# fact_requester

==> config.mk <==
export PLATFORM = sky130hd
export DESIGN_NAME = fact_requester
export DESIGN_NICKNAME = d
export VERILOG_FILES = /design/src/rtl/fact_requester.sv
export SDC_FILE = /design/constraint.sdc
export NUM_CORES = 1
export LEC_CHECK = 0
export CORE_MARGIN = 5
export CORE_UTILIZATION = 42
export CTS_CLUSTER_DIAMETER = 200
export DETAILED_ROUTE_END_ITERATION = 8
export GPL_TIMING_DRIVEN = 0
export PLACE_DENSITY = 0.79
export RECOVER_POWER = 50
export REMOVE_ABC_BUFFERS = 1
export SLEW_MARGIN = 5
export SYNTH_ARGS = -nofsm -noshare
export SYNTH_HDL_FRONTEND = slang
export SYNTH_SLANG_ARGS = --single-unit
==> constraint.sdc <==
create_clock -name clk -period 2.3 [get_ports clk]
set_clock_uncertainty 0.05 [all_clocks]
set_input_delay 0.46 -clock clk [delete_from_list [all_inputs] [get_ports clk]]
set_output_delay 0.46 -clock clk [all_outputs]
set_load 0.03 [all_outputs]
==> src/rtl/fact_requester.sv <==
// Request sequencer for an external factorial unit: issues one go pulse per accepted operand, waits
// for done_in with a timeout, and captures the result. Define FACT_REQ_SELFCHECK_EN to check results against an n! table.
module fact_requester #(
    parameter int TIMEOUT_CYC = 255,
    parameter int N_MAX       = 12
) (
    input  logic        clk,
    input  logic        rst,
    input  logic        start,
    input  logic [3:0]  n_in,
    output logic        go,
    output logic [3:0]  n_out,
    input  logic        done_in,
    input  logic [31:0] result_in,
    output logic [31:0] result,
    output logic        valid,
    output logic        busy,
    output logic        err,
    output logic        mismatch
);

    typedef enum logic [1:0] {S_IDLE, S_ISSUE, S_WAIT} state_t;

    localparam logic [3:0] N_MAX_L  = 4'(N_MAX);
    // Last timer value: the TIMEOUT_CYC-th WAIT cycle without done_in ends the request.
    localparam logic [7:0] TMO_LAST = 8'(TIMEOUT_CYC - 1);

    state_t      state_q, state_d;
    logic        go_q, go_d;
    logic [3:0]  n_out_q, n_out_d;
    logic [31:0] result_q, result_d;
    logic        valid_q, valid_d;
    logic        busy_q, busy_d;
    logic        err_q, err_d;
    logic        mismatch_q, mismatch_d;
    logic [7:0]  timer_q, timer_d;

    logic n_ok;
    logic timeout;
    logic capture_bad;

    assign n_ok    = (n_in <= N_MAX_L);
    assign timeout = (timer_q == TMO_LAST);

`ifdef FACT_REQ_SELFCHECK_EN
    function automatic logic [31:0] fact_f(input int n);
        logic [31:0] p;
        p = 32'd1;
        for (int i = 2; i <= n; i++) begin
            p = p * 32'(i);
        end
        return p;
    endfunction

    // Padded to 16 entries so the 4-bit operand indexes it directly.
    logic [31:0] fact_table [16];
    generate
        for (genvar gi = 0; gi < 16; gi++) begin : g_fact
            assign fact_table[gi] = (gi <= N_MAX) ? fact_f(gi) : 32'd0;
        end
    endgenerate

    assign capture_bad = (result_in != fact_table[n_out_q]);
`else
    assign capture_bad = 1'b0;
`endif

    always_ff @(posedge clk) begin
        if (rst) begin
            state_q    <= S_IDLE;
            go_q       <= 1'b0;
            n_out_q    <= 4'd0;
            result_q   <= 32'd0;
            valid_q    <= 1'b0;
            busy_q     <= 1'b0;
            err_q      <= 1'b0;
            mismatch_q <= 1'b0;
            timer_q    <= 8'd0;
        end else begin
            state_q    <= state_d;
            go_q       <= go_d;
            n_out_q    <= n_out_d;
            result_q   <= result_d;
            valid_q    <= valid_d;
            busy_q     <= busy_d;
            err_q      <= err_d;
            mismatch_q <= mismatch_d;
            timer_q    <= timer_d;
        end
    end

    always_comb begin
        state_d = state_q;
        case (state_q)
            S_IDLE:  if (start && n_ok) state_d = S_ISSUE;
            S_ISSUE: state_d = S_WAIT;
            S_WAIT:  if (done_in || timeout) state_d = S_IDLE;
            default: state_d = S_IDLE;
        endcase
    end

    always_comb begin
        go_d       = 1'b0;
        n_out_d    = n_out_q;
        result_d   = result_q;
        valid_d    = valid_q;
        busy_d     = busy_q;
        err_d      = err_q;
        mismatch_d = mismatch_q;
        timer_d    = timer_q;
        case (state_q)
            S_IDLE: begin
                if (start) begin
                    if (n_ok) begin
                        // go is registered here so it is high for the whole ISSUE cycle.
                        go_d       = 1'b1;
                        n_out_d    = n_in;
                        valid_d    = 1'b0;
                        err_d      = 1'b0;
                        mismatch_d = 1'b0;
                        busy_d     = 1'b1;
                    end else begin
                        err_d   = 1'b1;
                        valid_d = 1'b0;
                    end
                end
            end
            S_ISSUE: begin
                timer_d = 8'd0;
            end
            S_WAIT: begin
                if (done_in) begin
                    result_d   = result_in;
                    valid_d    = 1'b1;
                    busy_d     = 1'b0;
                    mismatch_d = capture_bad;
                end else if (timeout) begin
                    err_d   = 1'b1;
                    valid_d = 1'b0;
                    busy_d  = 1'b0;
                end else begin
                    timer_d = timer_q + 8'd1;
                end
            end
            default: ;
        endcase
    end

    assign go       = go_q;
    assign n_out    = n_out_q;
    assign result   = result_q;
    assign valid    = valid_q;
    assign busy     = busy_q;
    assign err      = err_q;
    assign mismatch = mismatch_q;

endmodule

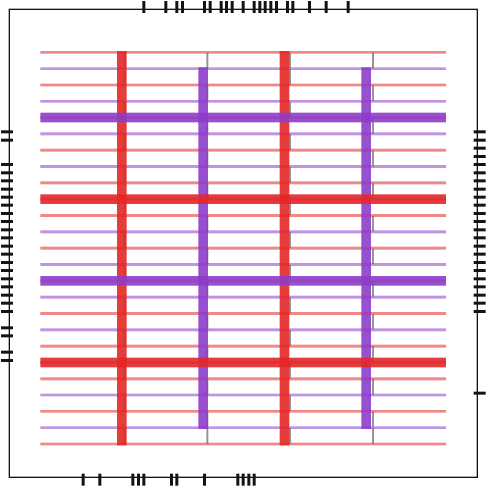
*PDN straps and rails, fact_requester*
Scale: 6 px per µm. Pins as bars on the die edge. Tap cells in gray.
- VDD: purple
- VSS: red
- met4 straps: 4
- rows: 24
- met5 straps: 4
- met1 rails: 25
worst vdd ir: 365 µV
Die X: 77.8 µm
Core ar.: 4410 µm²
Die Y: 77.8 µm

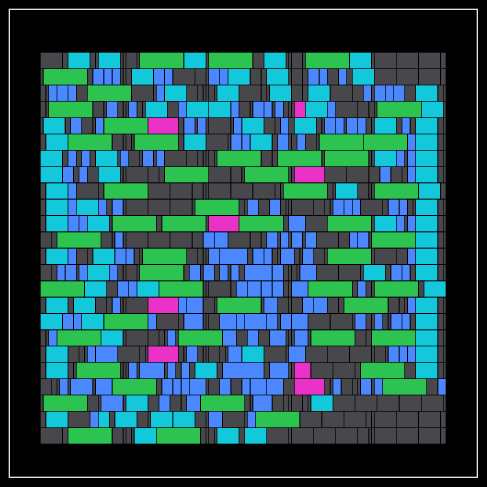
*Cells colored by class, fact_requester*
Scale: 6 px per µm. Fill, decap, tap and diode cells in gray.
- clock drivers and dummy loads: magenta (cells 8; share of their area 3.5%)
- remaining logic cells: blue (cells 172; share of their area 31%)
- remaining buffers and delay cells: cyan (cells 79; share of their area 29%)
- registers: green (cells 50; share of their area 36%)
flop share of the area: 35.6%
final core utilization: 63.7%
row count: 24
Finished Cell Area: 2810 µm²

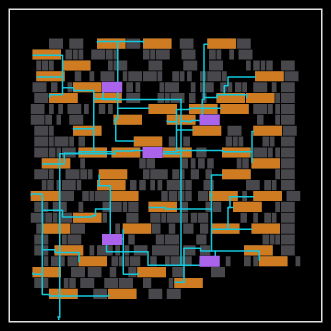
*Clock distribution, fact_requester*
Scale: 4 px per µm.
- clock wires: cyan (length 630 µm)
- flip-flops: orange (count 50)
- clock-net drivers: purple (count 5)
- routed clock nets: 6
- flops lie: widely spread
clock group power: 532 µW
Clk pwr share: 32.1%

## repair_timing
| action | in CTS | in global routing |
|---|---|---|
| hold endpoints to repair | 0 | 0 |
| setup endpoints to repair | 0 | 1 |
| hold buffers | 0 | 0 |
| resized | 0 | 1 |
## kinds of logic (layout without fill, tap and decap cells)
group,count (synthesis),in the layout
multiplexers,4,4
AND/OR/NAND/NOR,106,106
AND-OR/OR-AND,55,55
buffers and inverters,19,91
other,1,1
flip-flops,50,50
adder cells (fa/ha/maj),2,2
## sequential cells by signal, summed over array words and instances, names as in the netlist
signal,flops
err,1
go,1
result,32
timer_q,8
state_q,2
valid,1
busy,1
n_out,4
==> flow_metrics.env <==
# source this file to load flow results
export IMPL_buffer_area_share_pct=27.9
export IMPL_hpwl_mm=3.23
export IMPL_cts_tree="built"
export IMPL_dr_wl_met3_um=447
export IMPL_dp_cells=353
export IMPL_final_clk_cell_share_pct=3.38
export IMPL_grt_first_pass_wirelength_mm=7.75
export IMPL_drt_iter0_drc=73
export IMPL_vias=1792
export IMPL_setup_viol=0
export IMPL_h_tree_depth=2
export IMPL_lay_top_count="nand2_1"
export IMPL_seqPwrFrac_pct=54.4
export IMPL_run_status="completed"
export IMPL_top_cell="nand2_1"
export IMPL_antenna_found_initial=0

# shift_in_loader

### PDN straps and rails, shift_in_loader

Scale: 2 px per µm. Pins as bars on the die edge. Tap cells in gray.
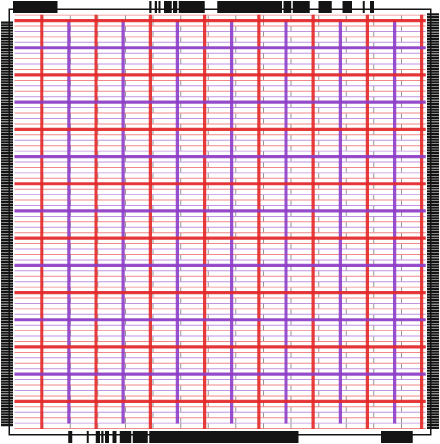
### Cells colored by class, shift_in_loader

Scale: 2 px per µm. Fill, decap, tap and diode cells in gray.
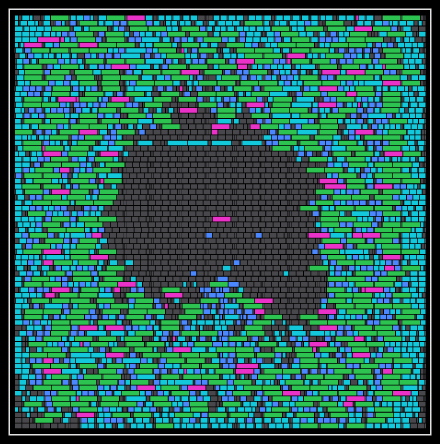
--- src/rtl/shift_in_loader.sv ---
// Assembles DATA_W-wide input beats into a WORD_W-wide registered word.
// Latency: out_valid rises one cycle after the beat that completes the word.
// Backpressure: in_ready drops while a complete word waits for out_ready, and whenever clear is high.
//
// Ports:
//   clk, reset_n          sole clock (rising edge); asynchronous active-low reset
//   clear                 synchronous abort, discards any partial or held word
//   in_valid/in_ready     input beat handshake, in_data carries the beat
//   out_valid/out_ready   completed word handshake, out_word carries the word
//   beat_cnt              beats accepted into the current word (BEATS while held)
module shift_in_loader #(
  parameter int DATA_W    = 8,
  parameter int WORD_W    = 512,
  parameter bit MSB_FIRST = 1'b1,
  localparam int BEATS    = WORD_W / DATA_W,
  localparam int CNT_W    = $clog2(BEATS + 1)
) (
  input  logic              clk,
  input  logic              reset_n,
  input  logic              clear,
  input  logic              in_valid,
  input  logic [DATA_W-1:0] in_data,
  output logic              in_ready,
  output logic              out_valid,
  input  logic              out_ready,
  output logic [WORD_W-1:0] out_word,
  output logic [CNT_W-1:0]  beat_cnt
);

  generate
    if ((WORD_W % DATA_W) != 0 || WORD_W < DATA_W) begin : g_bad_width
      $error("shift_in_loader: WORD_W must be a non-zero integer multiple of DATA_W");
    end
  endgenerate

  typedef enum logic {
    FILL = 1'b0,
    HOLD = 1'b1
  } state_t;

  // Count value held by the beat that completes the word, before it is accepted.
  localparam logic [CNT_W-1:0] LAST_CNT = CNT_W'(BEATS - 1);

  state_t              state_q, state_d;
  logic [CNT_W-1:0]    cnt_q, cnt_d;
  logic [WORD_W-1:0]   word_q, word_d;
  logic [WORD_W-1:0]   shifted;

  // Word after shifting in the current beat; orientation chosen at elaboration.
  generate
    if (BEATS == 1) begin : g_single
      assign shifted = in_data;
    end else if (MSB_FIRST) begin : g_msb
      assign shifted = {word_q[WORD_W-DATA_W-1:0], in_data};
    end else begin : g_lsb
      assign shifted = {in_data, word_q[WORD_W-1:DATA_W]};
    end
  endgenerate

  always_comb begin
    state_d = state_q;
    cnt_d   = cnt_q;
    word_d  = word_q;
    // clear outranks both the input beat and the output handshake.
    if (clear) begin
      state_d = FILL;
      cnt_d   = '0;
      word_d  = '0;
    end else begin
      case (state_q)
        FILL: begin
          if (in_valid) begin
            word_d = shifted;
            cnt_d  = cnt_q + 1'b1;
            if (cnt_q == LAST_CNT) begin
              state_d = HOLD;
            end
          end
        end
        HOLD: begin
          // Word is left in place after the handshake; the next beat shifts it out.
          if (out_ready) begin
            state_d = FILL;
            cnt_d   = '0;
          end
        end
        default: state_d = FILL;
      endcase
    end
  end

  always_ff @(posedge clk or negedge reset_n) begin
    if (!reset_n) begin
      state_q <= FILL;
      cnt_q   <= '0;
      word_q  <= '0;
    end else begin
      state_q <= state_d;
      cnt_q   <= cnt_d;
      word_q  <= word_d;
    end
  end

  assign in_ready  = (state_q == FILL) && !clear;
  assign out_valid = (state_q == HOLD);
  assign out_word  = word_q;
  assign beat_cnt  = cnt_q;

endmodule

--- config.mk ---
export PLATFORM = sky130hd
export DESIGN_NAME = shift_in_loader
export DESIGN_NICKNAME = d
export VERILOG_FILES = /design/src/rtl/shift_in_loader.sv
export SDC_FILE = /design/constraint.sdc
export NUM_CORES = 1
export LEC_CHECK = 0
export CORE_AREA = 2 2 208 210
export DETAILED_ROUTE_END_ITERATION = 7
export DIE_AREA = 0 0 210 212
export PLACE_DENSITY = 0.76
export SLEW_MARGIN = 0
export SYNTH_ARGS = -nofsm -noshare
export SYNTH_HDL_FRONTEND = slang
export SYNTH_SLANG_ARGS = --single-unit
--- constraint.sdc ---
create_clock -name clk -period 1.7 [get_ports clk]
set_clock_uncertainty 0.15 [all_clocks]
set_input_delay 0.255 -clock clk [delete_from_list [all_inputs] [get_ports clk]]
set_output_delay 0.255 -clock clk [all_outputs]
set_load 0.01 [all_outputs]
==> flow_metrics.env <==
# source this file to load flow results
export IMPL_run_status="finished, violations left"
export IMPL_switchingPower_uw=5820
export IMPL_min_path_type="in -> async"
export IMPL_final_nets=2167
export IMPL_syn_inst=1185
export IMPL_final_layout_top_logic_cells="a22o_1 (513), dfrtp_1 (485), buf_4 (422), clkdlybuf4s15_1 (299), dlygate4sd2_1 (95)"
export IMPL_grtUsageMet2_pct=50.5
export IMPL_setup_viol=224
export IMPL_fin_cells=2736
export IMPL_clock_fmax_mhz=558
export IMPL_chip_area_um2=44500
export IMPL_setup_slack_ns=-0.0915
export IMPL_avgSynthCellArea_um2=16.0
export IMPL_warnings=28
export IMPL_clock_latency_ns=0.58
export IMPL_worstSetupPathType="reg -> out"
export IMPL_dp_cells=2235
export IMPL_portBuffers=533
export IMPL_violations="negative setup slack"
export IMPL_sequentialPower_uw=12400
export IMPL_finalPower_uw=25600
export IMPL_hpwl_mm=39.8
export IMPL_synth_compound_area_share_pct=24.0
export IMPL_synthesis_nets=1199
export IMPL_critPathBufInv=3
export IMPL_syn2layout_area_growth_pct=57.3
export IMPL_top_logic_kind="AND-OR/OR-AND gates"
export IMPL_ys_seq_share_pct=68.6
## Picture notes: 'PDN straps and rails' of shift_in_loader
- VDD: purple
- VSS: red
- tap cells: 546
- met4 straps: 15
- rows: 76
- met1 rails: 77
Die Y: 212 µm
worst vdd ir: 1130 µV
Core ar.: 42500 µm²
Die X: 210 µm

## Picture notes: 'Cells colored by class' of shift_in_loader
- clock drivers and dummy loads: magenta (cells 90; share of their area 5.9%)
- remaining buffers and delay cells: cyan (cells 1023; share of their area 33%)
- remaining logic cells: blue (cells 557; share of their area 17%)
- registers: green (cells 520; share of their area 45%)
final core utilization: 70.2%
row count: 76

==> state kept, by name, summed over array words and instances (netlist names) <==
name	count
beat_cnt	7
out_valid	1
out_word	512
==> area by class of cell <==
class                   count  area [µm²]
clock inverters            13         173
multi-input cells         555        4820
well taps                 546         683
flip-flops and latches    520       13100
fillers                  2615       12700
repair buffers           1023        9540
clock buffers              77        1560
inverters                   2        7.51
==> timing repair <==
item	4_1_cts	5_1_grt
endpoints found under the hold margin	417	0
setup buffers	318	58
endpoints found under the setup margin	1026	674
hold buffers	1	0
cloned	13	25
gates resized	1037	160
pin swaps	0	3

# ahb_master_arbiter_flat

### Signal wires by layer, ahb_master_arbiter_flat

Scale: 3 px per µm.
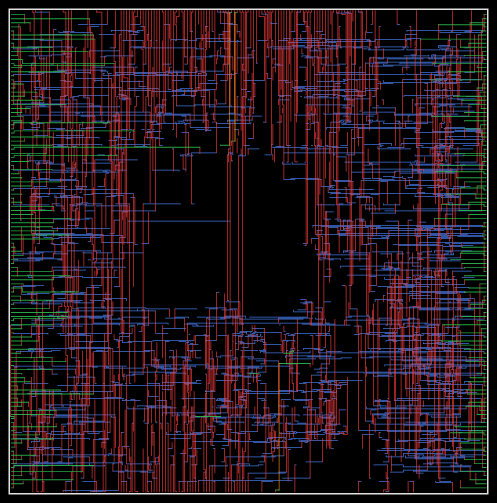
### PDN straps and rails, ahb_master_arbiter_flat

Scale: 3 px per µm. Pins as bars on the die edge. Tap cells in gray.
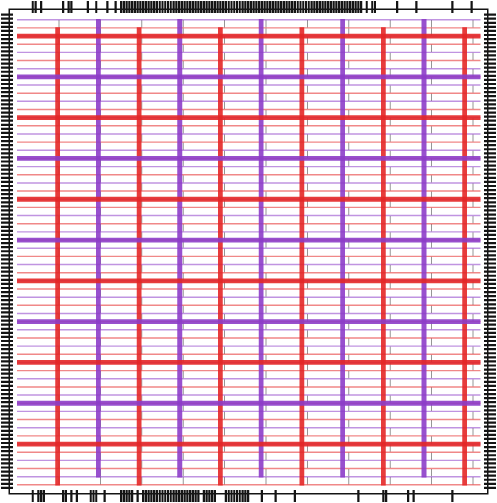
### Routing congestion, ahb_master_arbiter_flat

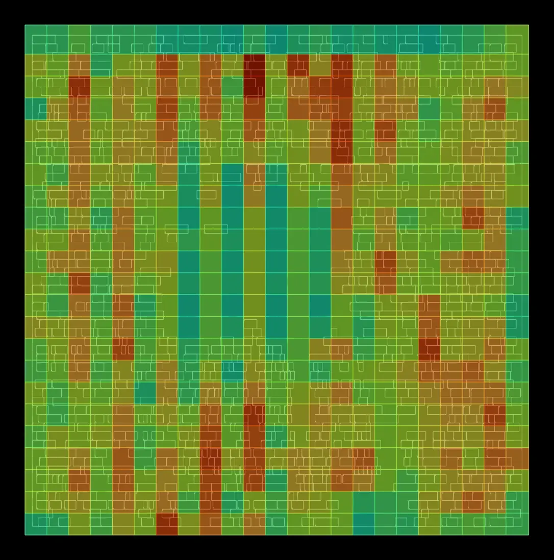
$ cat src/rtl/ahb_master_arbiter_if.sv
`default_nettype none
// +----------------------------------------------------------------------------+
// | ahb_master_arbiter_if : per-master request bundle and shared AHB bus       |
// | Revision: 1.0                                                              |
// +----------------------------------------------------------------------------+
interface ahb_master_arbiter_if #(
    parameter int N_MASTERS  = 4,
    parameter int ADDR_WIDTH = 32,
    parameter int DATA_WIDTH = 32
);
    logic [2*N_MASTERS-1:0]          m_htrans;
    logic [ADDR_WIDTH*N_MASTERS-1:0] m_haddr;
    logic [N_MASTERS-1:0]            m_hwrite;
    logic [3*N_MASTERS-1:0]          m_hsize;
    logic [3*N_MASTERS-1:0]          m_hburst;
    logic [4*N_MASTERS-1:0]          m_hprot;
    logic [DATA_WIDTH*N_MASTERS-1:0] m_hwdata;
    logic                            HREADY;
    logic [1:0]                      HRESP;

    logic [1:0]                      HTRANS;
    logic [ADDR_WIDTH-1:0]           HADDR;
    logic                            HWRITE;
    logic [2:0]                      HSIZE;
    logic [2:0]                      HBURST;
    logic [3:0]                      HPROT;
    logic [DATA_WIDTH-1:0]           HWDATA;
    logic [N_MASTERS-1:0]            m_hgrant;
    logic [2:0]                      HMASTER;
    logic [2:0]                      HMASTER_D;
    logic                            HMASTER_DV;

    // Bus environment side: masters and the shared slave.
    modport master (
        output m_htrans, m_haddr, m_hwrite, m_hsize, m_hburst, m_hprot, m_hwdata,
        output HREADY, HRESP,
        input  HTRANS, HADDR, HWRITE, HSIZE, HBURST, HPROT, HWDATA,
        input  m_hgrant, HMASTER, HMASTER_D, HMASTER_DV
    );

    // Arbiter side.
    modport slave (
        input  m_htrans, m_haddr, m_hwrite, m_hsize, m_hburst, m_hprot, m_hwdata,
        input  HREADY, HRESP,
        output HTRANS, HADDR, HWRITE, HSIZE, HBURST, HPROT, HWDATA,
        output m_hgrant, HMASTER, HMASTER_D, HMASTER_DV
    );
endinterface
`default_nettype wire

$ cat src/rtl/ahb_master_arbiter.sv
`default_nettype none
// +----------------------------------------------------------------------------+
// | ahb_master_arbiter : round-robin AHB multi-master arbiter with bus muxes   |
// | Revision: 1.0                                                              |
// +----------------------------------------------------------------------------+
module ahb_master_arbiter #(
    parameter int N_MASTERS  = 4,
    parameter int ADDR_WIDTH = 32,
    parameter int DATA_WIDTH = 32
) (
    input  wire logic           HCLK,
    input  wire logic           HRESETn,
    ahb_master_arbiter_if.slave bus
);
    localparam logic [1:0] c_TRANS_IDLE   = 2'b00;
    localparam logic [1:0] c_TRANS_NONSEQ = 2'b10;
    localparam logic [1:0] c_TRANS_SEQ    = 2'b11;
    localparam logic [2:0] c_BURST_SINGLE = 3'b000;
    localparam logic [1:0] c_RESP_ERROR   = 2'b01;

    logic [2:0]            owner_q, owner_d;
    logic [3:0]            beat_q, beat_d;
    logic [2:0]            data_owner_q, data_owner_d;
    logic                  data_valid_q, data_valid_d;

    logic [N_MASTERS-1:0]  w_req;
    logic [1:0]            w_own_trans;
    logic [ADDR_WIDTH-1:0] w_own_addr;
    logic                  w_own_write;
    logic [2:0]            w_own_size;
    logic [2:0]            w_own_burst;
    logic [3:0]            w_own_prot;
    logic [DATA_WIDTH-1:0] w_data_wdata;
    logic                  w_fixed;
    logic [3:0]            w_burst_last;
    logic                  w_arb_point;
    logic [2:0]            w_winner;

    always_comb begin
        w_req        = '0;
        w_own_trans  = bus.m_htrans[1:0];
        w_own_addr   = bus.m_haddr[ADDR_WIDTH-1:0];
        w_own_write  = bus.m_hwrite[0];
        w_own_size   = bus.m_hsize[2:0];
        w_own_burst  = bus.m_hburst[2:0];
        w_own_prot   = bus.m_hprot[3:0];
        w_data_wdata = bus.m_hwdata[DATA_WIDTH-1:0];
        for (int i = 0; i < N_MASTERS; i++) begin
            w_req[i] = (bus.m_htrans[2*i +: 2] == c_TRANS_NONSEQ);
            if (owner_q == 3'(i)) begin
                w_own_trans = bus.m_htrans[2*i +: 2];
                w_own_addr  = bus.m_haddr[ADDR_WIDTH*i +: ADDR_WIDTH];
                w_own_write = bus.m_hwrite[i];
                w_own_size  = bus.m_hsize[3*i +: 3];
                w_own_burst = bus.m_hburst[3*i +: 3];
                w_own_prot  = bus.m_hprot[4*i +: 4];
            end
            if (data_owner_q == 3'(i)) begin
                w_data_wdata = bus.m_hwdata[DATA_WIDTH*i +: DATA_WIDTH];
            end
        end
    end

    // Fixed-length bursts end on beat index length-1; SINGLE and INCR never do here.
    always_comb begin
        w_fixed      = 1'b1;
        w_burst_last = 4'd0;
        case (w_own_burst)
            3'b010, 3'b011: w_burst_last = 4'd3;
            3'b100, 3'b101: w_burst_last = 4'd7;
            3'b110, 3'b111: w_burst_last = 4'd15;
            default:        w_fixed      = 1'b0;
        endcase
    end

    assign w_arb_point = bus.HREADY &&
                         ((bus.HRESP == c_RESP_ERROR) ||
                          (w_own_trans == c_TRANS_IDLE) ||
                          ((w_own_trans == c_TRANS_NONSEQ) && (w_own_burst == c_BURST_SINGLE)) ||
                          ((w_own_trans == c_TRANS_SEQ) && w_fixed && (beat_q == w_burst_last)));

    // Two descending passes: lowest requester above the owner beats any at or below it,
    // so the owner itself only wins when it is the sole requester.
    always_comb begin
        w_winner = owner_q;
        for (int i = N_MASTERS - 1; i >= 0; i--) begin
            if (w_req[i] && (3'(i) <= owner_q)) w_winner = 3'(i);
        end
        for (int i = N_MASTERS - 1; i >= 0; i--) begin
            if (w_req[i] && (3'(i) > owner_q)) w_winner = 3'(i);
        end
    end

    always_comb begin
        owner_d      = owner_q;
        beat_d       = beat_q;
        data_owner_d = data_owner_q;
        data_valid_d = data_valid_q;
        if (bus.HREADY) begin
            data_owner_d = owner_q;
            data_valid_d = w_own_trans[1];
            if (w_arb_point) begin
                owner_d = w_winner;
                beat_d  = 4'd0;
            end else if (w_own_trans == c_TRANS_NONSEQ) begin
                beat_d  = 4'd1;
            end else if (w_own_trans == c_TRANS_SEQ) begin
                beat_d  = beat_q + 4'd1;
            end
        end
    end

    always_ff @(posedge HCLK or negedge HRESETn) begin
        if (!HRESETn) begin
            owner_q      <= 3'd0;
            beat_q       <= 4'd0;
            data_owner_q <= 3'd0;
            data_valid_q <= 1'b0;
        end else begin
            owner_q      <= owner_d;
            beat_q       <= beat_d;
            data_owner_q <= data_owner_d;
            data_valid_q <= data_valid_d;
        end
    end

    assign bus.HTRANS     = w_own_trans;
    assign bus.HADDR      = w_own_addr;
    assign bus.HWRITE     = w_own_write;
    assign bus.HSIZE      = w_own_size;
    assign bus.HBURST     = w_own_burst;
    assign bus.HPROT      = w_own_prot;
    assign bus.HWDATA     = data_valid_q ? w_data_wdata : '0;
    assign bus.HMASTER    = owner_q;
    assign bus.HMASTER_D  = data_owner_q;
    assign bus.HMASTER_DV = data_valid_q;

    for (genvar gi = 0; gi < N_MASTERS; gi++) begin : g_grant
        assign bus.m_hgrant[gi] = (owner_q == 3'(gi));
    end
endmodule
`default_nettype wire

$ cat src/flat_wrapper.sv
// flat-port wrapper written by rule: the top's interface ports become plain ports
module ahb_master_arbiter_flat 
#(
    parameter int N_MASTERS  = 4,
    parameter int ADDR_WIDTH = 32,
    parameter int DATA_WIDTH = 32
)
  (HCLK, HRESETn, bus_m_htrans, bus_m_haddr, bus_m_hwrite, bus_m_hsize, bus_m_hburst, bus_m_hprot, bus_m_hwdata, bus_HREADY, bus_HRESP, bus_HTRANS, bus_HADDR, bus_HWRITE, bus_HSIZE, bus_HBURST, bus_HPROT, bus_HWDATA, bus_m_hgrant, bus_HMASTER, bus_HMASTER_D, bus_HMASTER_DV);
  ahb_master_arbiter_if #(.N_MASTERS(N_MASTERS), .ADDR_WIDTH(ADDR_WIDTH), .DATA_WIDTH(DATA_WIDTH)) bus_i ();
  input  wire logic HCLK;
  input  wire logic HRESETn;
  input wire logic [$bits(bus_i.m_htrans)-1:0] bus_m_htrans;
  input wire logic [$bits(bus_i.m_haddr)-1:0] bus_m_haddr;
  input wire logic [$bits(bus_i.m_hwrite)-1:0] bus_m_hwrite;
  input wire logic [$bits(bus_i.m_hsize)-1:0] bus_m_hsize;
  input wire logic [$bits(bus_i.m_hburst)-1:0] bus_m_hburst;
  input wire logic [$bits(bus_i.m_hprot)-1:0] bus_m_hprot;
  input wire logic [$bits(bus_i.m_hwdata)-1:0] bus_m_hwdata;
  input wire logic [$bits(bus_i.HREADY)-1:0] bus_HREADY;
  input wire logic [$bits(bus_i.HRESP)-1:0] bus_HRESP;
  output wire logic [$bits(bus_i.HTRANS)-1:0] bus_HTRANS;
  output wire logic [$bits(bus_i.HADDR)-1:0] bus_HADDR;
  output wire logic [$bits(bus_i.HWRITE)-1:0] bus_HWRITE;
  output wire logic [$bits(bus_i.HSIZE)-1:0] bus_HSIZE;
  output wire logic [$bits(bus_i.HBURST)-1:0] bus_HBURST;
  output wire logic [$bits(bus_i.HPROT)-1:0] bus_HPROT;
  output wire logic [$bits(bus_i.HWDATA)-1:0] bus_HWDATA;
  output wire logic [$bits(bus_i.m_hgrant)-1:0] bus_m_hgrant;
  output wire logic [$bits(bus_i.HMASTER)-1:0] bus_HMASTER;
  output wire logic [$bits(bus_i.HMASTER_D)-1:0] bus_HMASTER_D;
  output wire logic [$bits(bus_i.HMASTER_DV)-1:0] bus_HMASTER_DV;
  assign bus_i.m_htrans = bus_m_htrans;
  assign bus_i.m_haddr = bus_m_haddr;
  assign bus_i.m_hwrite = bus_m_hwrite;
  assign bus_i.m_hsize = bus_m_hsize;
  assign bus_i.m_hburst = bus_m_hburst;
  assign bus_i.m_hprot = bus_m_hprot;
  assign bus_i.m_hwdata = bus_m_hwdata;
  assign bus_i.HREADY = bus_HREADY;
  assign bus_i.HRESP = bus_HRESP;
  assign bus_HTRANS = bus_i.HTRANS;
  assign bus_HADDR = bus_i.HADDR;
  assign bus_HWRITE = bus_i.HWRITE;
  assign bus_HSIZE = bus_i.HSIZE;
  assign bus_HBURST = bus_i.HBURST;
  assign bus_HPROT = bus_i.HPROT;
  assign bus_HWDATA = bus_i.HWDATA;
  assign bus_m_hgrant = bus_i.m_hgrant;
  assign bus_HMASTER = bus_i.HMASTER;
  assign bus_HMASTER_D = bus_i.HMASTER_D;
  assign bus_HMASTER_DV = bus_i.HMASTER_DV;
  ahb_master_arbiter #(.N_MASTERS(N_MASTERS), .ADDR_WIDTH(ADDR_WIDTH), .DATA_WIDTH(DATA_WIDTH)) u_core (.HCLK(HCLK), .HRESETn(HRESETn), .bus(bus_i));
endmodule
$ cat config.mk
export PLATFORM = sky130hd
export DESIGN_NAME = ahb_master_arbiter_flat
export DESIGN_NICKNAME = d
export VERILOG_FILES = /design/src/rtl/ahb_master_arbiter_if.sv /design/src/rtl/ahb_master_arbiter.sv /design/src/flat_wrapper.sv
export SDC_FILE = /design/constraint.sdc
export NUM_CORES = 1
export LEC_CHECK = 0
export ABC_AREA = 1
export CORE_AREA = 2 2 157 159
export CTS_BUF_LIST = sky130_fd_sc_hd__clkbuf_4
export DETAILED_ROUTE_END_ITERATION = 10
export DIE_AREA = 0 0 159 161
export PLACE_DENSITY = 0.44
export SLEW_MARGIN = 20
export SYNTH_ARGS = -nofsm -noshare
export SYNTH_HDL_FRONTEND = slang
export SYNTH_SLANG_ARGS = --single-unit
$ cat constraint.sdc
create_clock -name HCLK -period 1.65 [get_ports HCLK]
set_input_delay 0.165 -clock HCLK [delete_from_list [all_inputs] [get_ports HCLK]]
set_output_delay 0.165 -clock HCLK [all_outputs]
set_load 0.1 [all_outputs]
==> flow_metrics.env <==
# source this file to load flow results
export IMPL_yosysWarnings=0
export IMPL_rsz0062_at_grt="yes"
export IMPL_worst_ep_required_time_ns=1.48
export IMPL_logic_area_um2=4810
export IMPL_cp_depth=8
export IMPL_chip_area_um2=25600
export IMPL_seq_share_pct=1.94
export IMPL_setup_slack_ns=-0.398
export IMPL_setup_viol=85
export IMPL_diodes=0
export IMPL_vias_per_cell=4.38
export IMPL_fin_cells=1378
export IMPL_layout_drive_gt1_share_pct=50.0
export IMPL_finalClockPeriodUsage_pct=124
export IMPL_warnings=29
export IMPL_run_status="finished, violations left"
export IMPL_first_pass_iters=4
export IMPL_clk_root_buffer_cell="clkbuf_4"
export IMPL_postLayoutCellArea_um2=12500
export IMPL_cp_arrival_ns=1.88
export IMPL_violations="negative setup slack"
## Picture notes: 'Signal wires by layer' of ahb_master_arbiter_flat
- M4: orange (wire length 129 µm)
- M3: green (wire length 1920 µm)
- M2: red (wire length 14600 µm)
- M1: blue (wire length 9460 µm)
WL per Instance: 19.0 µm
Via Count: 6036
Routed WL: 26.2 mm
total global routing track utilization: 19.7%

## Picture notes: 'PDN straps and rails' of ahb_master_arbiter_flat
- VDD: purple
- VSS: red
- signal pins: 401
- met5 straps: 11
- met1 rails: 58
- met4 straps: 11
- tap cells: 324
Core ar.: 24000 µm²

## Picture notes: 'Routing congestion' of ahb_master_arbiter_flat
final core utilization: 52.0%
GR peak layer: met2
met1 Use GR: 21.1%
GRT met2 Usage: 39.7%
met3 Use GR: 5.32%

placed cells by master, fill, tap and decap left out, drive strengths merged, types with 2 or more instances in the layout:
cell	instances
a21oi	99
buf	226
bufbuf	2
clkbuf	5
clkdlybuf4s50	312
clkinvlp	2
conb	2
dfrtp	9
inv	22
nand2	138
nand3	49
nand3b	2
nand4	4
nor2	55
o21ai	79
o221ai	36
o22ai	4

# ldpc_iter_ctrl

### PDN straps and rails, ldpc_iter_ctrl

Scale: 6 px per µm. Pins as bars on the die edge. Tap cells in gray.
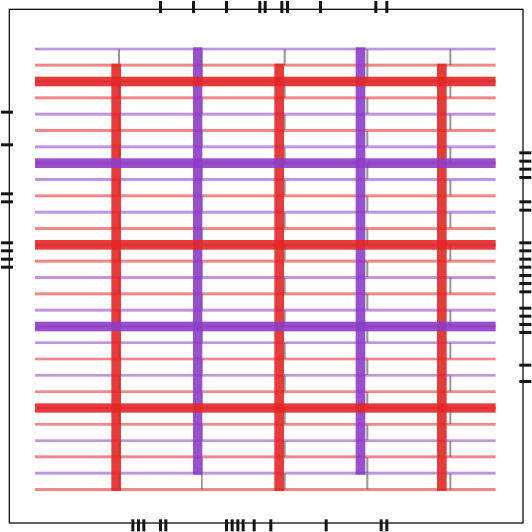
### Cells colored by class, ldpc_iter_ctrl

Scale: 6 px per µm. Fill, decap, tap and diode cells in gray.
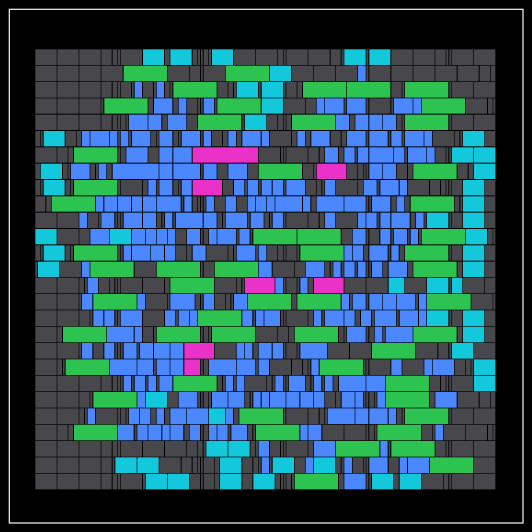
## config.mk

```make
export PLATFORM = sky130hd
export DESIGN_NAME = ldpc_iter_ctrl
export DESIGN_NICKNAME = d
export VERILOG_FILES = /design/src/rtl/ldpc_iter_ctrl.sv
export SDC_FILE = /design/constraint.sdc
export NUM_CORES = 1
export LEC_CHECK = 0
export CORE_MARGIN = 4
export CORE_UTILIZATION = 45
export DETAILED_ROUTE_END_ITERATION = 8
export PLACE_DENSITY_LB_ADDON = 0.3
export SLEW_MARGIN = 20
export SYNTH_ARGS = -nofsm -noshare
export SYNTH_HDL_FRONTEND = slang
export SYNTH_SLANG_ARGS = --single-unit
export TNS_END_PERCENT = 10
```

## constraint.sdc

```tcl
create_clock -name clk -period 3.4 [get_ports clk]
set_input_delay 0.68 -clock clk [delete_from_list [all_inputs] [get_ports clk]]
set_output_delay 0.68 -clock clk [all_outputs]
set_load 0.01 [all_outputs]
```

## src/rtl/ldpc_iter_ctrl.sv

```systemverilog
// Iteration controller for the QC-LDPC decoder.
// Launches node-update iterations, steps the syndrome judge after each one, stops on a
// parity pass, the iteration limit or a judge timeout, then presents the frame status on a
// valid/ready handshake and keeps saturating pass/fail statistics.
module ldpc_iter_ctrl #(
  parameter int unsigned MAX_ITER = 16,
  parameter int unsigned ITER_W   = 5,
  parameter int unsigned JUDGE_TO = 8,
  parameter int unsigned STAT_W   = 16
) (
  input  logic              clk,
  input  logic              rst,
  input  logic              frame_valid,
  output logic              frame_ready,
  output logic              iter_start,
  input  logic              iter_done,
  output logic              judge,
  input  logic              finish,
  input  logic              flag_out,
  output logic              out_valid,
  input  logic              out_ready,
  output logic              out_success,
  output logic [ITER_W-1:0] out_iters,
  output logic              out_timeout,
  output logic              protocol_err,
  output logic [STAT_W-1:0] frames_ok,
  output logic [STAT_W-1:0] frames_fail
);

  localparam int unsigned TmoW = (JUDGE_TO > 1) ? $clog2(JUDGE_TO) : 1;

  typedef enum logic [2:0] {
    StIdle,
    StIter,
    StJudge,
    StResult,
    StDone
  } state_e;

  state_e            state;
  logic [ITER_W-1:0] iter_cnt;
  logic [TmoW-1:0]   tmo_cnt;

  // Controller FSM; every output is a register updated alongside the state.
  always_ff @(posedge clk) begin
    if (rst) begin
      state        <= StIdle;
      frame_ready  <= 1'b1;
      iter_start   <= 1'b0;
      judge        <= 1'b0;
      out_valid    <= 1'b0;
      out_success  <= 1'b0;
      out_iters    <= '0;
      out_timeout  <= 1'b0;
      protocol_err <= 1'b0;
      frames_ok    <= '0;
      frames_fail  <= '0;
      iter_cnt     <= '0;
      tmo_cnt      <= '0;
    end else begin
      iter_start <= 1'b0;
      case (state)
        StIdle: begin
          if (frame_valid) begin
            state        <= StIter;
            frame_ready  <= 1'b0;
            iter_start   <= 1'b1;
            iter_cnt     <= ITER_W'(1);
            protocol_err <= 1'b0;
          end
        end
        StIter: begin
          // iter_start high marks the launch cycle; a done in that cycle is ignored
          if (iter_done && !iter_start) begin
            state   <= StJudge;
            judge   <= 1'b1;
            tmo_cnt <= '0;
          end
        end
        StJudge: begin
          if (finish) begin
            state <= StResult;
            judge <= 1'b0;
          end else if (tmo_cnt == TmoW'(JUDGE_TO - 1)) begin
            state       <= StDone;
            judge       <= 1'b0;
            out_valid   <= 1'b1;
            out_success <= 1'b0;
            out_timeout <= 1'b1;
            out_iters   <= iter_cnt;
          end else begin
            tmo_cnt <= tmo_cnt + TmoW'(1);
          end
        end
        StResult: begin
          // flag_out is valid in this cycle, one after finish
          if (flag_out || (iter_cnt == ITER_W'(MAX_ITER))) begin
            state       <= StDone;
            out_valid   <= 1'b1;
            out_success <= flag_out;
            out_timeout <= 1'b0;
            out_iters   <= iter_cnt;
          end else begin
            state      <= StIter;
            iter_start <= 1'b1;
            iter_cnt   <= iter_cnt + ITER_W'(1);
          end
        end
        StDone: begin
          if (out_ready) begin
            state       <= StIdle;
            out_valid   <= 1'b0;
            frame_ready <= 1'b1;
            if (out_success) begin
              if (frames_ok != {STAT_W{1'b1}}) frames_ok <= frames_ok + STAT_W'(1);
            end else begin
              if (frames_fail != {STAT_W{1'b1}}) frames_fail <= frames_fail + STAT_W'(1);
            end
          end
        end
        default: begin
          state       <= StIdle;
          frame_ready <= 1'b1;
          judge       <= 1'b0;
          out_valid   <= 1'b0;
        end
      endcase
      // Stray iter_done is flagged without disturbing the state; it also beats the clear on accept
      if (iter_done && (state != StIter)) protocol_err <= 1'b1;
    end
  end

endmodule

```

==> flow_metrics.env <==
# source this file to load flow results
export IMPL_rr_endpoint="frames_fail[1]"
export IMPL_yosysTopAreaCellShare_pct=40.9
export IMPL_ys_sh_adder_pct=2.79
export IMPL_antenna_found_initial=0
export IMPL_grt_usage_pct=16.2
export IMPL_critPathCaptureType="flop"
export IMPL_top_logic_kind="simple AND/OR/NAND/NOR gates"
export IMPL_grt_first_pass_wirelength_mm=10.0
export IMPL_dp_slack_ns=0.624
export IMPL_slew_headroom_pct=62.4
export IMPL_critPathMaxFanout=9
export IMPL_clock_sinks=55
export IMPL_ff_latch_area_um2=1100
export IMPL_drt_iter0_drc=117
export IMPL_run_status="completed"
About 'PDN straps and rails' of ldpc_iter_ctrl:
- VSS: red
- VDD: purple
- tap cells: 72
- met1 rails: 28
worst vdd ir: 196 µV
Die X: 85.4 µm
Die Y: 85.4 µm
Core ar.: 5640 µm²

About 'Cells colored by class' of ldpc_iter_ctrl:
- registers: green (cells 55; share of their area 34%)
- remaining buffers and delay cells: cyan (cells 52; share of their area 16%)
- clock drivers and dummy loads: magenta (cells 7; share of their area 3.3%)
- remaining logic cells: blue (cells 249; share of their area 47%)
flop share of the area: 32.8%
row count: 27
Finished Cell Area: 3360 µm²
final core utilization: 59.5%

## worst max path at each step
| stage | cells past startpoint | to | from | slack, ns |
|---|---|---|---|---|
| 2_1_floorplan | 5 | iter_cnt[3] | frame_valid | 1.52 |
| 3_3_place_gp | 6 | frames_ok[10] | out_ready | 0.72 |
| 3_5_place_dp | 6 | frames_fail[1] | out_ready | 0.62 |
| 4_1_cts | 6 | frames_fail[1] | out_ready | 0.97 |
| 5_1_grt | 6 | frames_fail[1] | out_ready | 0.81 |
| 6_report | 6 | frames_fail[1] | out_ready | 1.0 |

# interrupt_sequencer

[src/rtl/cpu_pkg.sv]
// Shared CPU definitions used by the interrupt entry logic.
//   PC_W            : program counter width
//   INT_VECTOR_ADDR : default PC loaded on hardware interrupt entry
//   int_state_t     : interrupt sequencer FSM state encoding
package cpu_pkg;

  localparam int PC_W = 32;

  localparam logic [PC_W-1:0] INT_VECTOR_ADDR = 32'h0000_0000;

  typedef enum logic [2:0] {
    ST_IDLE      = 3'd0,
    ST_WAIT_SAFE = 3'd1,
    ST_FLUSH     = 3'd2,
    ST_PUSH      = 3'd3,
    ST_VECTOR    = 3'd4
  } int_state_t;

endpackage

[src/rtl/interrupt_sequencer.sv]
// Hardware interrupt entry sequencer for the pipelined CPU.
// Latches an interrupt request, waits until the decode instruction can be
// split, then flushes decode, holds decode's push-PC control for
// PUSH_CYCLES cycles and loads the vector address into the PC. Further
// entries are masked until a return-from-interrupt retires.
//
// Ports:
//   i_clk, i_reset         clock (rising edge), asynchronous active-low reset
//   i_int_req              interrupt request (pulse or level)
//   i_hazard_instruction   decode instruction must not be split
//   i_stall                pipeline stalled by the hazard unit
//   i_rti                  return-from-interrupt retiring (1-cycle pulse)
//   i_fetch_pc             PC of the next instruction to resume at
//   o_int_active           decode i_interrupt (push-PC control)
//   o_stall_fetch          freeze the PC/fetch register
//   o_flush_decode         bubble the fetch/decode register
//   o_pc_load, o_pc_value  PC load strobe and value (value 0 when not loading)
//   o_return_pc            saved resume PC
//   o_in_isr               interrupt service in progress (entries masked)
//   o_busy                 FSM not idle
module interrupt_sequencer
  import cpu_pkg::*;
#(
  parameter logic [PC_W-1:0] VECTOR_ADDR = INT_VECTOR_ADDR,
  parameter int              PUSH_CYCLES = 2
) (
  input  logic            i_clk,
  input  logic            i_reset,
  input  logic            i_int_req,
  input  logic            i_hazard_instruction,
  input  logic            i_stall,
  input  logic            i_rti,
  input  logic [PC_W-1:0] i_fetch_pc,
  output logic            o_int_active,
  output logic            o_stall_fetch,
  output logic            o_flush_decode,
  output logic            o_pc_load,
  output logic [PC_W-1:0] o_pc_value,
  output logic [PC_W-1:0] o_return_pc,
  output logic            o_in_isr,
  output logic            o_busy
);

  localparam logic [2:0] PUSH_LAST = 3'(PUSH_CYCLES - 1);

  int_state_t      state;
  logic            pending;
  logic [2:0]      push_cnt;
  logic            in_isr;
  logic [PC_W-1:0] return_pc;

  logic safe;
  logic unmasked;

  assign safe = !i_hazard_instruction && !i_stall;
  // An RTI retiring this cycle lifts the mask early enough that a
  // still-pending request can reach FLUSH on the very next cycle.
  assign unmasked = !in_isr || i_rti;

  always_ff @(posedge i_clk or negedge i_reset) begin
    if (!i_reset) begin
      state     <= ST_IDLE;
      pending   <= 1'b0;
      push_cnt  <= 3'd0;
      in_isr    <= 1'b0;
      return_pc <= '0;
    end else begin
      // A new request in the VECTOR cycle must survive the clear.
      if (i_int_req)
        pending <= 1'b1;
      else if (state == ST_VECTOR)
        pending <= 1'b0;

      if (state == ST_VECTOR)
        in_isr <= 1'b1;
      else if (i_rti)
        in_isr <= 1'b0;

      case (state)
        ST_IDLE: begin
          if (pending && unmasked) begin
            if (safe) begin
              state     <= ST_FLUSH;
              return_pc <= i_fetch_pc;
            end else begin
              state <= ST_WAIT_SAFE;
            end
          end
        end
        ST_WAIT_SAFE: begin
          if (safe) begin
            state     <= ST_FLUSH;
            return_pc <= i_fetch_pc;
          end
        end
        ST_FLUSH: begin
          state    <= ST_PUSH;
          push_cnt <= 3'd0;
        end
        ST_PUSH: begin
          if (push_cnt == PUSH_LAST) begin
            state    <= ST_VECTOR;
            push_cnt <= 3'd0;
          end else begin
            push_cnt <= push_cnt + 3'd1;
          end
        end
        ST_VECTOR: begin
          state <= ST_IDLE;
        end
        default: begin
          state    <= ST_IDLE;
          push_cnt <= 3'd0;
        end
      endcase
    end
  end

  // Moore outputs decoded from the registered state
  assign o_flush_decode = (state == ST_FLUSH);
  assign o_int_active   = (state == ST_PUSH);
  assign o_stall_fetch  = (state == ST_FLUSH) || (state == ST_PUSH);
  assign o_pc_load      = (state == ST_VECTOR);
  assign o_pc_value     = (state == ST_VECTOR) ? VECTOR_ADDR : '0;
  assign o_busy         = (state != ST_IDLE);
  assign o_return_pc    = return_pc;
  assign o_in_isr       = in_isr;

endmodule

[config.mk]
export PLATFORM = sky130hd
export DESIGN_NAME = interrupt_sequencer
export DESIGN_NICKNAME = d
export VERILOG_FILES = /design/src/rtl/cpu_pkg.sv /design/src/rtl/interrupt_sequencer.sv
export SDC_FILE = /design/constraint.sdc
export NUM_CORES = 1
export LEC_CHECK = 0
export CORE_AREA = 2 2 75 77
export DETAILED_ROUTE_END_ITERATION = 12
export DIE_AREA = 0 0 77 79
export GPL_TIMING_DRIVEN = 0
export PLACE_DENSITY = 0.83
export SLEW_MARGIN = 30
export SYNTH_ARGS = -nofsm -noshare
export SYNTH_HDL_FRONTEND = slang
export SYNTH_SLANG_ARGS = --single-unit
[constraint.sdc]
create_clock -name i_clk -period 1.6 [get_ports i_clk]
set_input_delay 0.32 -clock i_clk [delete_from_list [all_inputs] [get_ports i_clk]]
set_output_delay 0.32 -clock i_clk [all_outputs]
set_load 0.005 [all_outputs]
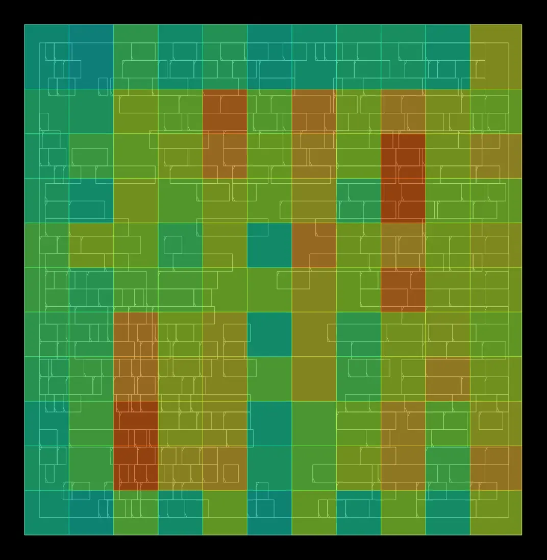
*Routing congestion, interrupt_sequencer*
met3 Use GR: 5.00%
met1 Use GR: 18.9%
final core utilization: 61.4%
GR peak layer: met2

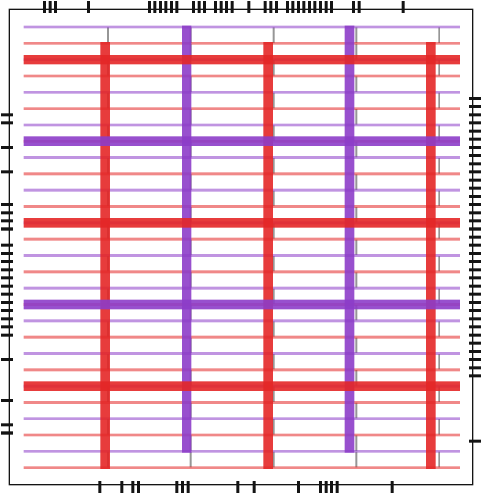
*PDN straps and rails, interrupt_sequencer*
Scale: 6 px per µm. Pins as bars on the die edge. Tap cells in gray.
- VDD: purple
- VSS: red
- met1 rails: 28
- signal pins: 108
- rows: 27
- met5 straps: 5
worst vdd ir: 625 µV
Die Y: 79 µm
Core ar.: 5340 µm²
Die X: 77 µm

==> flow_metrics.env <==
# source this file to load flow results
export IMPL_setup_tns_ns=-0.00810
export IMPL_setup_slack_ns=-0.00810
export IMPL_setup_viol=1
export IMPL_pin_count=108
export IMPL_top_cell="dfrtp_1"
export IMPL_grt_pass1_vias=1417
export IMPL_flops=40
export IMPL_holdWs_ns=0.491
export IMPL_fill_cells=441
export IMPL_cp_arrival_ns=1.29
export IMPL_cp_slowest_cell="dfrtp_1"
export IMPL_synth_area_leader_cell="dfrtp_1"
export IMPL_p_leak_uw=0.00165
export IMPL_met1_length_mm=1.87
export IMPL_top_cells_by_count="dfrtp_1 (40), buf_4 (33), mux2_4 (30)"
export IMPL_internal_power_uw=3840
export IMPL_slew_viol_final=0
export IMPL_avgSynthCellArea_um2=13.6
export IMPL_switchingPower_uw=1440
export IMPL_reg2reg_depth=9
export IMPL_power_density_nw_per_um2=1610
export IMPL_largest_reg_flops=32
export IMPL_clock_latency_ns=0.29
export IMPL_run_status="finished, violations left"
export IMPL_first_pass_iters=4
export IMPL_clock_skew_ns=0.00369
export IMPL_grt_overflow=0
export IMPL_violations="negative setup slack"
export IMPL_grt_first_pass_wirelength_mm=7.07
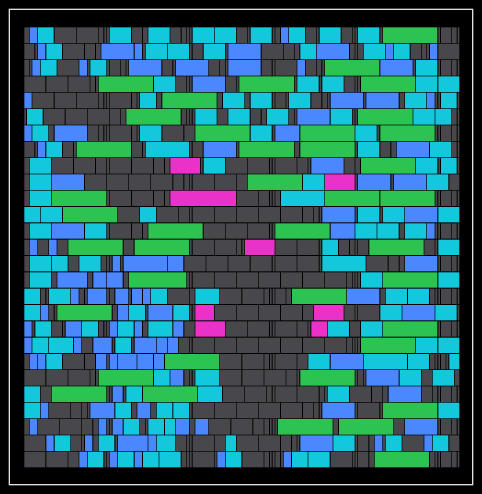
*Cells colored by class, interrupt_sequencer*
Scale: 6 px per µm. Fill, decap, tap and diode cells in gray.
- remaining buffers and delay cells: cyan (cells 131; share of their area 38%)
- remaining logic cells: blue (cells 101; share of their area 27%)
- clock drivers and dummy loads: magenta (cells 8; share of their area 3.6%)
- registers: green (cells 40; share of their area 31%)
row count: 27
flop share of the area: 30.6%

==> placed cells by master (no fill, tap or decap), types with 2 or more instances in the layout <==
master / count
conb_1: 32
clkbuf_8: 5
buf_12: 4
nor2_4: 2
or3_1: 2
dfrtp_1: 39
clkdlybuf4s50_1: 69
nand2_1: 5
a21oi_1: 3
o21ai_0: 6
mux2_4: 30
mux2_2: 2
buf_2: 2
buf_6: 5
buf_4: 47
inv_1: 2
nand2_2: 2
==> cells by family after synthesis <==
group,after synthesis,synth area share [%]
other cells,1,0.186
mux,32,23.4
flops,40,49.6
buf+inv,41,15.9
compound gates,13,3.84
simple gates,21,7.13

# seq_mult_ctrl

==> src/rtl/seq_mult_ctrl_pkg.sv <==
// Shared definitions for the sequential multiplier: state encodings and the
// default operand width used by the controller and the datapath modules.
package seq_mult_ctrl_pkg;

  localparam int WIDTH_DEF = 32;
  localparam int CNT_W_DEF = 5;

  typedef enum logic [2:0] {
    S_IDLE  = 3'd0,
    S_INIT  = 3'd1,
    S_TEST  = 3'd2,
    S_SHIFT = 3'd3,
    S_DONE  = 3'd4
  } state_e;

endpackage

==> src/rtl/seq_mult_ctrl_iter_counter.sv <==
// Iteration counter for the multiplier: synchronous clear, increment enable
// and a terminal-count flag raised on the last iteration.
module iter_counter #(
  parameter int WIDTH = 32,
  parameter int CNT_W = 5
) (
  input  logic             clk,
  input  logic             reset,
  input  logic             clr_i,
  input  logic             inc_i,
  output logic [CNT_W-1:0] cnt_o,
  output logic             tc_o
);

  logic [CNT_W-1:0] cnt_q, cnt_d;

  always_comb begin
    cnt_d = cnt_q;
    if (clr_i)      cnt_d = '0;
    else if (inc_i) cnt_d = cnt_q + 1'b1;
  end

  always_ff @(posedge clk) begin
    if (reset) cnt_q <= '0;
    else       cnt_q <= cnt_d;
  end

  assign cnt_o = cnt_q;
  assign tc_o  = (cnt_q == CNT_W'(WIDTH - 1));

endmodule

==> src/rtl/seq_mult_ctrl.sv <==
// Control FSM for the shift-add multiplier: sequences load, WIDTH test/shift
// pairs and a one-cycle done pulse; the datapath lives elsewhere.
module seq_mult_ctrl
  import seq_mult_ctrl_pkg::*;
#(
  parameter int WIDTH = WIDTH_DEF,
  parameter int CNT_W = CNT_W_DEF
) (
  input  logic             clk,
  input  logic             reset,
  input  logic             start,
  input  logic             mult_lsb,
  output logic             busy,
  output logic             load_en,
  output logic             add_en,
  output logic             shift_en,
  output logic             done,
  output logic [CNT_W-1:0] iter_cnt
);

  state_e state_q, state_d;
  logic   cnt_clr, cnt_inc, cnt_tc;

  iter_counter #(
    .WIDTH (WIDTH),
    .CNT_W (CNT_W)
  ) u_iter_counter (
    .clk   (clk),
    .reset (reset),
    .clr_i (cnt_clr),
    .inc_i (cnt_inc),
    .cnt_o (iter_cnt),
    .tc_o  (cnt_tc)
  );

  always_ff @(posedge clk) begin
    if (reset) state_q <= S_IDLE;
    else       state_q <= state_d;
  end

  // add_en is the only Mealy output; everything else decodes state alone.
  always_comb begin
    state_d  = state_q;
    busy     = 1'b0;
    load_en  = 1'b0;
    add_en   = 1'b0;
    shift_en = 1'b0;
    done     = 1'b0;
    cnt_clr  = 1'b0;
    cnt_inc  = 1'b0;
    unique case (state_q)
      S_IDLE: begin
        if (start) state_d = S_INIT;
      end
      S_INIT: begin
        busy    = 1'b1;
        load_en = 1'b1;
        cnt_clr = 1'b1;
        state_d = S_TEST;
      end
      S_TEST: begin
        busy    = 1'b1;
        add_en  = mult_lsb;
        state_d = S_SHIFT;
      end
      S_SHIFT: begin
        busy     = 1'b1;
        shift_en = 1'b1;
        if (cnt_tc) begin
          cnt_clr = 1'b1;
          state_d = S_DONE;
        end else begin
          cnt_inc = 1'b1;
          state_d = S_TEST;
        end
      end
      S_DONE: begin
        busy    = 1'b1;
        done    = 1'b1;
        state_d = S_IDLE;
      end
      default: state_d = S_IDLE;
    endcase
  end

endmodule
==> config.mk <==
export PLATFORM = sky130hd
export DESIGN_NAME = seq_mult_ctrl
export DESIGN_NICKNAME = d
export VERILOG_FILES = /design/src/rtl/seq_mult_ctrl_pkg.sv /design/src/rtl/seq_mult_ctrl_iter_counter.sv /design/src/rtl/seq_mult_ctrl.sv
export SDC_FILE = /design/constraint.sdc
export NUM_CORES = 1
export LEC_CHECK = 0
export ABC_AREA = 1
export CORE_AREA = 2 2 39 41
export CTS_BUF_LIST = sky130_fd_sc_hd__clkbuf_8 sky130_fd_sc_hd__clkbuf_16
export DETAILED_ROUTE_END_ITERATION = 6
export DIE_AREA = 0 0 41 43
export GPL_ROUTABILITY_DRIVEN = 0
export HOLD_SLACK_MARGIN = 0.02
export PLACE_DENSITY = 0.54
export SKIP_LAST_GASP = 1
export SLEW_MARGIN = 5
export SYNTH_ARGS = -nofsm -noshare
export SYNTH_HDL_FRONTEND = slang
export SYNTH_HIERARCHICAL = 1
export SYNTH_SLANG_ARGS = --single-unit
==> constraint.sdc <==
create_clock -name clk -period 2.2 [get_ports clk]
set_clock_uncertainty 0.05 [all_clocks]
set_input_delay 0.33 -clock clk [delete_from_list [all_inputs] [get_ports clk]]
set_output_delay 0.33 -clock clk [all_outputs]
set_load 0.02 [all_outputs]
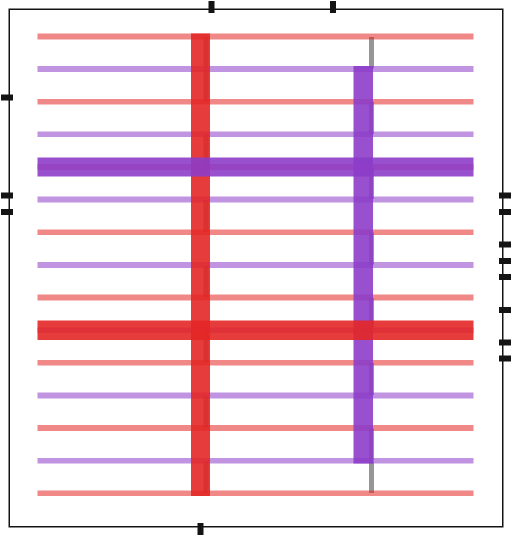
*PDN straps and rails, seq_mult_ctrl*
Scale: 12 px per µm. Pins as bars on the die edge. Tap cells in gray.
- VSS: red
- VDD: purple
- met4 straps: 2
- signal pins: 14
- met5 straps: 2
- tap cells: 16
Core ar.: 1380 µm²
Die Y: 43 µm
worst vdd ir: 309 µV
Die X: 41 µm

==> flow_metrics.env <==
# source this file to load flow results
export IMPL_edf_count=0
export IMPL_p_leak_uw=0.000254
export IMPL_cpPeakStageDelay_ns=0.61
export IMPL_dp_slack_ns=0.308
export IMPL_yosys_area_share_simple_pct=38.5
export IMPL_nNonClkInverters=7
export IMPL_postLayoutCellArea_um2=592
export IMPL_dp_cells=85
export IMPL_warnings=26
export IMPL_wirelength_um=821
export IMPL_hold_violations=0
export IMPL_synthesis_nets=61
export IMPL_run_status="completed"
export IMPL_cts_tree="built"
export IMPL_synthArstFlopShare_pct=0
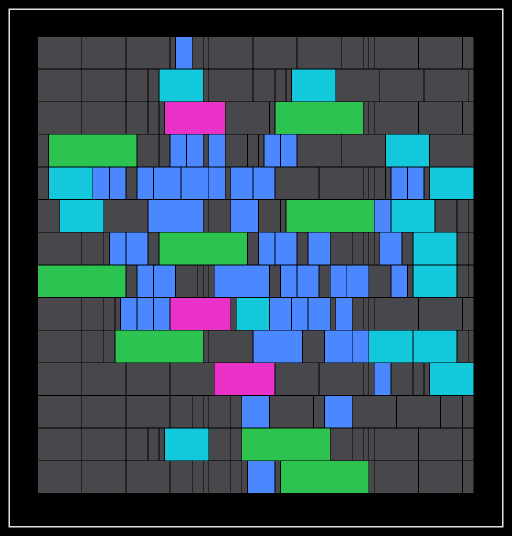
*Cells colored by class, seq_mult_ctrl*
Scale: 12 px per µm. Fill, decap, tap and diode cells in gray.
- clock-net drivers: magenta (cells 3; share of their area 7.2%)
- remaining logic cells: blue (cells 47; share of their area 41%)
- remaining buffers and delay cells: cyan (cells 14; share of their area 24%)
- registers: green (cells 8; share of their area 28%)
flop share of the area: 27.1%
final core utilization: 42.8%

## where the power goes
part           switching [µW]  internal (µW)
clock                    56.2            118
sequential               5.09            150
combinational            27.9           24.7
total                    89.2            293
## path summary, 6_finish.rpt
kind,startpoint,endpoint,slack [ns],depth (start not counted)
worst min-delay path,state_q[0],state_q[0],0.44,1
worst max-delay path,mult_lsb,add_en,0.31,4
worst min register to register,state_q[0],state_q[0],0.44,1
worst max register to register,u_iter_counter/cnt_o[0],u_iter_counter/cnt_o[3],0.40,10
## sequential cells by signal (all words and copies together) (netlist names)
| signal | flops |
|---|---|
| state_q | 3 |
| u_iter_counter/cnt_o | 5 |

# rst_decipher

### config.mk
export PLATFORM = sky130hd
export DESIGN_NAME = rst_decipher
export DESIGN_NICKNAME = d
export VERILOG_FILES = /design/src/rtl/rst_decipher.sv
export SDC_FILE = /design/constraint.sdc
export NUM_CORES = 1
export LEC_CHECK = 0
export CORE_MARGIN = 3
export CORE_UTILIZATION = 52
export DETAILED_ROUTE_END_ITERATION = 8
export HOLD_SLACK_MARGIN = 0.03
export PLACE_DENSITY = 0.78
export SLEW_MARGIN = 20
export SYNTH_ARGS = -nofsm -noshare
export SYNTH_HDL_FRONTEND = slang
export SYNTH_SLANG_ARGS = --single-unit
### constraint.sdc
create_clock -name clk -period 6.76 [get_ports clk]
set_clock_uncertainty 0.05 [all_clocks]
set_input_delay 0.676 -clock clk [delete_from_list [all_inputs] [get_ports clk]]
set_output_delay 0.676 -clock clk [all_outputs]
set_load 0.01 [all_outputs]
### src/rtl/rst_decipher.sv
// rst_decipher: Rotary Substitution Table decryption stage, one plaintext char per valid ciphertext pair.
// Rotation is tracked as an offset k into the loaded table rather than by moving bytes.
module rst_decipher #(
    parameter int NUM_ROWS  = 6,
    parameter int ALPHA_CNT = 26
) (
    input  logic             clk,
    input  logic             rst_n,
    input  logic [11:0][7:0] key,
    input  logic             ctxt_valid,
    input  logic [15:0]      ctxt_str,
    output logic [7:0]       ptxt_char,
    output logic             ptxt_ready,
    output logic             err_invalid_key,
    output logic             err_invalid_ctxt_char,
    output logic             key_not_installed
);
    typedef enum logic {NO_KEY, KEYED} state_t;

    state_t     state_q;
    logic [7:0] rows_q [NUM_ROWS];
    logic [7:0] cols_q [NUM_ROWS];
    logic [7:0] key_row [NUM_ROWS];
    logic [7:0] key_col [NUM_ROWS];
    logic [2:0] k_q, k_d;
    logic [7:0] ptxt_char_q;
    logic       ptxt_ready_q, err_key_q, err_ctxt_q, kni_q;
    logic       key_ok, row_hit, col_hit;
    logic [2:0] row_p, col_p, ri, ci;
    logic [3:0] row_s, col_s;
    logic [5:0] n;
    logic [7:0] dec_char;

    function automatic logic is_alnum(input logic [7:0] c);
        return (c >= 8'h30 && c <= 8'h39) || (c >= 8'h41 && c <= 8'h5a) || (c >= 8'h61 && c <= 8'h7a);
    endfunction

    // Odd key positions (from the first character) feed rows, even positions feed columns
    assign key_row = '{key[11], key[1], key[9], key[3], key[7], key[5]};
    assign key_col = '{key[10], key[0], key[8], key[2], key[6], key[4]};

    always_comb begin
        key_ok = 1'b1;
        for (int a = 0; a < 12; a++) begin
            key_ok = key_ok & is_alnum(key[a]);
            for (int b = a + 1; b < 12; b++) key_ok = key_ok & (key[a] != key[b]);
        end
    end

    // Key chars are distinct, so at most one row and one column can match
    always_comb begin
        row_hit = 1'b0;
        col_hit = 1'b0;
        row_p   = 3'd0;
        col_p   = 3'd0;
        for (int p = 0; p < NUM_ROWS; p++) begin
            if (rows_q[p] == ctxt_str[15:8]) begin
                row_hit = 1'b1;
                row_p   = 3'(p);
            end
            if (cols_q[p] == ctxt_str[7:0]) begin
                col_hit = 1'b1;
                col_p   = 3'(p);
            end
        end
    end

    // Stored slot p appears at effective index (p + k) mod 6
    assign row_s    = {1'b0, row_p} + {1'b0, k_q};
    assign col_s    = {1'b0, col_p} + {1'b0, k_q};
    assign ri       = row_s >= 4'd6 ? 3'(row_s - 4'd6) : row_s[2:0];
    assign ci       = col_s >= 4'd6 ? 3'(col_s - 4'd6) : col_s[2:0];
    assign n        = 6'(ri) * 6'd6 + 6'(ci);
    assign dec_char = n < 6'(ALPHA_CNT) ? 8'h61 + 8'(n) : 8'h16 + 8'(n);
    assign k_d      = k_q == 3'd5 ? 3'd0 : k_q + 3'd1;

    always_ff @(posedge clk or negedge rst_n) begin
        if (!rst_n) begin
            state_q      <= NO_KEY;
            rows_q       <= '{default: 8'h00};
            cols_q       <= '{default: 8'h00};
            k_q          <= 3'd0;
            ptxt_char_q  <= 8'h00;
            ptxt_ready_q <= 1'b0;
            err_key_q    <= 1'b0;
            err_ctxt_q   <= 1'b0;
            kni_q        <= 1'b1;
        end else begin
            ptxt_ready_q <= 1'b0;
            err_key_q    <= 1'b0;
            err_ctxt_q   <= 1'b0;
            if (state_q == NO_KEY) begin
                if (key_ok) begin
                    rows_q  <= key_row;
                    cols_q  <= key_col;
                    state_q <= KEYED;
                    kni_q   <= 1'b0;
                end else begin
                    err_key_q <= |key;
                end
            end else if (ctxt_valid) begin
                if (row_hit && col_hit) begin
                    ptxt_char_q  <= dec_char;
                    ptxt_ready_q <= 1'b1;
                    k_q          <= k_d;
                end else begin
                    err_ctxt_q <= 1'b1;
                end
            end
        end
    end

    assign ptxt_char             = ptxt_char_q;
    assign ptxt_ready            = ptxt_ready_q;
    assign err_invalid_key       = err_key_q;
    assign err_invalid_ctxt_char = err_ctxt_q;
    assign key_not_installed     = kni_q;
endmodule

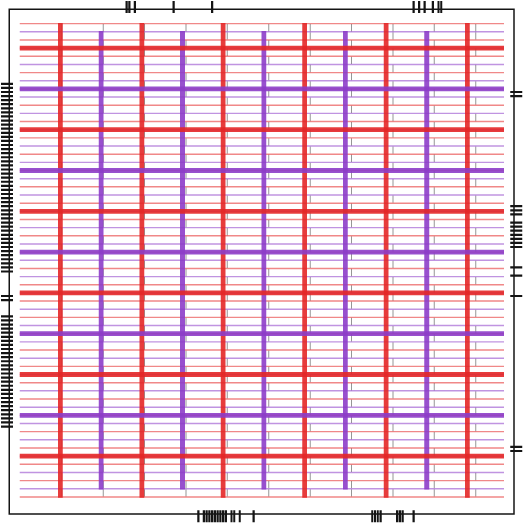
*PDN straps and rails, rst_decipher*
Scale: 3 px per µm. Pins as bars on the die edge. Tap cells in gray.
- VDD: purple
- VSS: red
- met5 straps: 11
- rows: 58
- signal pins: 127
- met4 straps: 11
Die X: 168 µm
Core ar.: 25500 µm²
Die Y: 168 µm
worst vdd ir: 96.0 µV

==> flow_metrics.env <==
# source this file to load flow results
export IMPL_cp_endpoint="ptxt_char[3]"
export IMPL_top_logic_kind="XOR/XNOR gates"
export IMPL_worstSetupPathType="in -> reg"
export IMPL_maxCapViolations=0
export IMPL_antenna_found_initial=0
export IMPL_clockBufferDepth=2
export IMPL_ys_dominant_reg_cell="dfrtp_1"
export IMPL_pin_count=127
export IMPL_synth_area_leader_cell="xnor2_1"
export IMPL_crit_path_cell_trace="clkdlybuf4s50_1 > xor2_1 > nor4_1 > a21o_1 > nor2_1 > fa_1 > inv_1 > nor4_1 > a221o_1 > ha_1 > fa_1 > and3b_1 > o311ai_0 > mux2i_1 > or4_1 > a21boi_1 > mux2i_1 > xnor2_1 > a21oi_1"
export IMPL_power_top_group="combinational logic"
export IMPL_grt_pass1_vias=12200
export IMPL_synthArstFlopShare_pct=100
export IMPL_synth_cell_type_count=58
export IMPL_wl_met2_mm=19.9
export IMPL_sequentialPower_uw=669
export IMPL_run_status="completed"
export IMPL_synth_compound_area_share_pct=5.09
export IMPL_ys_seq_share_pct=20.6
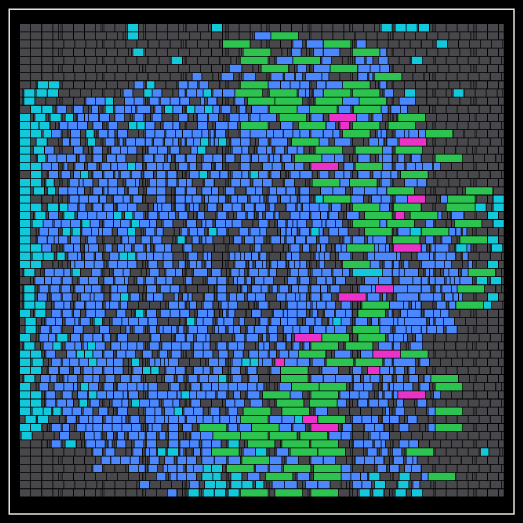
*Cells colored by class, rst_decipher*
Scale: 3 px per µm. Fill, decap, tap and diode cells in gray.
- remaining buffers and delay cells: cyan (cells 198; share of their area 13%)
- remaining logic cells: blue (cells 1202; share of their area 66%)
- registers: green (cells 112; share of their area 19%)
- clock drivers and dummy loads: magenta (cells 16; share of their area 2.1%)
Finished Cell Area: 14900 µm²
row count: 58
final core utilization: 58.5%

-- area by class of cell --
cell class | count | area, µm² | share of cell area, %
clock inverters | 6 | 70.1 | 0.470
well taps | 330 | 413 | 2.77
inverters | 15 | 56.3 | 0.378
clock buffers | 10 | 239 | 1.60
diodes | 1 | 2.50 | 0.0168
repair buffers | 198 | 1820 | 12.2
multi-input cells | 1187 | 9500 | 63.8
flip-flops and latches | 112 | 2800 | 18.8

# pcie_tx_arbiter

### PDN straps and rails, pcie_tx_arbiter

Scale: 4 px per µm. Pins as bars on the die edge. Tap cells in gray.
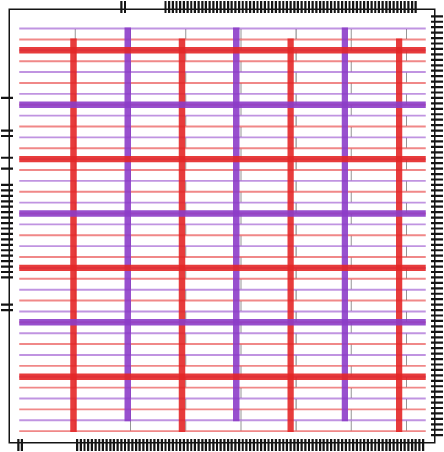
### Cells colored by class, pcie_tx_arbiter

Scale: 4 px per µm. Fill, decap, tap and diode cells in gray.
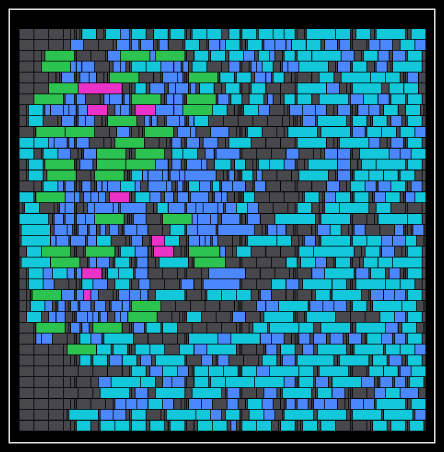
## src/rtl/pcie_tx_arb_pkg.sv

```systemverilog
// Shared types and constants for the two-source PCIe TRN transmit arbiter.
package pcie_tx_arb_pkg;

    typedef enum logic [1:0] {
        ST_IDLE = 2'd0,
        ST_GNT0 = 2'd1,
        ST_GNT1 = 2'd2
    } arb_state_e;

    // trn_tbuf_av bit positions: posted (DMA writes) and completion (PIO reads)
    localparam int TBUF_P_BIT   = 1;
    localparam int TBUF_CPL_BIT = 2;

    localparam logic [63:0] IDLE_TD     = 64'h0;
    localparam logic [7:0]  IDLE_TREM_N = 8'hFF;

endpackage

```

## src/rtl/pcie_tx_arb_sel.sv

```systemverilog
// Combinational grant selection: completions first, DMA once the completion burst limit is reached.
module pcie_tx_arb_sel
    import pcie_tx_arb_pkg::*;
#(
    parameter int MAX_CPL_BURST = 4,
    parameter int BURST_W       = 3
) (
    input  logic [1:0]         elig_i,
    input  logic [BURST_W-1:0] burst_cnt_i,
    output logic               gnt_o,
    output logic               vld_o
);

    localparam logic [BURST_W-1:0] BURST_MAX = BURST_W'(MAX_CPL_BURST);

    logic burst_hit;

    assign burst_hit = (burst_cnt_i >= BURST_MAX);

    always_comb begin
        vld_o = |elig_i;
        gnt_o = 1'b0;
        if (elig_i == 2'b11) begin
            gnt_o = burst_hit;
        end else begin
            gnt_o = elig_i[1];
        end
    end

endmodule

```

## src/rtl/pcie_tx_arbiter.sv

```systemverilog
// Arbitrates the endpoint TRN transmit port between the completion engine (r0) and FOFB DMA (r1).
// state   | meaning
// IDLE    | no owner; trn_* driven to idle values, both requesters held off
// GNT0    | completion engine owns trn_*, combinational pass-through
// GNT1    | DMA engine owns trn_*, combinational pass-through
module pcie_tx_arbiter
    import pcie_tx_arb_pkg::*;
#(
    parameter int MAX_CPL_BURST = 4,
    parameter int CNT_W         = 16
) (
    input  logic             trn_clk,
    input  logic             trn_reset_n,
    input  logic             trn_lnk_up_n,
    input  logic [63:0]      r0_td,
    input  logic [7:0]       r0_trem_n,
    input  logic             r0_tsof_n,
    input  logic             r0_teof_n,
    input  logic             r0_tsrc_rdy_n,
    output logic             r0_tdst_rdy_n,
    output logic             r0_dsc_n,
    input  logic [63:0]      r1_td,
    input  logic [7:0]       r1_trem_n,
    input  logic             r1_tsof_n,
    input  logic             r1_teof_n,
    input  logic             r1_tsrc_rdy_n,
    output logic             r1_tdst_rdy_n,
    output logic             r1_dsc_n,
    output logic [63:0]      trn_td,
    output logic [7:0]       trn_trem_n,
    output logic             trn_tsof_n,
    output logic             trn_teof_n,
    output logic             trn_tsrc_rdy_n,
    output logic             trn_tsrc_dsc_n,
    input  logic             trn_tdst_rdy_n,
    input  logic             trn_tdst_dsc_n,
    input  logic [3:0]       trn_tbuf_av,
    output logic [CNT_W-1:0] r0_tlp_cnt,
    output logic [CNT_W-1:0] r1_tlp_cnt
);

    localparam int BURST_W = $clog2(MAX_CPL_BURST + 1);
    localparam logic [BURST_W-1:0] BURST_MAX = BURST_W'(MAX_CPL_BURST);

    arb_state_e         state_q, state_d;
    logic [BURST_W-1:0] burst_q, burst_d;
    logic [CNT_W-1:0]   r0_cnt_q, r0_cnt_d;
    logic [CNT_W-1:0]   r1_cnt_q, r1_cnt_d;
    logic [1:0]         elig;
    logic               sel_gnt, sel_vld;
    logic               owned, dsc, cpl, cpl0, cpl1;
    logic               unused_tbuf;

    assign elig[0] = ~r0_tsrc_rdy_n & ~r0_tsof_n & trn_tbuf_av[TBUF_CPL_BIT];
    assign elig[1] = ~r1_tsrc_rdy_n & ~r1_tsof_n & trn_tbuf_av[TBUF_P_BIT];
    assign unused_tbuf = trn_tbuf_av[0] ^ trn_tbuf_av[3];

    // Selection sees the post-update burst count so the limit takes effect on the completing beat.
    pcie_tx_arb_sel #(
        .MAX_CPL_BURST(MAX_CPL_BURST),
        .BURST_W      (BURST_W)
    ) u_sel (
        .elig_i     (elig),
        .burst_cnt_i(burst_d),
        .gnt_o      (sel_gnt),
        .vld_o      (sel_vld)
    );

    assign owned = (state_q != ST_IDLE);
    assign dsc   = owned & ~trn_tdst_dsc_n;
    assign cpl   = ~trn_tsrc_rdy_n & ~trn_tdst_rdy_n & ~trn_teof_n & ~dsc;
    assign cpl0  = cpl & (state_q == ST_GNT0);
    assign cpl1  = cpl & (state_q == ST_GNT1);

    assign trn_tsrc_dsc_n = 1'b1;
    assign r0_tlp_cnt     = r0_cnt_q;
    assign r1_tlp_cnt     = r1_cnt_q;

    always_comb begin
        trn_td         = IDLE_TD;
        trn_trem_n     = IDLE_TREM_N;
        trn_tsof_n     = 1'b1;
        trn_teof_n     = 1'b1;
        trn_tsrc_rdy_n = 1'b1;
        r0_tdst_rdy_n  = 1'b1;
        r1_tdst_rdy_n  = 1'b1;
        r0_dsc_n       = 1'b1;
        r1_dsc_n       = 1'b1;
        case (state_q)
            ST_GNT0: begin
                trn_td         = r0_td;
                trn_trem_n     = r0_trem_n;
                trn_tsof_n     = r0_tsof_n;
                trn_teof_n     = r0_teof_n;
                trn_tsrc_rdy_n = r0_tsrc_rdy_n;
                r0_tdst_rdy_n  = trn_tdst_rdy_n;
                r0_dsc_n       = trn_tdst_dsc_n;
            end
            ST_GNT1: begin
                trn_td         = r1_td;
                trn_trem_n     = r1_trem_n;
                trn_tsof_n     = r1_tsof_n;
                trn_teof_n     = r1_teof_n;
                trn_tsrc_rdy_n = r1_tsrc_rdy_n;
                r1_tdst_rdy_n  = trn_tdst_rdy_n;
                r1_dsc_n       = trn_tdst_dsc_n;
            end
            default: ;
        endcase
    end

    always_comb begin
        burst_d = burst_q;
        if (r1_tsrc_rdy_n || cpl1) begin
            burst_d = '0;
        end else if (cpl0 && (burst_q < BURST_MAX)) begin
            burst_d = burst_q + BURST_W'(1);
        end
    end

    always_comb begin
        r0_cnt_d = r0_cnt_q;
        r1_cnt_d = r1_cnt_q;
        if (cpl0) r0_cnt_d = r0_cnt_q + CNT_W'(1);
        if (cpl1) r1_cnt_d = r1_cnt_q + CNT_W'(1);
    end

    always_comb begin
        state_d = state_q;
        case (state_q)
            ST_IDLE: begin
                if (!trn_lnk_up_n && sel_vld) begin
                    state_d = sel_gnt ? ST_GNT1 : ST_GNT0;
                end
            end
            ST_GNT0, ST_GNT1: begin
                if (trn_lnk_up_n || dsc) begin
                    state_d = ST_IDLE;
                end else if (cpl) begin
                    if (sel_vld) state_d = sel_gnt ? ST_GNT1 : ST_GNT0;
                    else         state_d = ST_IDLE;
                end
            end
            default: state_d = ST_IDLE;
        endcase
    end

    always_ff @(posedge trn_clk) begin
        if (!trn_reset_n) begin
            state_q  <= ST_IDLE;
            burst_q  <= '0;
            r0_cnt_q <= '0;
            r1_cnt_q <= '0;
        end else begin
            state_q  <= state_d;
            burst_q  <= burst_d;
            r0_cnt_q <= r0_cnt_d;
            r1_cnt_q <= r1_cnt_d;
        end
    end

endmodule

```

## config.mk

```make
export PLATFORM = sky130hd
export DESIGN_NAME = pcie_tx_arbiter
export DESIGN_NICKNAME = d
export VERILOG_FILES = /design/src/rtl/pcie_tx_arb_pkg.sv /design/src/rtl/pcie_tx_arb_sel.sv /design/src/rtl/pcie_tx_arbiter.sv
export SDC_FILE = /design/constraint.sdc
export NUM_CORES = 1
export LEC_CHECK = 0
export CAP_MARGIN = 10
export CORE_AREA = 2 2 104 106
export DETAILED_ROUTE_END_ITERATION = 7
export DIE_AREA = 0 0 106 108
export PLACE_DENSITY = 0.75
export SETUP_SLACK_MARGIN = 0.4
export SYNTH_ARGS = -nofsm -noshare
export SYNTH_HDL_FRONTEND = slang
export SYNTH_SLANG_ARGS = --single-unit
```

## constraint.sdc

```tcl
create_clock -name trn_clk -period 2.8 [get_ports trn_clk]
set_clock_uncertainty 0.15 [all_clocks]
set_input_delay 0.42 -clock trn_clk [delete_from_list [all_inputs] [get_ports trn_clk]]
set_output_delay 0.42 -clock trn_clk [all_outputs]
set_load 0.05 [all_outputs]
```

==> flow_metrics.env <==
# source this file to load flow results
export IMPL_run_status="completed"
export IMPL_warnings=32
export IMPL_final_layout_top_logic_cells="clkdlybuf4s50_1 (188), a22oi_1 (72), buf_12 (66), nor2b_2 (61), dfxtp_1 (35)"
export IMPL_numSynthFlops=37
export IMPL_clk_root_buffer_cell="clkbuf_8"
export IMPL_yosys_area_share_xor_xnor_pct=6.59
export IMPL_grt_overflow=0
export IMPL_setup_viol=0
export IMPL_reg2reg_depth=8
export IMPL_diodes=0
export IMPL_dr_wl_met3_mm=1.20
export IMPL_critPathBufInv=2
export IMPL_finalPower_uw=1570
export IMPL_pin_count=271
export IMPL_cp_arrival_ns=2.46
About 'PDN straps and rails' of pcie_tx_arbiter:
- VDD: purple
- VSS: red
- met1 rails: 38
- signal pins: 271
- tap cells: 136
worst vdd ir: 285 µV
Die X: 106 µm

About 'Cells colored by class' of pcie_tx_arbiter:
- registers: green (cells 37; share of their area 11%)
- remaining buffers and delay cells: cyan (cells 287; share of their area 52%)
- clock drivers and dummy loads: magenta (cells 8; share of their area 1.7%)
- remaining logic cells: blue (cells 329; share of their area 35%)
row count: 37
flop share of the area: 10.7%
Core ar.: 10200 µm²
Finished Cell Area: 6940 µm²

[power by group through the flow]
stage	combinational [µW]	clock [µW]	sequential, µW
after floorplan	210	0	540
after detailed placement	522	0	541
after global routing	588	513	529
after global placement	517	0	540
after CTS	550	483	529
final	558	481	529
[cell usage after synthesis, drive strengths merged (11+ instances only)]
cell	instances	area (µm²)
a21oi	11	55.1
a22oi	74	561
buf	11	65.1
clkbuf	25	93.8
dfxtp	37	741
nand2	22	82.6
nand3	14	82.6
nand4	13	81.3
nor2	30	115
nor2b	64	400
xor2	21	184

# restoring_divider_flat

==> config.mk <==
export PLATFORM = sky130hd
export DESIGN_NAME = restoring_divider_flat
export DESIGN_NICKNAME = d
export VERILOG_FILES = /design/src/rtl/restoring_divider_if.sv /design/src/rtl/restoring_divider.sv /design/src/flat_wrapper.sv
export SDC_FILE = /design/constraint.sdc
export NUM_CORES = 1
export LEC_CHECK = 0
export ABC_AREA = 1
export CAP_MARGIN = 10
export CORE_MARGIN = 2
export CORE_UTILIZATION = 48
export CTS_CLUSTER_SIZE = 24
export DETAILED_ROUTE_END_ITERATION = 10
export PLACE_DENSITY = 0.74
export SLEW_MARGIN = 20
export SYNTH_ARGS = -nofsm -noshare
export SYNTH_HDL_FRONTEND = slang
export SYNTH_SLANG_ARGS = --single-unit
==> constraint.sdc <==
create_clock -name Clk -period 2 [get_ports Clk]
set_input_delay 0.5 -clock Clk [delete_from_list [all_inputs] [get_ports Clk]]
set_output_delay 0.5 -clock Clk [all_outputs]
set_load 0.02 [all_outputs]
==> src/rtl/restoring_divider_if.sv <==
// Operand/result bundle for the restoring divider.
// Groups the button/switch controls (LoadDividend, LoadDivisor, Run, Switches)
// with the display-facing results (Quotient, Remainder, Divisor) and status
// flags (Busy, Done, DivByZero). The master side drives the controls and reads
// the results; the slave side is the divider itself.
interface restoring_divider_if #(
  parameter int WIDTH = 8
);
  logic             LoadDividend;
  logic             LoadDivisor;
  logic             Run;
  logic [WIDTH-1:0] Switches;
  logic [WIDTH-1:0] Quotient;
  logic [WIDTH-1:0] Remainder;
  logic [WIDTH-1:0] Divisor;
  logic             Busy;
  logic             Done;
  logic             DivByZero;

  modport master (
    output LoadDividend, LoadDivisor, Run, Switches,
    input  Quotient, Remainder, Divisor, Busy, Done, DivByZero
  );

  modport slave (
    input  LoadDividend, LoadDivisor, Run, Switches,
    output Quotient, Remainder, Divisor, Busy, Done, DivByZero
  );
endinterface

==> src/rtl/restoring_divider.sv <==
// Sequential unsigned restoring divider, one quotient bit per clock.
// Ports:
//   Clk   - system clock, rising edge
//   Reset - asynchronous active-high reset, clears all state
//   bus   - restoring_divider_if.slave: loads/run/switches in,
//           quotient/remainder/divisor and Busy/Done/DivByZero out
// Q holds the dividend before a run and the quotient after; R is WIDTH+1 bits
// so its top bit carries the borrow of the trial subtraction.
module restoring_divider #(
  parameter int WIDTH = 8,
  parameter int CW    = 4
) (
  input  logic                Clk,
  input  logic                Reset,
  restoring_divider_if.slave  bus
);

  typedef enum logic [1:0] {IDLE, CALC, DONE} state_t;

  state_t           state;
  logic [WIDTH:0]   r;
  logic [WIDTH-1:0] q;
  logic [WIDTH-1:0] d;
  logic [CW-1:0]    cnt;
  logic             busy;
  logic             done;
  logic             dbz;
  logic [2*WIDTH:0] step_nxt;
  logic             unused_sign;

  // One restoring iteration: shift {R,Q} left, trial-subtract D, and keep the
  // difference only when it did not borrow. Returns {R_next, Q_next}.
  function automatic logic [2*WIDTH:0] div_step(
    input logic [WIDTH-1:0] r_low,
    input logic [WIDTH-1:0] q_in,
    input logic [WIDTH-1:0] d_in
  );
    logic [WIDTH:0] r_sh;
    logic [WIDTH:0] trial;
    r_sh  = {r_low, q_in[WIDTH-1]};
    trial = r_sh - {1'b0, d_in};
    if (trial[WIDTH])
      return {r_sh, q_in[WIDTH-2:0], 1'b0};
    return {trial, q_in[WIDTH-2:0], 1'b1};
  endfunction

  // R never exceeds D after an iteration, so its top bit is always zero
  // going into the next shift and never feeds the datapath.
  assign unused_sign = r[WIDTH];
  assign step_nxt    = div_step(r[WIDTH-1:0], q, d);

  always_ff @(posedge Clk or posedge Reset) begin
    if (Reset) begin
      state <= IDLE;
      r     <= '0;
      q     <= '0;
      d     <= '0;
      cnt   <= '0;
      busy  <= 1'b0;
      done  <= 1'b0;
      dbz   <= 1'b0;
    end else begin
      case (state)
        IDLE: begin
          // Any load wins over Run; Run is a level and starts on a later cycle.
          if (bus.LoadDividend || bus.LoadDivisor) begin
            if (bus.LoadDividend) begin
              q <= bus.Switches;
              r <= '0;
            end
            if (bus.LoadDivisor)
              d <= bus.Switches;
          end else if (bus.Run) begin
            if (d != '0) begin
              r     <= '0;
              cnt   <= '0;
              dbz   <= 1'b0;
              busy  <= 1'b1;
              state <= CALC;
            end else begin
              // Divide by zero: report all-ones quotient, keep dividend as remainder.
              q     <= '1;
              r     <= {1'b0, q};
              dbz   <= 1'b1;
              done  <= 1'b1;
              state <= DONE;
            end
          end
        end
        CALC: begin
          r   <= step_nxt[2*WIDTH:WIDTH];
          q   <= step_nxt[WIDTH-1:0];
          cnt <= cnt + CW'(1);
          if (cnt == CW'(WIDTH - 1)) begin
            busy  <= 1'b0;
            done  <= 1'b1;
            state <= DONE;
          end
        end
        DONE: begin
          // Hold until Run drops so a held button runs exactly once.
          if (!bus.Run) begin
            done  <= 1'b0;
            state <= IDLE;
          end
        end
        default: begin
          busy  <= 1'b0;
          done  <= 1'b0;
          state <= IDLE;
        end
      endcase
    end
  end

  assign bus.Quotient  = q;
  assign bus.Remainder = r[WIDTH-1:0];
  assign bus.Divisor   = d;
  assign bus.Busy      = busy;
  assign bus.Done      = done;
  assign bus.DivByZero = dbz;

endmodule
==> src/flat_wrapper.sv <==
// flat-port wrapper written by rule: the top's interface ports become plain ports
module restoring_divider_flat 
#(
  parameter int WIDTH = 8,
  parameter int CW    = 4
)
  (Clk, Reset, bus_LoadDividend, bus_LoadDivisor, bus_Run, bus_Switches, bus_Quotient, bus_Remainder, bus_Divisor, bus_Busy, bus_Done, bus_DivByZero);
  restoring_divider_if #(.WIDTH(WIDTH)) bus_i ();
  input  logic Clk;
  input  logic Reset;
  input wire logic [$bits(bus_i.LoadDividend)-1:0] bus_LoadDividend;
  input wire logic [$bits(bus_i.LoadDivisor)-1:0] bus_LoadDivisor;
  input wire logic [$bits(bus_i.Run)-1:0] bus_Run;
  input wire logic [$bits(bus_i.Switches)-1:0] bus_Switches;
  output wire logic [$bits(bus_i.Quotient)-1:0] bus_Quotient;
  output wire logic [$bits(bus_i.Remainder)-1:0] bus_Remainder;
  output wire logic [$bits(bus_i.Divisor)-1:0] bus_Divisor;
  output wire logic [$bits(bus_i.Busy)-1:0] bus_Busy;
  output wire logic [$bits(bus_i.Done)-1:0] bus_Done;
  output wire logic [$bits(bus_i.DivByZero)-1:0] bus_DivByZero;
  assign bus_i.LoadDividend = bus_LoadDividend;
  assign bus_i.LoadDivisor = bus_LoadDivisor;
  assign bus_i.Run = bus_Run;
  assign bus_i.Switches = bus_Switches;
  assign bus_Quotient = bus_i.Quotient;
  assign bus_Remainder = bus_i.Remainder;
  assign bus_Divisor = bus_i.Divisor;
  assign bus_Busy = bus_i.Busy;
  assign bus_Done = bus_i.Done;
  assign bus_DivByZero = bus_i.DivByZero;
  restoring_divider #(.WIDTH(WIDTH), .CW(CW)) u_core (.Clk(Clk), .Reset(Reset), .bus(bus_i));
endmodule
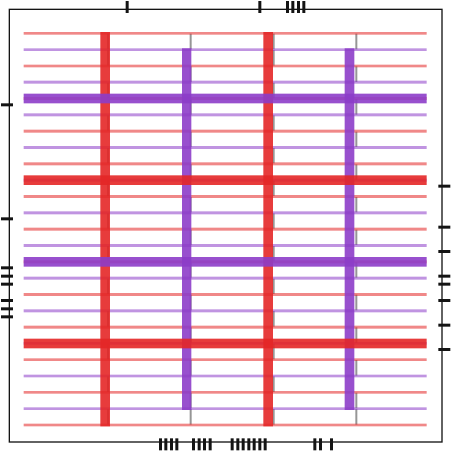
*PDN straps and rails, restoring_divider_flat*
Scale: 6 px per µm. Pins as bars on the die edge. Tap cells in gray.
- VDD: purple
- VSS: red
- rows: 24
- met1 rails: 25
- tap cells: 52
- met5 straps: 4
Die Y: 71.9 µm

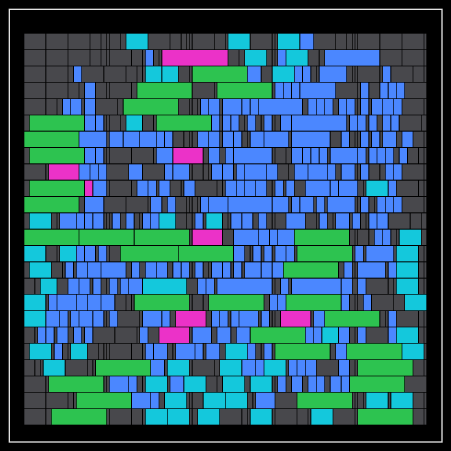
*Cells colored by class, restoring_divider_flat*
Scale: 6 px per µm. Fill, decap, tap and diode cells in gray.
- registers: green (cells 33; share of their area 29%)
- remaining logic cells: blue (cells 265; share of their area 51%)
- clock drivers and dummy loads: magenta (cells 8; share of their area 4.0%)
- remaining buffers and delay cells: cyan (cells 49; share of their area 17%)
final core utilization: 67.3%
row count: 24
flop share of the area: 28.0%

==> flow_metrics.env <==
# source this file to load flow results
export IMPL_run_status="completed"
export IMPL_pin_count=40
export IMPL_min_path_type="reg -> reg"
export IMPL_final_clkbuf_count=7
export IMPL_warnings=26
export IMPL_crit_family="buffers and inverters"
export IMPL_first_pass_iters=4
export IMPL_cp_endpoint="bus_Remainder[6]"
export IMPL_setup_viol=0
export IMPL_vias_per_cell=5.21
export IMPL_clk_root_buffer_cell="clkbuf_8"
export IMPL_r2r_start="u_core.bus.Divisor[5]"
export IMPL_portBuffers=39
export IMPL_setup_tns_ns=0
export IMPL_syn_inst=300
export IMPL_chip_area_um2=5170
export IMPL_mux_share_pct=0
export IMPL_maxCapViolations=0
export IMPL_wirelength_mm=5.56
export IMPL_clock_sinks=33
export IMPL_coreArea_um2=4380
export IMPL_cts_resized=1
export IMPL_slew_viol_final=0
export IMPL_min_delay_start="u_core.bus.DivByZero"
export IMPL_top_cell="nand2_1"
export IMPL_edf_count=0
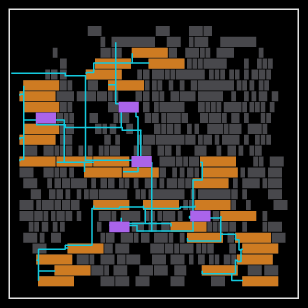
*Clock distribution, restoring_divider_flat*
Scale: 4 px per µm.
- clock-net drivers: purple (count 5)
- clock wires: cyan (length 413 µm)
- flip-flops: orange (count 33)
- routed clock nets: 6
- flops lie: widely spread
clock skew: 0.00870 ns
clk latency of the worst-skew pair: 0.29 ns

stage by stage:
stage | cell area (µm²) | std cells | utilization [%]
after floorplan | 2210 | 300 | -
after global placement | 2710 | 395 | 61.8
after detailed placement | 2710 | 395 | 61.8
after CTS | 2830 | 403 | 64.5
after global routing | 2950 | 407 | 67.3
final | 2950 | 407 | 67.3

# load_store_unit

===== src/rtl/load_store_unit.sv =====
// MEM-stage load/store initiator for the word-addressed data memory; sub-word stores are read-modify-write.
// Optional misaligned-access exceptions are enabled by defining LSU_MISALIGN_EXC_EN.
module load_store_unit #(
  parameter int unsigned ADDR_W = 32
) (
  input  logic              clk,
  input  logic              reset,
  input  logic              req_valid,
  output logic              req_ready,
  input  logic              req_we,
  input  logic [1:0]        req_size,
  input  logic              req_unsigned,
  input  logic [ADDR_W-1:0] req_addr,
  input  logic [31:0]       req_wdata,
  output logic              resp_valid,
  output logic [31:0]       resp_rdata,
  output logic              resp_exc,
  output logic [ADDR_W-1:0] mem_address,
  output logic [31:0]       mem_write_data,
  output logic              mem_write,
  output logic              mem_read,
  input  logic [31:0]       mem_read_data
);

  localparam logic [1:0] S_IDLE = 2'd0;
  localparam logic [1:0] S_RD   = 2'd1;
  localparam logic [1:0] S_WR   = 2'd2;
  localparam logic [1:0] S_RESP = 2'd3;

  logic [1:0]        state, state_nxt;
  logic              lat_we, lat_uns;
  logic [1:0]        lat_size;
  logic [ADDR_W-1:0] lat_addr;
  logic [31:0]       lat_wdata;
  logic [31:0]       load_ext, merged;
  logic [7:0]        lane_b;
  logic [15:0]       lane_h;
  logic              accept, misalign;

  assign accept = req_valid & (state == S_IDLE);

`ifdef LSU_MISALIGN_EXC_EN
  assign misalign = ((req_size == 2'b01) & req_addr[0]) | (req_size[1] & (req_addr[1:0] != 2'b00));
`else
  assign misalign = 1'b0;
`endif

  // State register
  always_ff @(posedge clk) begin
    if (!reset) state <= S_IDLE;
    else        state <= state_nxt;
  end

  // Next-state logic
  always_comb begin
    state_nxt = state;
    case (state)
      S_IDLE: begin
        if (accept) begin
          if (misalign)                  state_nxt = S_RESP;
          else if (req_we && req_size[1]) state_nxt = S_WR;
          else                           state_nxt = S_RD;
        end
      end
      S_RD:    state_nxt = lat_we ? S_WR : S_RESP;
      S_WR:    state_nxt = S_RESP;
      default: state_nxt = S_IDLE;
    endcase
  end

  // Lane extraction/extension for loads and lane merge for sub-word stores
  always_comb begin
    lane_b   = mem_read_data[{lat_addr[1:0], 3'b000} +: 8];
    lane_h   = lat_addr[1] ? mem_read_data[31:16] : mem_read_data[15:0];
    load_ext = mem_read_data;
    merged   = mem_read_data;
    case (lat_size)
      2'b00: begin
        load_ext = lat_uns ? {24'h000000, lane_b} : {{24{lane_b[7]}}, lane_b};
        merged[{lat_addr[1:0], 3'b000} +: 8] = lat_wdata[7:0];
      end
      2'b01: begin
        load_ext = lat_uns ? {16'h0000, lane_h} : {{16{lane_h[15]}}, lane_h};
        merged[{lat_addr[1], 4'b0000} +: 16] = lat_wdata[15:0];
      end
      default: merged = lat_wdata;
    endcase
  end

  // Request latch and response data
  always_ff @(posedge clk) begin
    if (!reset) begin
      lat_we     <= 1'b0;
      lat_uns    <= 1'b0;
      lat_size   <= 2'b00;
      lat_addr   <= '0;
      lat_wdata  <= 32'h0;
      resp_rdata <= 32'h0;
      resp_exc   <= 1'b0;
    end else if (accept) begin
      lat_we     <= req_we;
      lat_uns    <= req_unsigned;
      lat_size   <= req_size;
      lat_addr   <= req_addr;
      lat_wdata  <= req_wdata;
      resp_rdata <= 32'h0;
      resp_exc   <= misalign;
    end else if (state == S_RD) begin
      if (lat_we) lat_wdata  <= merged;
      else        resp_rdata <= load_ext;
    end
  end

  // Memory strobes are qualified by reset so a reset during WR drops the write
  assign req_ready      = (state == S_IDLE);
  assign resp_valid     = reset & (state == S_RESP);
  assign mem_read       = reset & (state == S_RD);
  assign mem_write      = reset & (state == S_WR);
  assign mem_address    = (reset && (state == S_RD || state == S_WR)) ?
                          {lat_addr[ADDR_W-1:2], 2'b00} : '0;
  assign mem_write_data = (reset && state == S_WR) ? lat_wdata : 32'h0;

endmodule


===== config.mk =====
export PLATFORM = sky130hd
export DESIGN_NAME = load_store_unit
export DESIGN_NICKNAME = d
export VERILOG_FILES = /design/src/rtl/load_store_unit.sv
export SDC_FILE = /design/constraint.sdc
export NUM_CORES = 1
export LEC_CHECK = 0
export CORE_ASPECT_RATIO = 0.75
export CORE_UTILIZATION = 50
export CTS_BUF_LIST = sky130_fd_sc_hd__clkbuf_2
export CTS_CLUSTER_SIZE = 40
export DETAILED_ROUTE_END_ITERATION = 6
export PLACE_DENSITY_LB_ADDON = 0.12
export SLEW_MARGIN = 30
export SYNTH_ARGS = -nofsm -noshare
export SYNTH_HDL_FRONTEND = slang
export SYNTH_SLANG_ARGS = --single-unit

===== constraint.sdc =====
create_clock -name clk -period 6.32 [get_ports clk]
set_input_delay 1.264 -clock clk [delete_from_list [all_inputs] [get_ports clk]]
set_output_delay 1.264 -clock clk [all_outputs]
set_load 0.05 [all_outputs]

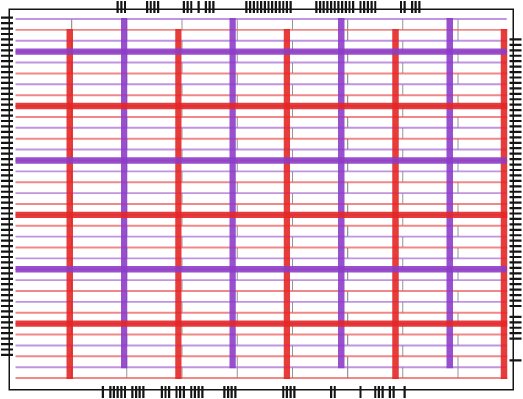
*PDN straps and rails, load_store_unit*
Scale: 4 px per µm. Pins as bars on the die edge. Tap cells in gray.
- VSS: red
- VDD: purple
- signal pins: 204
- tap cells: 140
- met1 rails: 34
Core ar.: 11000 µm²
Die X: 126 µm
Die Y: 94.7 µm
worst vdd ir: 244 µV

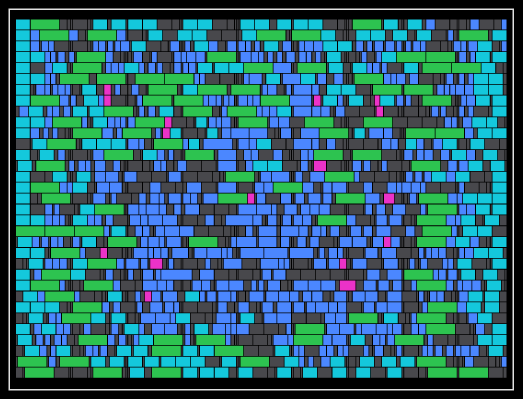
*Cells colored by class, load_store_unit*
Scale: 4 px per µm. Fill, decap, tap and diode cells in gray.
- clock drivers and dummy loads: magenta (cells 16; share of their area 1.3%)
- remaining buffers and delay cells: cyan (cells 206; share of their area 27%)
- registers: green (cells 102; share of their area 27%)
- remaining logic cells: blue (cells 554; share of their area 45%)
flop share of the area: 26.4%
final core utilization: 70.0%

==> flow_metrics.env <==
# source this file to load flow results
export IMPL_avgSynthCellArea_um2=7.91
export IMPL_finalPower_uw=2800
export IMPL_final_clkbuf_count=10
export IMPL_run_status="finished, violations left"
export IMPL_area_leaders="dfxtp_1 (36%), nand2_1 (6.9%), and3_1 (6.8%)"
export IMPL_drc_errors=13
export IMPL_comb_cells=539
export IMPL_post_drt_wl_per_cell_um=19.3
export IMPL_grt_use_met1_pct=44.0
export IMPL_mux_share_pct=1.92
export IMPL_violations="design-rule violations"
export IMPL_dp_cells=1002
export IMPL_cpPeakStageDelay_ns=0.81
export IMPL_critPathBufInv=2
export IMPL_clk_root_buffer_cell="clkbuf_2"
export IMPL_hold_depth=2
export IMPL_pin_count=204
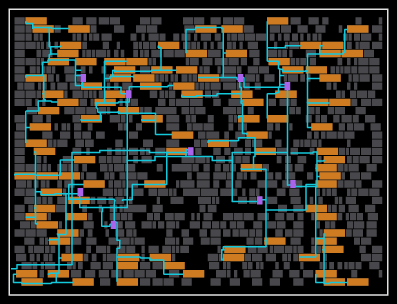
*Clock distribution, load_store_unit*
Scale: 3 px per µm.
- flip-flops: orange (count 102)
- clock wires: cyan (length 1280 µm)
- clock-net drivers: purple (count 9)
- flops lie: widely spread
clock skew: 0.0326 ns
clock group power: 297 µW
Clk pwr share: 10.6%
clk latency of the worst-skew pair: 0.63 ns

per-layer routing:
layer | part of all wire (%) | routed length, µm | vias up
li1 | - | - | 2913
met1 | 44 | 8580 | 2866
met2 | 43 | 8450 | 363
met3 | 11 | 2180 | 39
met4 | 2.1 | 404 | 0
met5 | 0 | 0 | -
sequential cells by signal (all words and copies together) (netlist names):
register    count
lat_size        2
lat_we          1
lat_uns         1
lat_addr       32
lat_wdata      32
resp_rdata     32
state           2
power breakdown:
group	internal [µW]	total, µW	switching, µW
combinational	518	1550	1030
clock	57.7	297	239
sequential	815	957	143

# booth_multiplier

### Clock distribution, booth_multiplier

Scale: 3 px per µm.
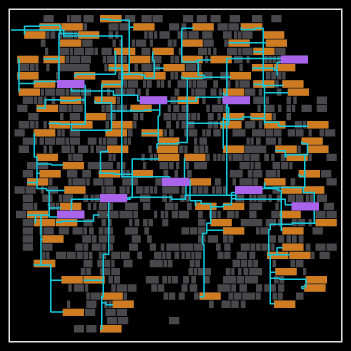
### PDN straps and rails, booth_multiplier

Scale: 4 px per µm. Pins as bars on the die edge. Tap cells in gray.
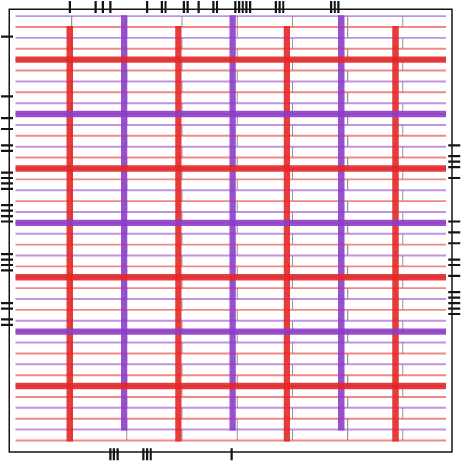
File: config.mk
export PLATFORM = sky130hd
export DESIGN_NAME = booth_multiplier
export DESIGN_NICKNAME = d
export VERILOG_FILES = /design/src/rtl/booth_multiplier.sv
export SDC_FILE = /design/constraint.sdc
export NUM_CORES = 1
export LEC_CHECK = 0
export CAP_MARGIN = 30
export CORE_UTILIZATION = 45
export DETAILED_ROUTE_END_ITERATION = 12
export GPL_TIMING_DRIVEN = 0
export PLACE_DENSITY = 0.68
export SLEW_MARGIN = 20
export SYNTH_ARGS = -nofsm -noshare
export SYNTH_HDL_FRONTEND = slang
export SYNTH_SLANG_ARGS = --single-unit
File: constraint.sdc
create_clock -name clk -period 3.7 [get_ports clk]
set_clock_uncertainty 0.05 [all_clocks]
set_input_delay 0.555 -clock clk [delete_from_list [all_inputs] [get_ports clk]]
set_output_delay 0.555 -clock clk [all_outputs]
set_load 0.01 [all_outputs]
File: src/rtl/booth_multiplier.sv
// Sequential radix-2 Booth multiplier: 16x16 unsigned -> 32-bit product.
// Operands are zero-extended to 17 bits so the signed recoding gives the unsigned result.
module booth_multiplier (
  input  logic        clk,
  input  logic        reset,
  input  logic [15:0] in_A,
  input  logic [15:0] in_B,
  input  logic        ld,
  input  logic        ld_PP,
  output logic [31:0] product
);

  logic [16:0] m_q;
  logic [16:0] a_q;
  logic [16:0] q_q;
  logic [15:0] b_q;
  logic        qm1_q;
  logic [4:0]  cnt_q;
  logic        busy_q;
  logic [31:0] product_q;

  logic [16:0] a_sum;
  logic [16:0] a_next;
  logic [16:0] q_next;

  // One Booth step: add/subtract, then arithmetic shift of {A, Q, Qm1}.
  always_comb begin
    a_sum = a_q;
    case ({q_q[0], qm1_q})
      2'b01:   a_sum = a_q + m_q;
      2'b10:   a_sum = a_q - m_q;
      default: a_sum = a_q;
    endcase
    a_next = {a_sum[16], a_sum[16:1]};
    q_next = {a_sum[0], q_q[16:1]};
  end

  always_ff @(posedge clk) begin
    if (!reset) begin
      m_q       <= '0;
      a_q       <= '0;
      q_q       <= '0;
      b_q       <= '0;
      qm1_q     <= 1'b0;
      cnt_q     <= '0;
      busy_q    <= 1'b0;
      product_q <= '0;
    end else if (ld) begin
      m_q    <= {1'b0, in_A};
      q_q    <= {1'b0, in_B};
      b_q    <= in_B;
      a_q    <= '0;
      qm1_q  <= 1'b0;
      busy_q <= 1'b0;
    end else if (ld_PP) begin
      // Q is consumed by the shifts, so restart from the shadow copy.
      a_q    <= '0;
      q_q    <= {1'b0, b_q};
      qm1_q  <= 1'b0;
      cnt_q  <= 5'd17;
      busy_q <= 1'b1;
    end else if (busy_q) begin
      a_q   <= a_next;
      q_q   <= q_next;
      qm1_q <= q_q[0];
      cnt_q <= cnt_q - 5'd1;
      if (cnt_q == 5'd1) begin
        busy_q    <= 1'b0;
        product_q <= {a_next[14:0], q_next};
      end
    end
  end

  assign product = product_q;

endmodule

==> flow_metrics.env <==
# source this file to load flow results
export IMPL_run_status="completed"
export IMPL_area_leaders="dfxtp_1 (39%), mux2i_1 (11%), nor2_1 (7.5%)"
export IMPL_postCtsSetupBuffers=0
export IMPL_hold_end="product[3]"
export IMPL_h_tree_depth=3
export IMPL_reg2reg_depth=11
export IMPL_chip_area_um2=12200
export IMPL_yosysWarnings=0
export IMPL_synthArstFlopShare_pct=0
export IMPL_wirelength_mm=14.2
export IMPL_rows=39
export IMPL_seqPwrFrac_pct=44.5
export IMPL_top_logic_kind="AND-OR/OR-AND gates"
export IMPL_slew_headroom_pct=50.7
export IMPL_antenna_left=0
export IMPL_cp_arrival_ns=3.65
export IMPL_worst_pin_slew_ns=0.740
export IMPL_final_layout_top_logic_cells="nor2_1 (106), dfxtp_1 (104), clkdlybuf4s50_1 (65), mux2i_1 (58), a21oi_1 (57)"
## Picture notes: 'Clock distribution' of booth_multiplier
- clock wires: cyan (length 1370 µm)
- flip-flops: orange (count 104)
- clock-net drivers: purple (count 9)
- routed clock nets: 10
clock group power: 996 µW
clk latency of the worst-skew pair: 0.36 ns
Clk pwr share: 37.2%

## Picture notes: 'PDN straps and rails' of booth_multiplier
- VDD: purple
- VSS: red
- met5 straps: 7
- met1 rails: 40
- met4 straps: 7
Die X: 110 µm
Core ar.: 11400 µm²

==> stage by stage <==
step / worst slack [ns] / utilization, % / hold WS [ns] / instance area, µm²
global placement: 0.137 / 53.5 / 0.394 / 6110
global route: 0.00496 / 56.3 / 0.427 / 6430
detailed placement: 0.0350 / 53.6 / 0.396 / 6120
floorplan: 0.693 / - / 0.394 / 5280
CTS: 0.00605 / 56.2 / 0.410 / 6420
finish: 0.218 / 56.3 / 0.409 / 6430
==> state kept, by name, indices dropped and copies added, names as in the netlist <==
register and cells:
q_q 17, product 32, qm1_q 1, b_q 16, busy_q 1, a_q 16, cnt_q 5, m_q 16

# piezo_tone_seq

### PDN straps and rails, piezo_tone_seq

Scale: 2 px per µm. Pins as bars on the die edge. Tap cells in gray.
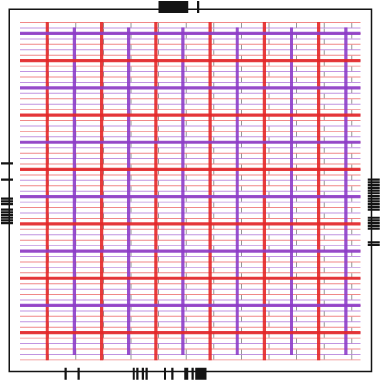
### Cells colored by class, piezo_tone_seq

Scale: 2 px per µm. Fill, decap, tap and diode cells in gray.
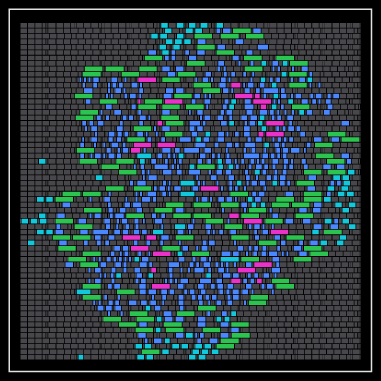
### Clock distribution, piezo_tone_seq

Scale: 2 px per µm.
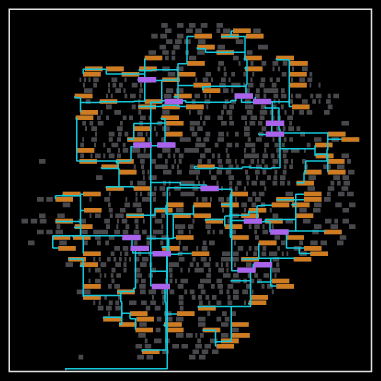
**config.mk**
```make
export PLATFORM = sky130hd
export DESIGN_NAME = piezo_tone_seq
export DESIGN_NICKNAME = d
export VERILOG_FILES = /design/src/rtl/piezo_pkg.sv /design/src/rtl/ms_tick_gen.sv /design/src/rtl/piezo_tone_seq.sv
export SDC_FILE = /design/constraint.sdc
export NUM_CORES = 1
export LEC_CHECK = 0
export ABC_AREA = 0
export CELL_PAD_IN_SITES_DETAIL_PLACEMENT = 1
export CELL_PAD_IN_SITES_GLOBAL_PLACEMENT = 1
export CORE_MARGIN = 5
export CORE_UTILIZATION = 25
export CTS_CLUSTER_SIZE = 16
export DETAILED_ROUTE_END_ITERATION = 12
export PLACE_DENSITY_LB_ADDON = 0.3
export SLEW_MARGIN = 20
export SYNTH_ARGS = -nofsm -noshare
export SYNTH_HDL_FRONTEND = slang
export SYNTH_SLANG_ARGS = --single-unit
```
**constraint.sdc**
```tcl
create_clock -name clk -period 3.2 [get_ports clk]
set_input_delay 0.64 -clock clk [delete_from_list [all_inputs] [get_ports clk]]
set_output_delay 0.64 -clock clk [all_outputs]
set_load 0.005 [all_outputs]
```
**src/rtl/piezo_pkg.sv**
```systemverilog
`timescale 1ns/1ps
`default_nettype none
// ============================================================================
//  Module      : piezo_pkg
//  Description : Shared types and constants for the piezo tone sequencer and
//                the blocks that feed it (e.g. the Morse keyer).
//  Revision    : 1.0 - initial release
// ============================================================================
package piezo_pkg;

    // Sequencer states: waiting, sounding the tone, trailing silence.
    typedef enum logic [1:0] {
        IDLE = 2'd0,
        TONE = 2'd1,
        GAP  = 2'd2
    } tone_state_t;

    // Field widths shared with request producers.
    localparam int unsigned c_div_w = 24;
    localparam int unsigned c_dur_w = 16;

    // Clock cycles per millisecond; never below one so the prescaler stays valid.
    function automatic int unsigned ms_cycles(input int unsigned clk_hz);
        return (clk_hz < 32'd1000) ? 32'd1 : (clk_hz / 32'd1000);
    endfunction

endpackage : piezo_pkg
`default_nettype wire

```
**src/rtl/ms_tick_gen.sv**
```systemverilog
`timescale 1ns/1ps
`default_nettype none
// ============================================================================
//  Module      : ms_tick_gen
//  Description : Millisecond prescaler. Emits a one-cycle tick every MS_CYC
//                cycles; a synchronous restart zeroes the count so the next
//                tick lands exactly MS_CYC cycles later.
//  Revision    : 1.0 - initial release
// ============================================================================
module ms_tick_gen #(
    parameter int unsigned MS_CYC = 50_000
) (
    input  logic clk,
    input  logic rst_n,
    input  logic restart,
    output logic tick
);

    localparam int unsigned       c_cnt_w = (MS_CYC > 1) ? $clog2(MS_CYC) : 1;
    localparam logic [c_cnt_w-1:0] c_last  = c_cnt_w'(MS_CYC - 1);

    logic [c_cnt_w-1:0] cnt_q;
    logic [c_cnt_w-1:0] cnt_d;

    // Next count: wrap at the last cycle of a millisecond, or restart.
    always_comb begin
        cnt_d = cnt_q + c_cnt_w'(1);
        if (restart || (cnt_q == c_last)) begin
            cnt_d = '0;
        end
    end

    // Prescaler count register.
    always_ff @(posedge clk or negedge rst_n) begin
        if (!rst_n) begin
            cnt_q <= '0;
        end else begin
            cnt_q <= cnt_d;
        end
    end

    assign tick = (cnt_q == c_last);

endmodule : ms_tick_gen
`default_nettype wire

```
**src/rtl/piezo_tone_seq.sv**
```systemverilog
`timescale 1ns/1ps
`default_nettype none
// ============================================================================
//  Module      : piezo_tone_seq
//  Description : One-request-at-a-time piezo tone sequencer. Each request
//                carries a half-period divisor, a tone length and a trailing
//                silence in milliseconds; the block drives the piezo pin and
//                reports busy/done.
//  Options     : PIEZO_DUTY_EN - adds req_high for programmable high-phase
//                length (clamped to 1..2N-1); otherwise fixed 50% duty.
//  Revision    : 1.0 - initial release
// ============================================================================
module piezo_tone_seq
    import piezo_pkg::*;
#(
    parameter int unsigned CLK_HZ = 50_000_000,
    parameter int unsigned DIV_W  = c_div_w,
    parameter int unsigned DUR_W  = c_dur_w
) (
    input  logic             clk,
    input  logic             rst_n,
    input  logic             req_valid,
    output logic             req_ready,
    input  logic [DIV_W-1:0] req_half_div,
    input  logic [DUR_W-1:0] req_dur_ms,
    input  logic [DUR_W-1:0] req_gap_ms,
`ifdef PIEZO_DUTY_EN
    input  logic [DIV_W-1:0] req_high,
`endif
    input  logic             abort,
    output logic             busy,
    output logic             done,
    output logic             piezo_out
);

    localparam int unsigned c_ms_cyc = ms_cycles(CLK_HZ);

    tone_state_t      state_q, state_d;
    logic [DIV_W-1:0] div_q;
    logic [DUR_W-1:0] dur_q;
    logic [DUR_W-1:0] gap_q;
    logic [DUR_W-1:0] ms_cnt_q, ms_cnt_d;
    logic [DIV_W:0]   ph_cnt_q, ph_cnt_d;
    logic             piezo_q, piezo_d;
    logic             done_q, done_d;
    logic             busy_q;

    logic             w_accept;
    logic             w_tick;
    logic             w_restart;
    logic             w_audible;
    logic [DUR_W:0]   w_ms_inc;
    logic [DIV_W:0]   w_wave_ph;
    logic             w_wave_piezo;

`ifdef PIEZO_DUTY_EN
    logic [DIV_W-1:0] high_q;
    logic [DIV_W:0]   w_two_n;
    logic [DIV_W:0]   w_high_eff;
    logic [DIV_W:0]   w_ph_next;
`else
    logic [DIV_W:0]   w_half_last;
`endif

    assign w_accept  = req_valid && req_ready;
    assign w_audible = (div_q >= DIV_W'(2));
    assign w_ms_inc  = {1'b0, ms_cnt_q} + (DUR_W + 1)'(1);

    // Millisecond prescaler, restarted on every state entry and held in IDLE.
    ms_tick_gen #(
        .MS_CYC  (c_ms_cyc)
    ) u_ms_tick (
        .clk     (clk),
        .rst_n   (rst_n),
        .restart (w_restart),
        .tick    (w_tick)
    );

`ifdef PIEZO_DUTY_EN
    // Waveform advance: phase runs over a 2N period, high while below the clamped high time.
    always_comb begin
        w_two_n    = {div_q, 1'b0};
        w_high_eff = {1'b0, high_q};
        if (high_q == '0) begin
            w_high_eff = (DIV_W + 1)'(1);
        end else if ({1'b0, high_q} >= w_two_n) begin
            w_high_eff = w_two_n - (DIV_W + 1)'(1);
        end
        w_ph_next = ph_cnt_q + (DIV_W + 1)'(1);
        if (ph_cnt_q == (w_two_n - (DIV_W + 1)'(1))) begin
            w_ph_next = '0;
        end
        w_wave_ph    = w_ph_next;
        w_wave_piezo = (w_ph_next < w_high_eff);
        if (!w_audible) begin
            w_wave_ph    = '0;
            w_wave_piezo = 1'b0;
        end
    end
`else
    // Waveform advance: toggle after N cycles in each half period.
    always_comb begin
        w_half_last  = {1'b0, div_q} - (DIV_W + 1)'(1);
        w_wave_ph    = ph_cnt_q + (DIV_W + 1)'(1);
        w_wave_piezo = piezo_q;
        if (ph_cnt_q == w_half_last) begin
            w_wave_ph    = '0;
            w_wave_piezo = ~piezo_q;
        end
        if (!w_audible) begin
            w_wave_ph    = '0;
            w_wave_piezo = 1'b0;
        end
    end
`endif

    // Next-state logic; counters and pin default to zero so every exit clears them.
    always_comb begin
        state_d  = state_q;
        ms_cnt_d = '0;
        ph_cnt_d = '0;
        piezo_d  = 1'b0;
        done_d   = 1'b0;
        case (state_q)
            IDLE: begin
                if (req_valid) begin
                    if (req_dur_ms != '0) begin
                        state_d = TONE;
                        piezo_d = (req_half_div >= DIV_W'(2));
                    end else if (req_gap_ms != '0) begin
                        state_d = GAP;
                    end else begin
                        done_d = 1'b1;
                    end
                end
            end
            TONE: begin
                if (abort) begin
                    state_d = IDLE;
                end else if (w_tick && (w_ms_inc == {1'b0, dur_q})) begin
                    if (gap_q != '0) begin
                        state_d = GAP;
                    end else begin
                        state_d = IDLE;
                        done_d  = 1'b1;
                    end
                end else begin
                    ms_cnt_d = w_tick ? w_ms_inc[DUR_W-1:0] : ms_cnt_q;
                    ph_cnt_d = w_wave_ph;
                    piezo_d  = w_wave_piezo;
                end
            end
            GAP: begin
                if (abort) begin
                    state_d = IDLE;
                end else if (w_tick && (w_ms_inc == {1'b0, gap_q})) begin
                    state_d = IDLE;
                    done_d  = 1'b1;
                end else begin
                    ms_cnt_d = w_tick ? w_ms_inc[DUR_W-1:0] : ms_cnt_q;
                end
            end
            default: begin
                state_d = IDLE;
            end
        endcase
    end

    assign w_restart = (state_q == IDLE) || (state_d != state_q);

    // State, counters and registered outputs.
    always_ff @(posedge clk or negedge rst_n) begin
        if (!rst_n) begin
            state_q  <= IDLE;
            ms_cnt_q <= '0;
            ph_cnt_q <= '0;
            piezo_q  <= 1'b0;
            done_q   <= 1'b0;
            busy_q   <= 1'b0;
        end else begin
            state_q  <= state_d;
            ms_cnt_q <= ms_cnt_d;
            ph_cnt_q <= ph_cnt_d;
            piezo_q  <= piezo_d;
            done_q   <= done_d;
            busy_q   <= (state_d != IDLE);
        end
    end

    // Request fields captured on accept; ignored afterwards.
    always_ff @(posedge clk or negedge rst_n) begin
        if (!rst_n) begin
            div_q  <= '0;
            dur_q  <= '0;
            gap_q  <= '0;
`ifdef PIEZO_DUTY_EN
            high_q <= '0;
`endif
        end else if (w_accept) begin
            div_q  <= req_half_div;
            dur_q  <= req_dur_ms;
            gap_q  <= req_gap_ms;
`ifdef PIEZO_DUTY_EN
            high_q <= req_high;
`endif
        end
    end

    assign req_ready = (state_q == IDLE);
    assign busy      = busy_q;
    assign done      = done_q;
    assign piezo_out = piezo_q;

endmodule : piezo_tone_seq
`default_nettype wire

```
==> flow_metrics.env <==
# source this file to load flow results
export IMPL_run_status="completed"
export IMPL_antenna_left=0
export IMPL_power_top_group="sequential cells"
export IMPL_buffer_area_share_pct=11.7
export IMPL_synth_compound_area_share_pct=8.14
export IMPL_grt_first_pass_wirelength_mm=34.9
export IMPL_cp_startpoint="div_q[8]"
export IMPL_grt_usage_pct=13.3
export IMPL_setup_viol=0
export IMPL_p_comb_uw=2350
export IMPL_clk_root_buffer_cell="clkbuf_16"
export IMPL_top_register="ph_cnt_q"
export IMPL_largest_cell_class="combinational gates"
export IMPL_yosys_area_share_simple_pct=23.6
export IMPL_internal_power_uw=4200
export IMPL_startpoint_type="flop"
About 'PDN straps and rails' of piezo_tone_seq:
- VSS: red
- VDD: purple
- tap cells: 384
- signal pins: 64
- rows: 62
Die Y: 180 µm
worst vdd ir: 439 µV

About 'Cells colored by class' of piezo_tone_seq:
- clock drivers and dummy loads: magenta (cells 29; share of their area 6.2%)
- registers: green (cells 118; share of their area 33%)
- remaining buffers and delay cells: cyan (cells 113; share of their area 12%)
- remaining logic cells: blue (cells 598; share of their area 48%)
Finished Cell Area: 9310 µm²
row count: 62
final core utilization: 32.4%

About 'Clock distribution' of piezo_tone_seq:
- clock wires: cyan (length 1980 µm)
- clock-net drivers: purple (count 17)
- flip-flops: orange (count 118)
- flops lie: widely spread
- routed clock nets: 18
clock skew: 0.0157 ns
clk latency of the worst-skew pair: 0.42 ns

==> what timing repair did <==
item	4_1_cts	5_1_grt
pin swaps	2	7
endpoints found under the setup margin	30	60
cloned	0	1
resized	7	20
==> per-layer routing <==
layer / vias to the layer above / part of all wire, % / GRT usage, %
li1: 2868 / - / -
met1: 2997 / 48 / 18.8
met4: 0 / 1.9 / 3.90
met3: 25 / 3.8 / 2.60
met5: - / 0 / 0
met2: 90 / 46 / 20.8


==> notes/layouts.md <==
Pictures saved along the way, in no particular order.

Signal wires by layer.
picture 1
Scale: 6 px per µm.
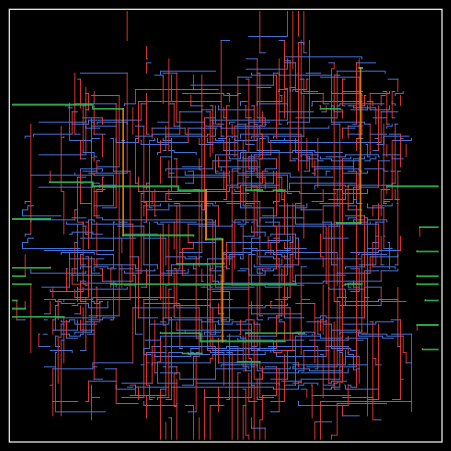
picture 2
Scale: 2 px per µm.
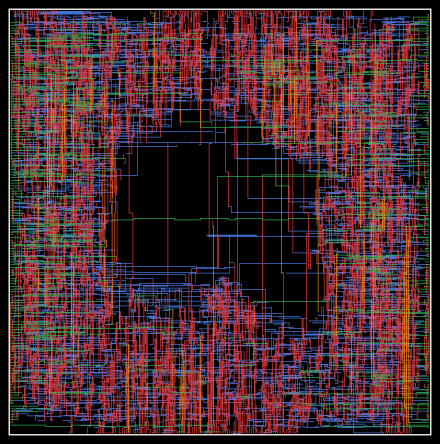
picture 3
Scale: 4 px per µm.
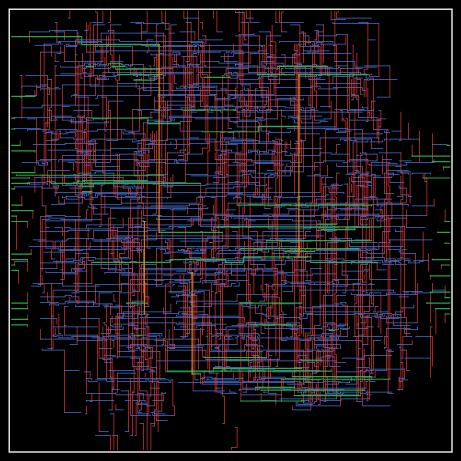
picture 4
Scale: 2 px per µm.
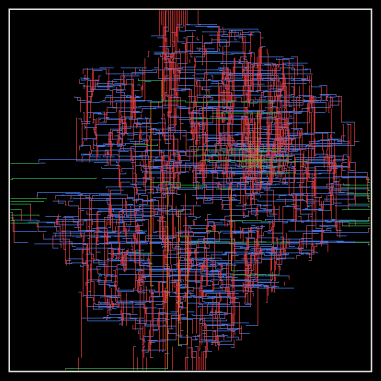
picture 5
Scale: 6 px per µm.
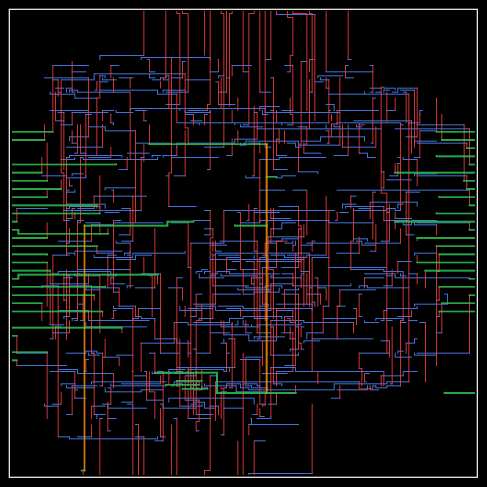
picture 6
Scale: 3 px per µm.
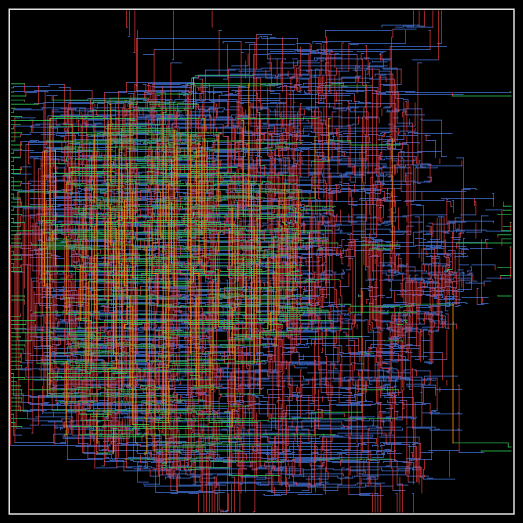
| from | picture |
|---|---|
| rst_decipher | picture 6 |
| shift_in_loader | picture 2 |
| fact_requester | picture 5 |
| piezo_tone_seq | picture 4 |
| restoring_divider_flat | picture 1 |
| booth_multiplier | picture 3 |
The one with the most wire is picture 2.
The one with the least wire is picture 5.

Key to picture 6:
- M4: orange (wire length 3380 µm)
- M3: green (wire length 6090 µm)
- M1: blue (wire length 18700 µm)
- M2: red (wire length 19900 µm)


==> gallery <==
Signal wires by layer.
Plate I
Scale: 6 px per µm.
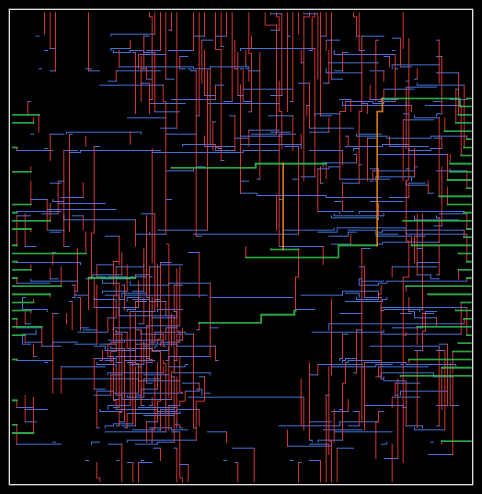
Plate II
Scale: 4 px per µm.
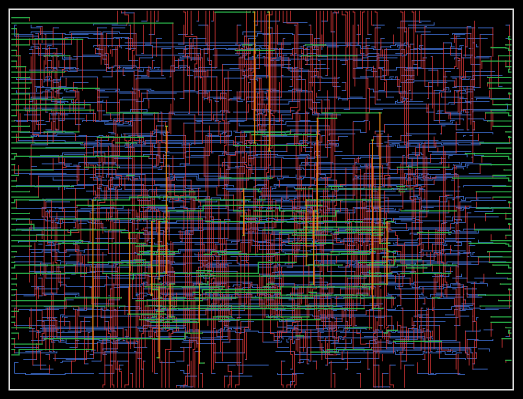
Plate III
Scale: 4 px per µm.
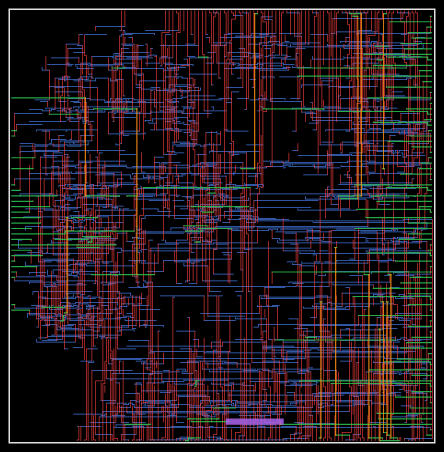
Plate IV
Scale: 12 px per µm.
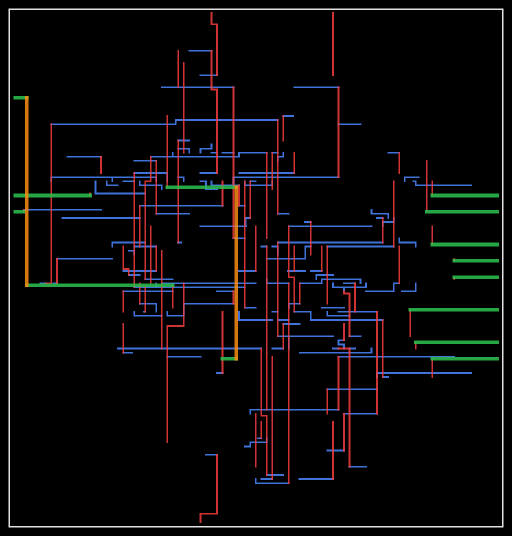
Plate V
Scale: 6 px per µm.
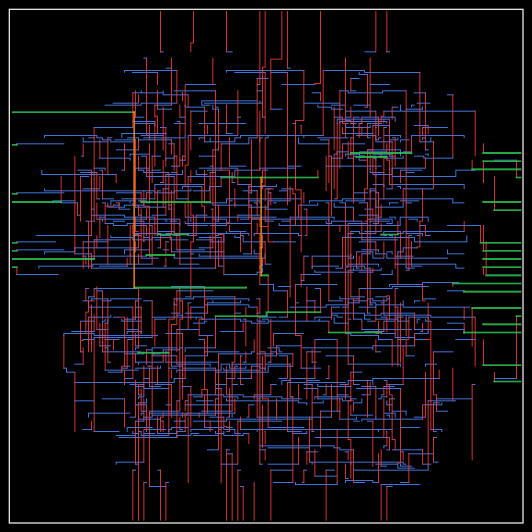
Plate V: ldpc_iter_ctrl
Plate I: interrupt_sequencer
Plate IV: seq_mult_ctrl
Plate III: pcie_tx_arbiter
Plate II: load_store_unit
The one with the smallest die is Plate IV.

Power and IR drop assume default switching activity.
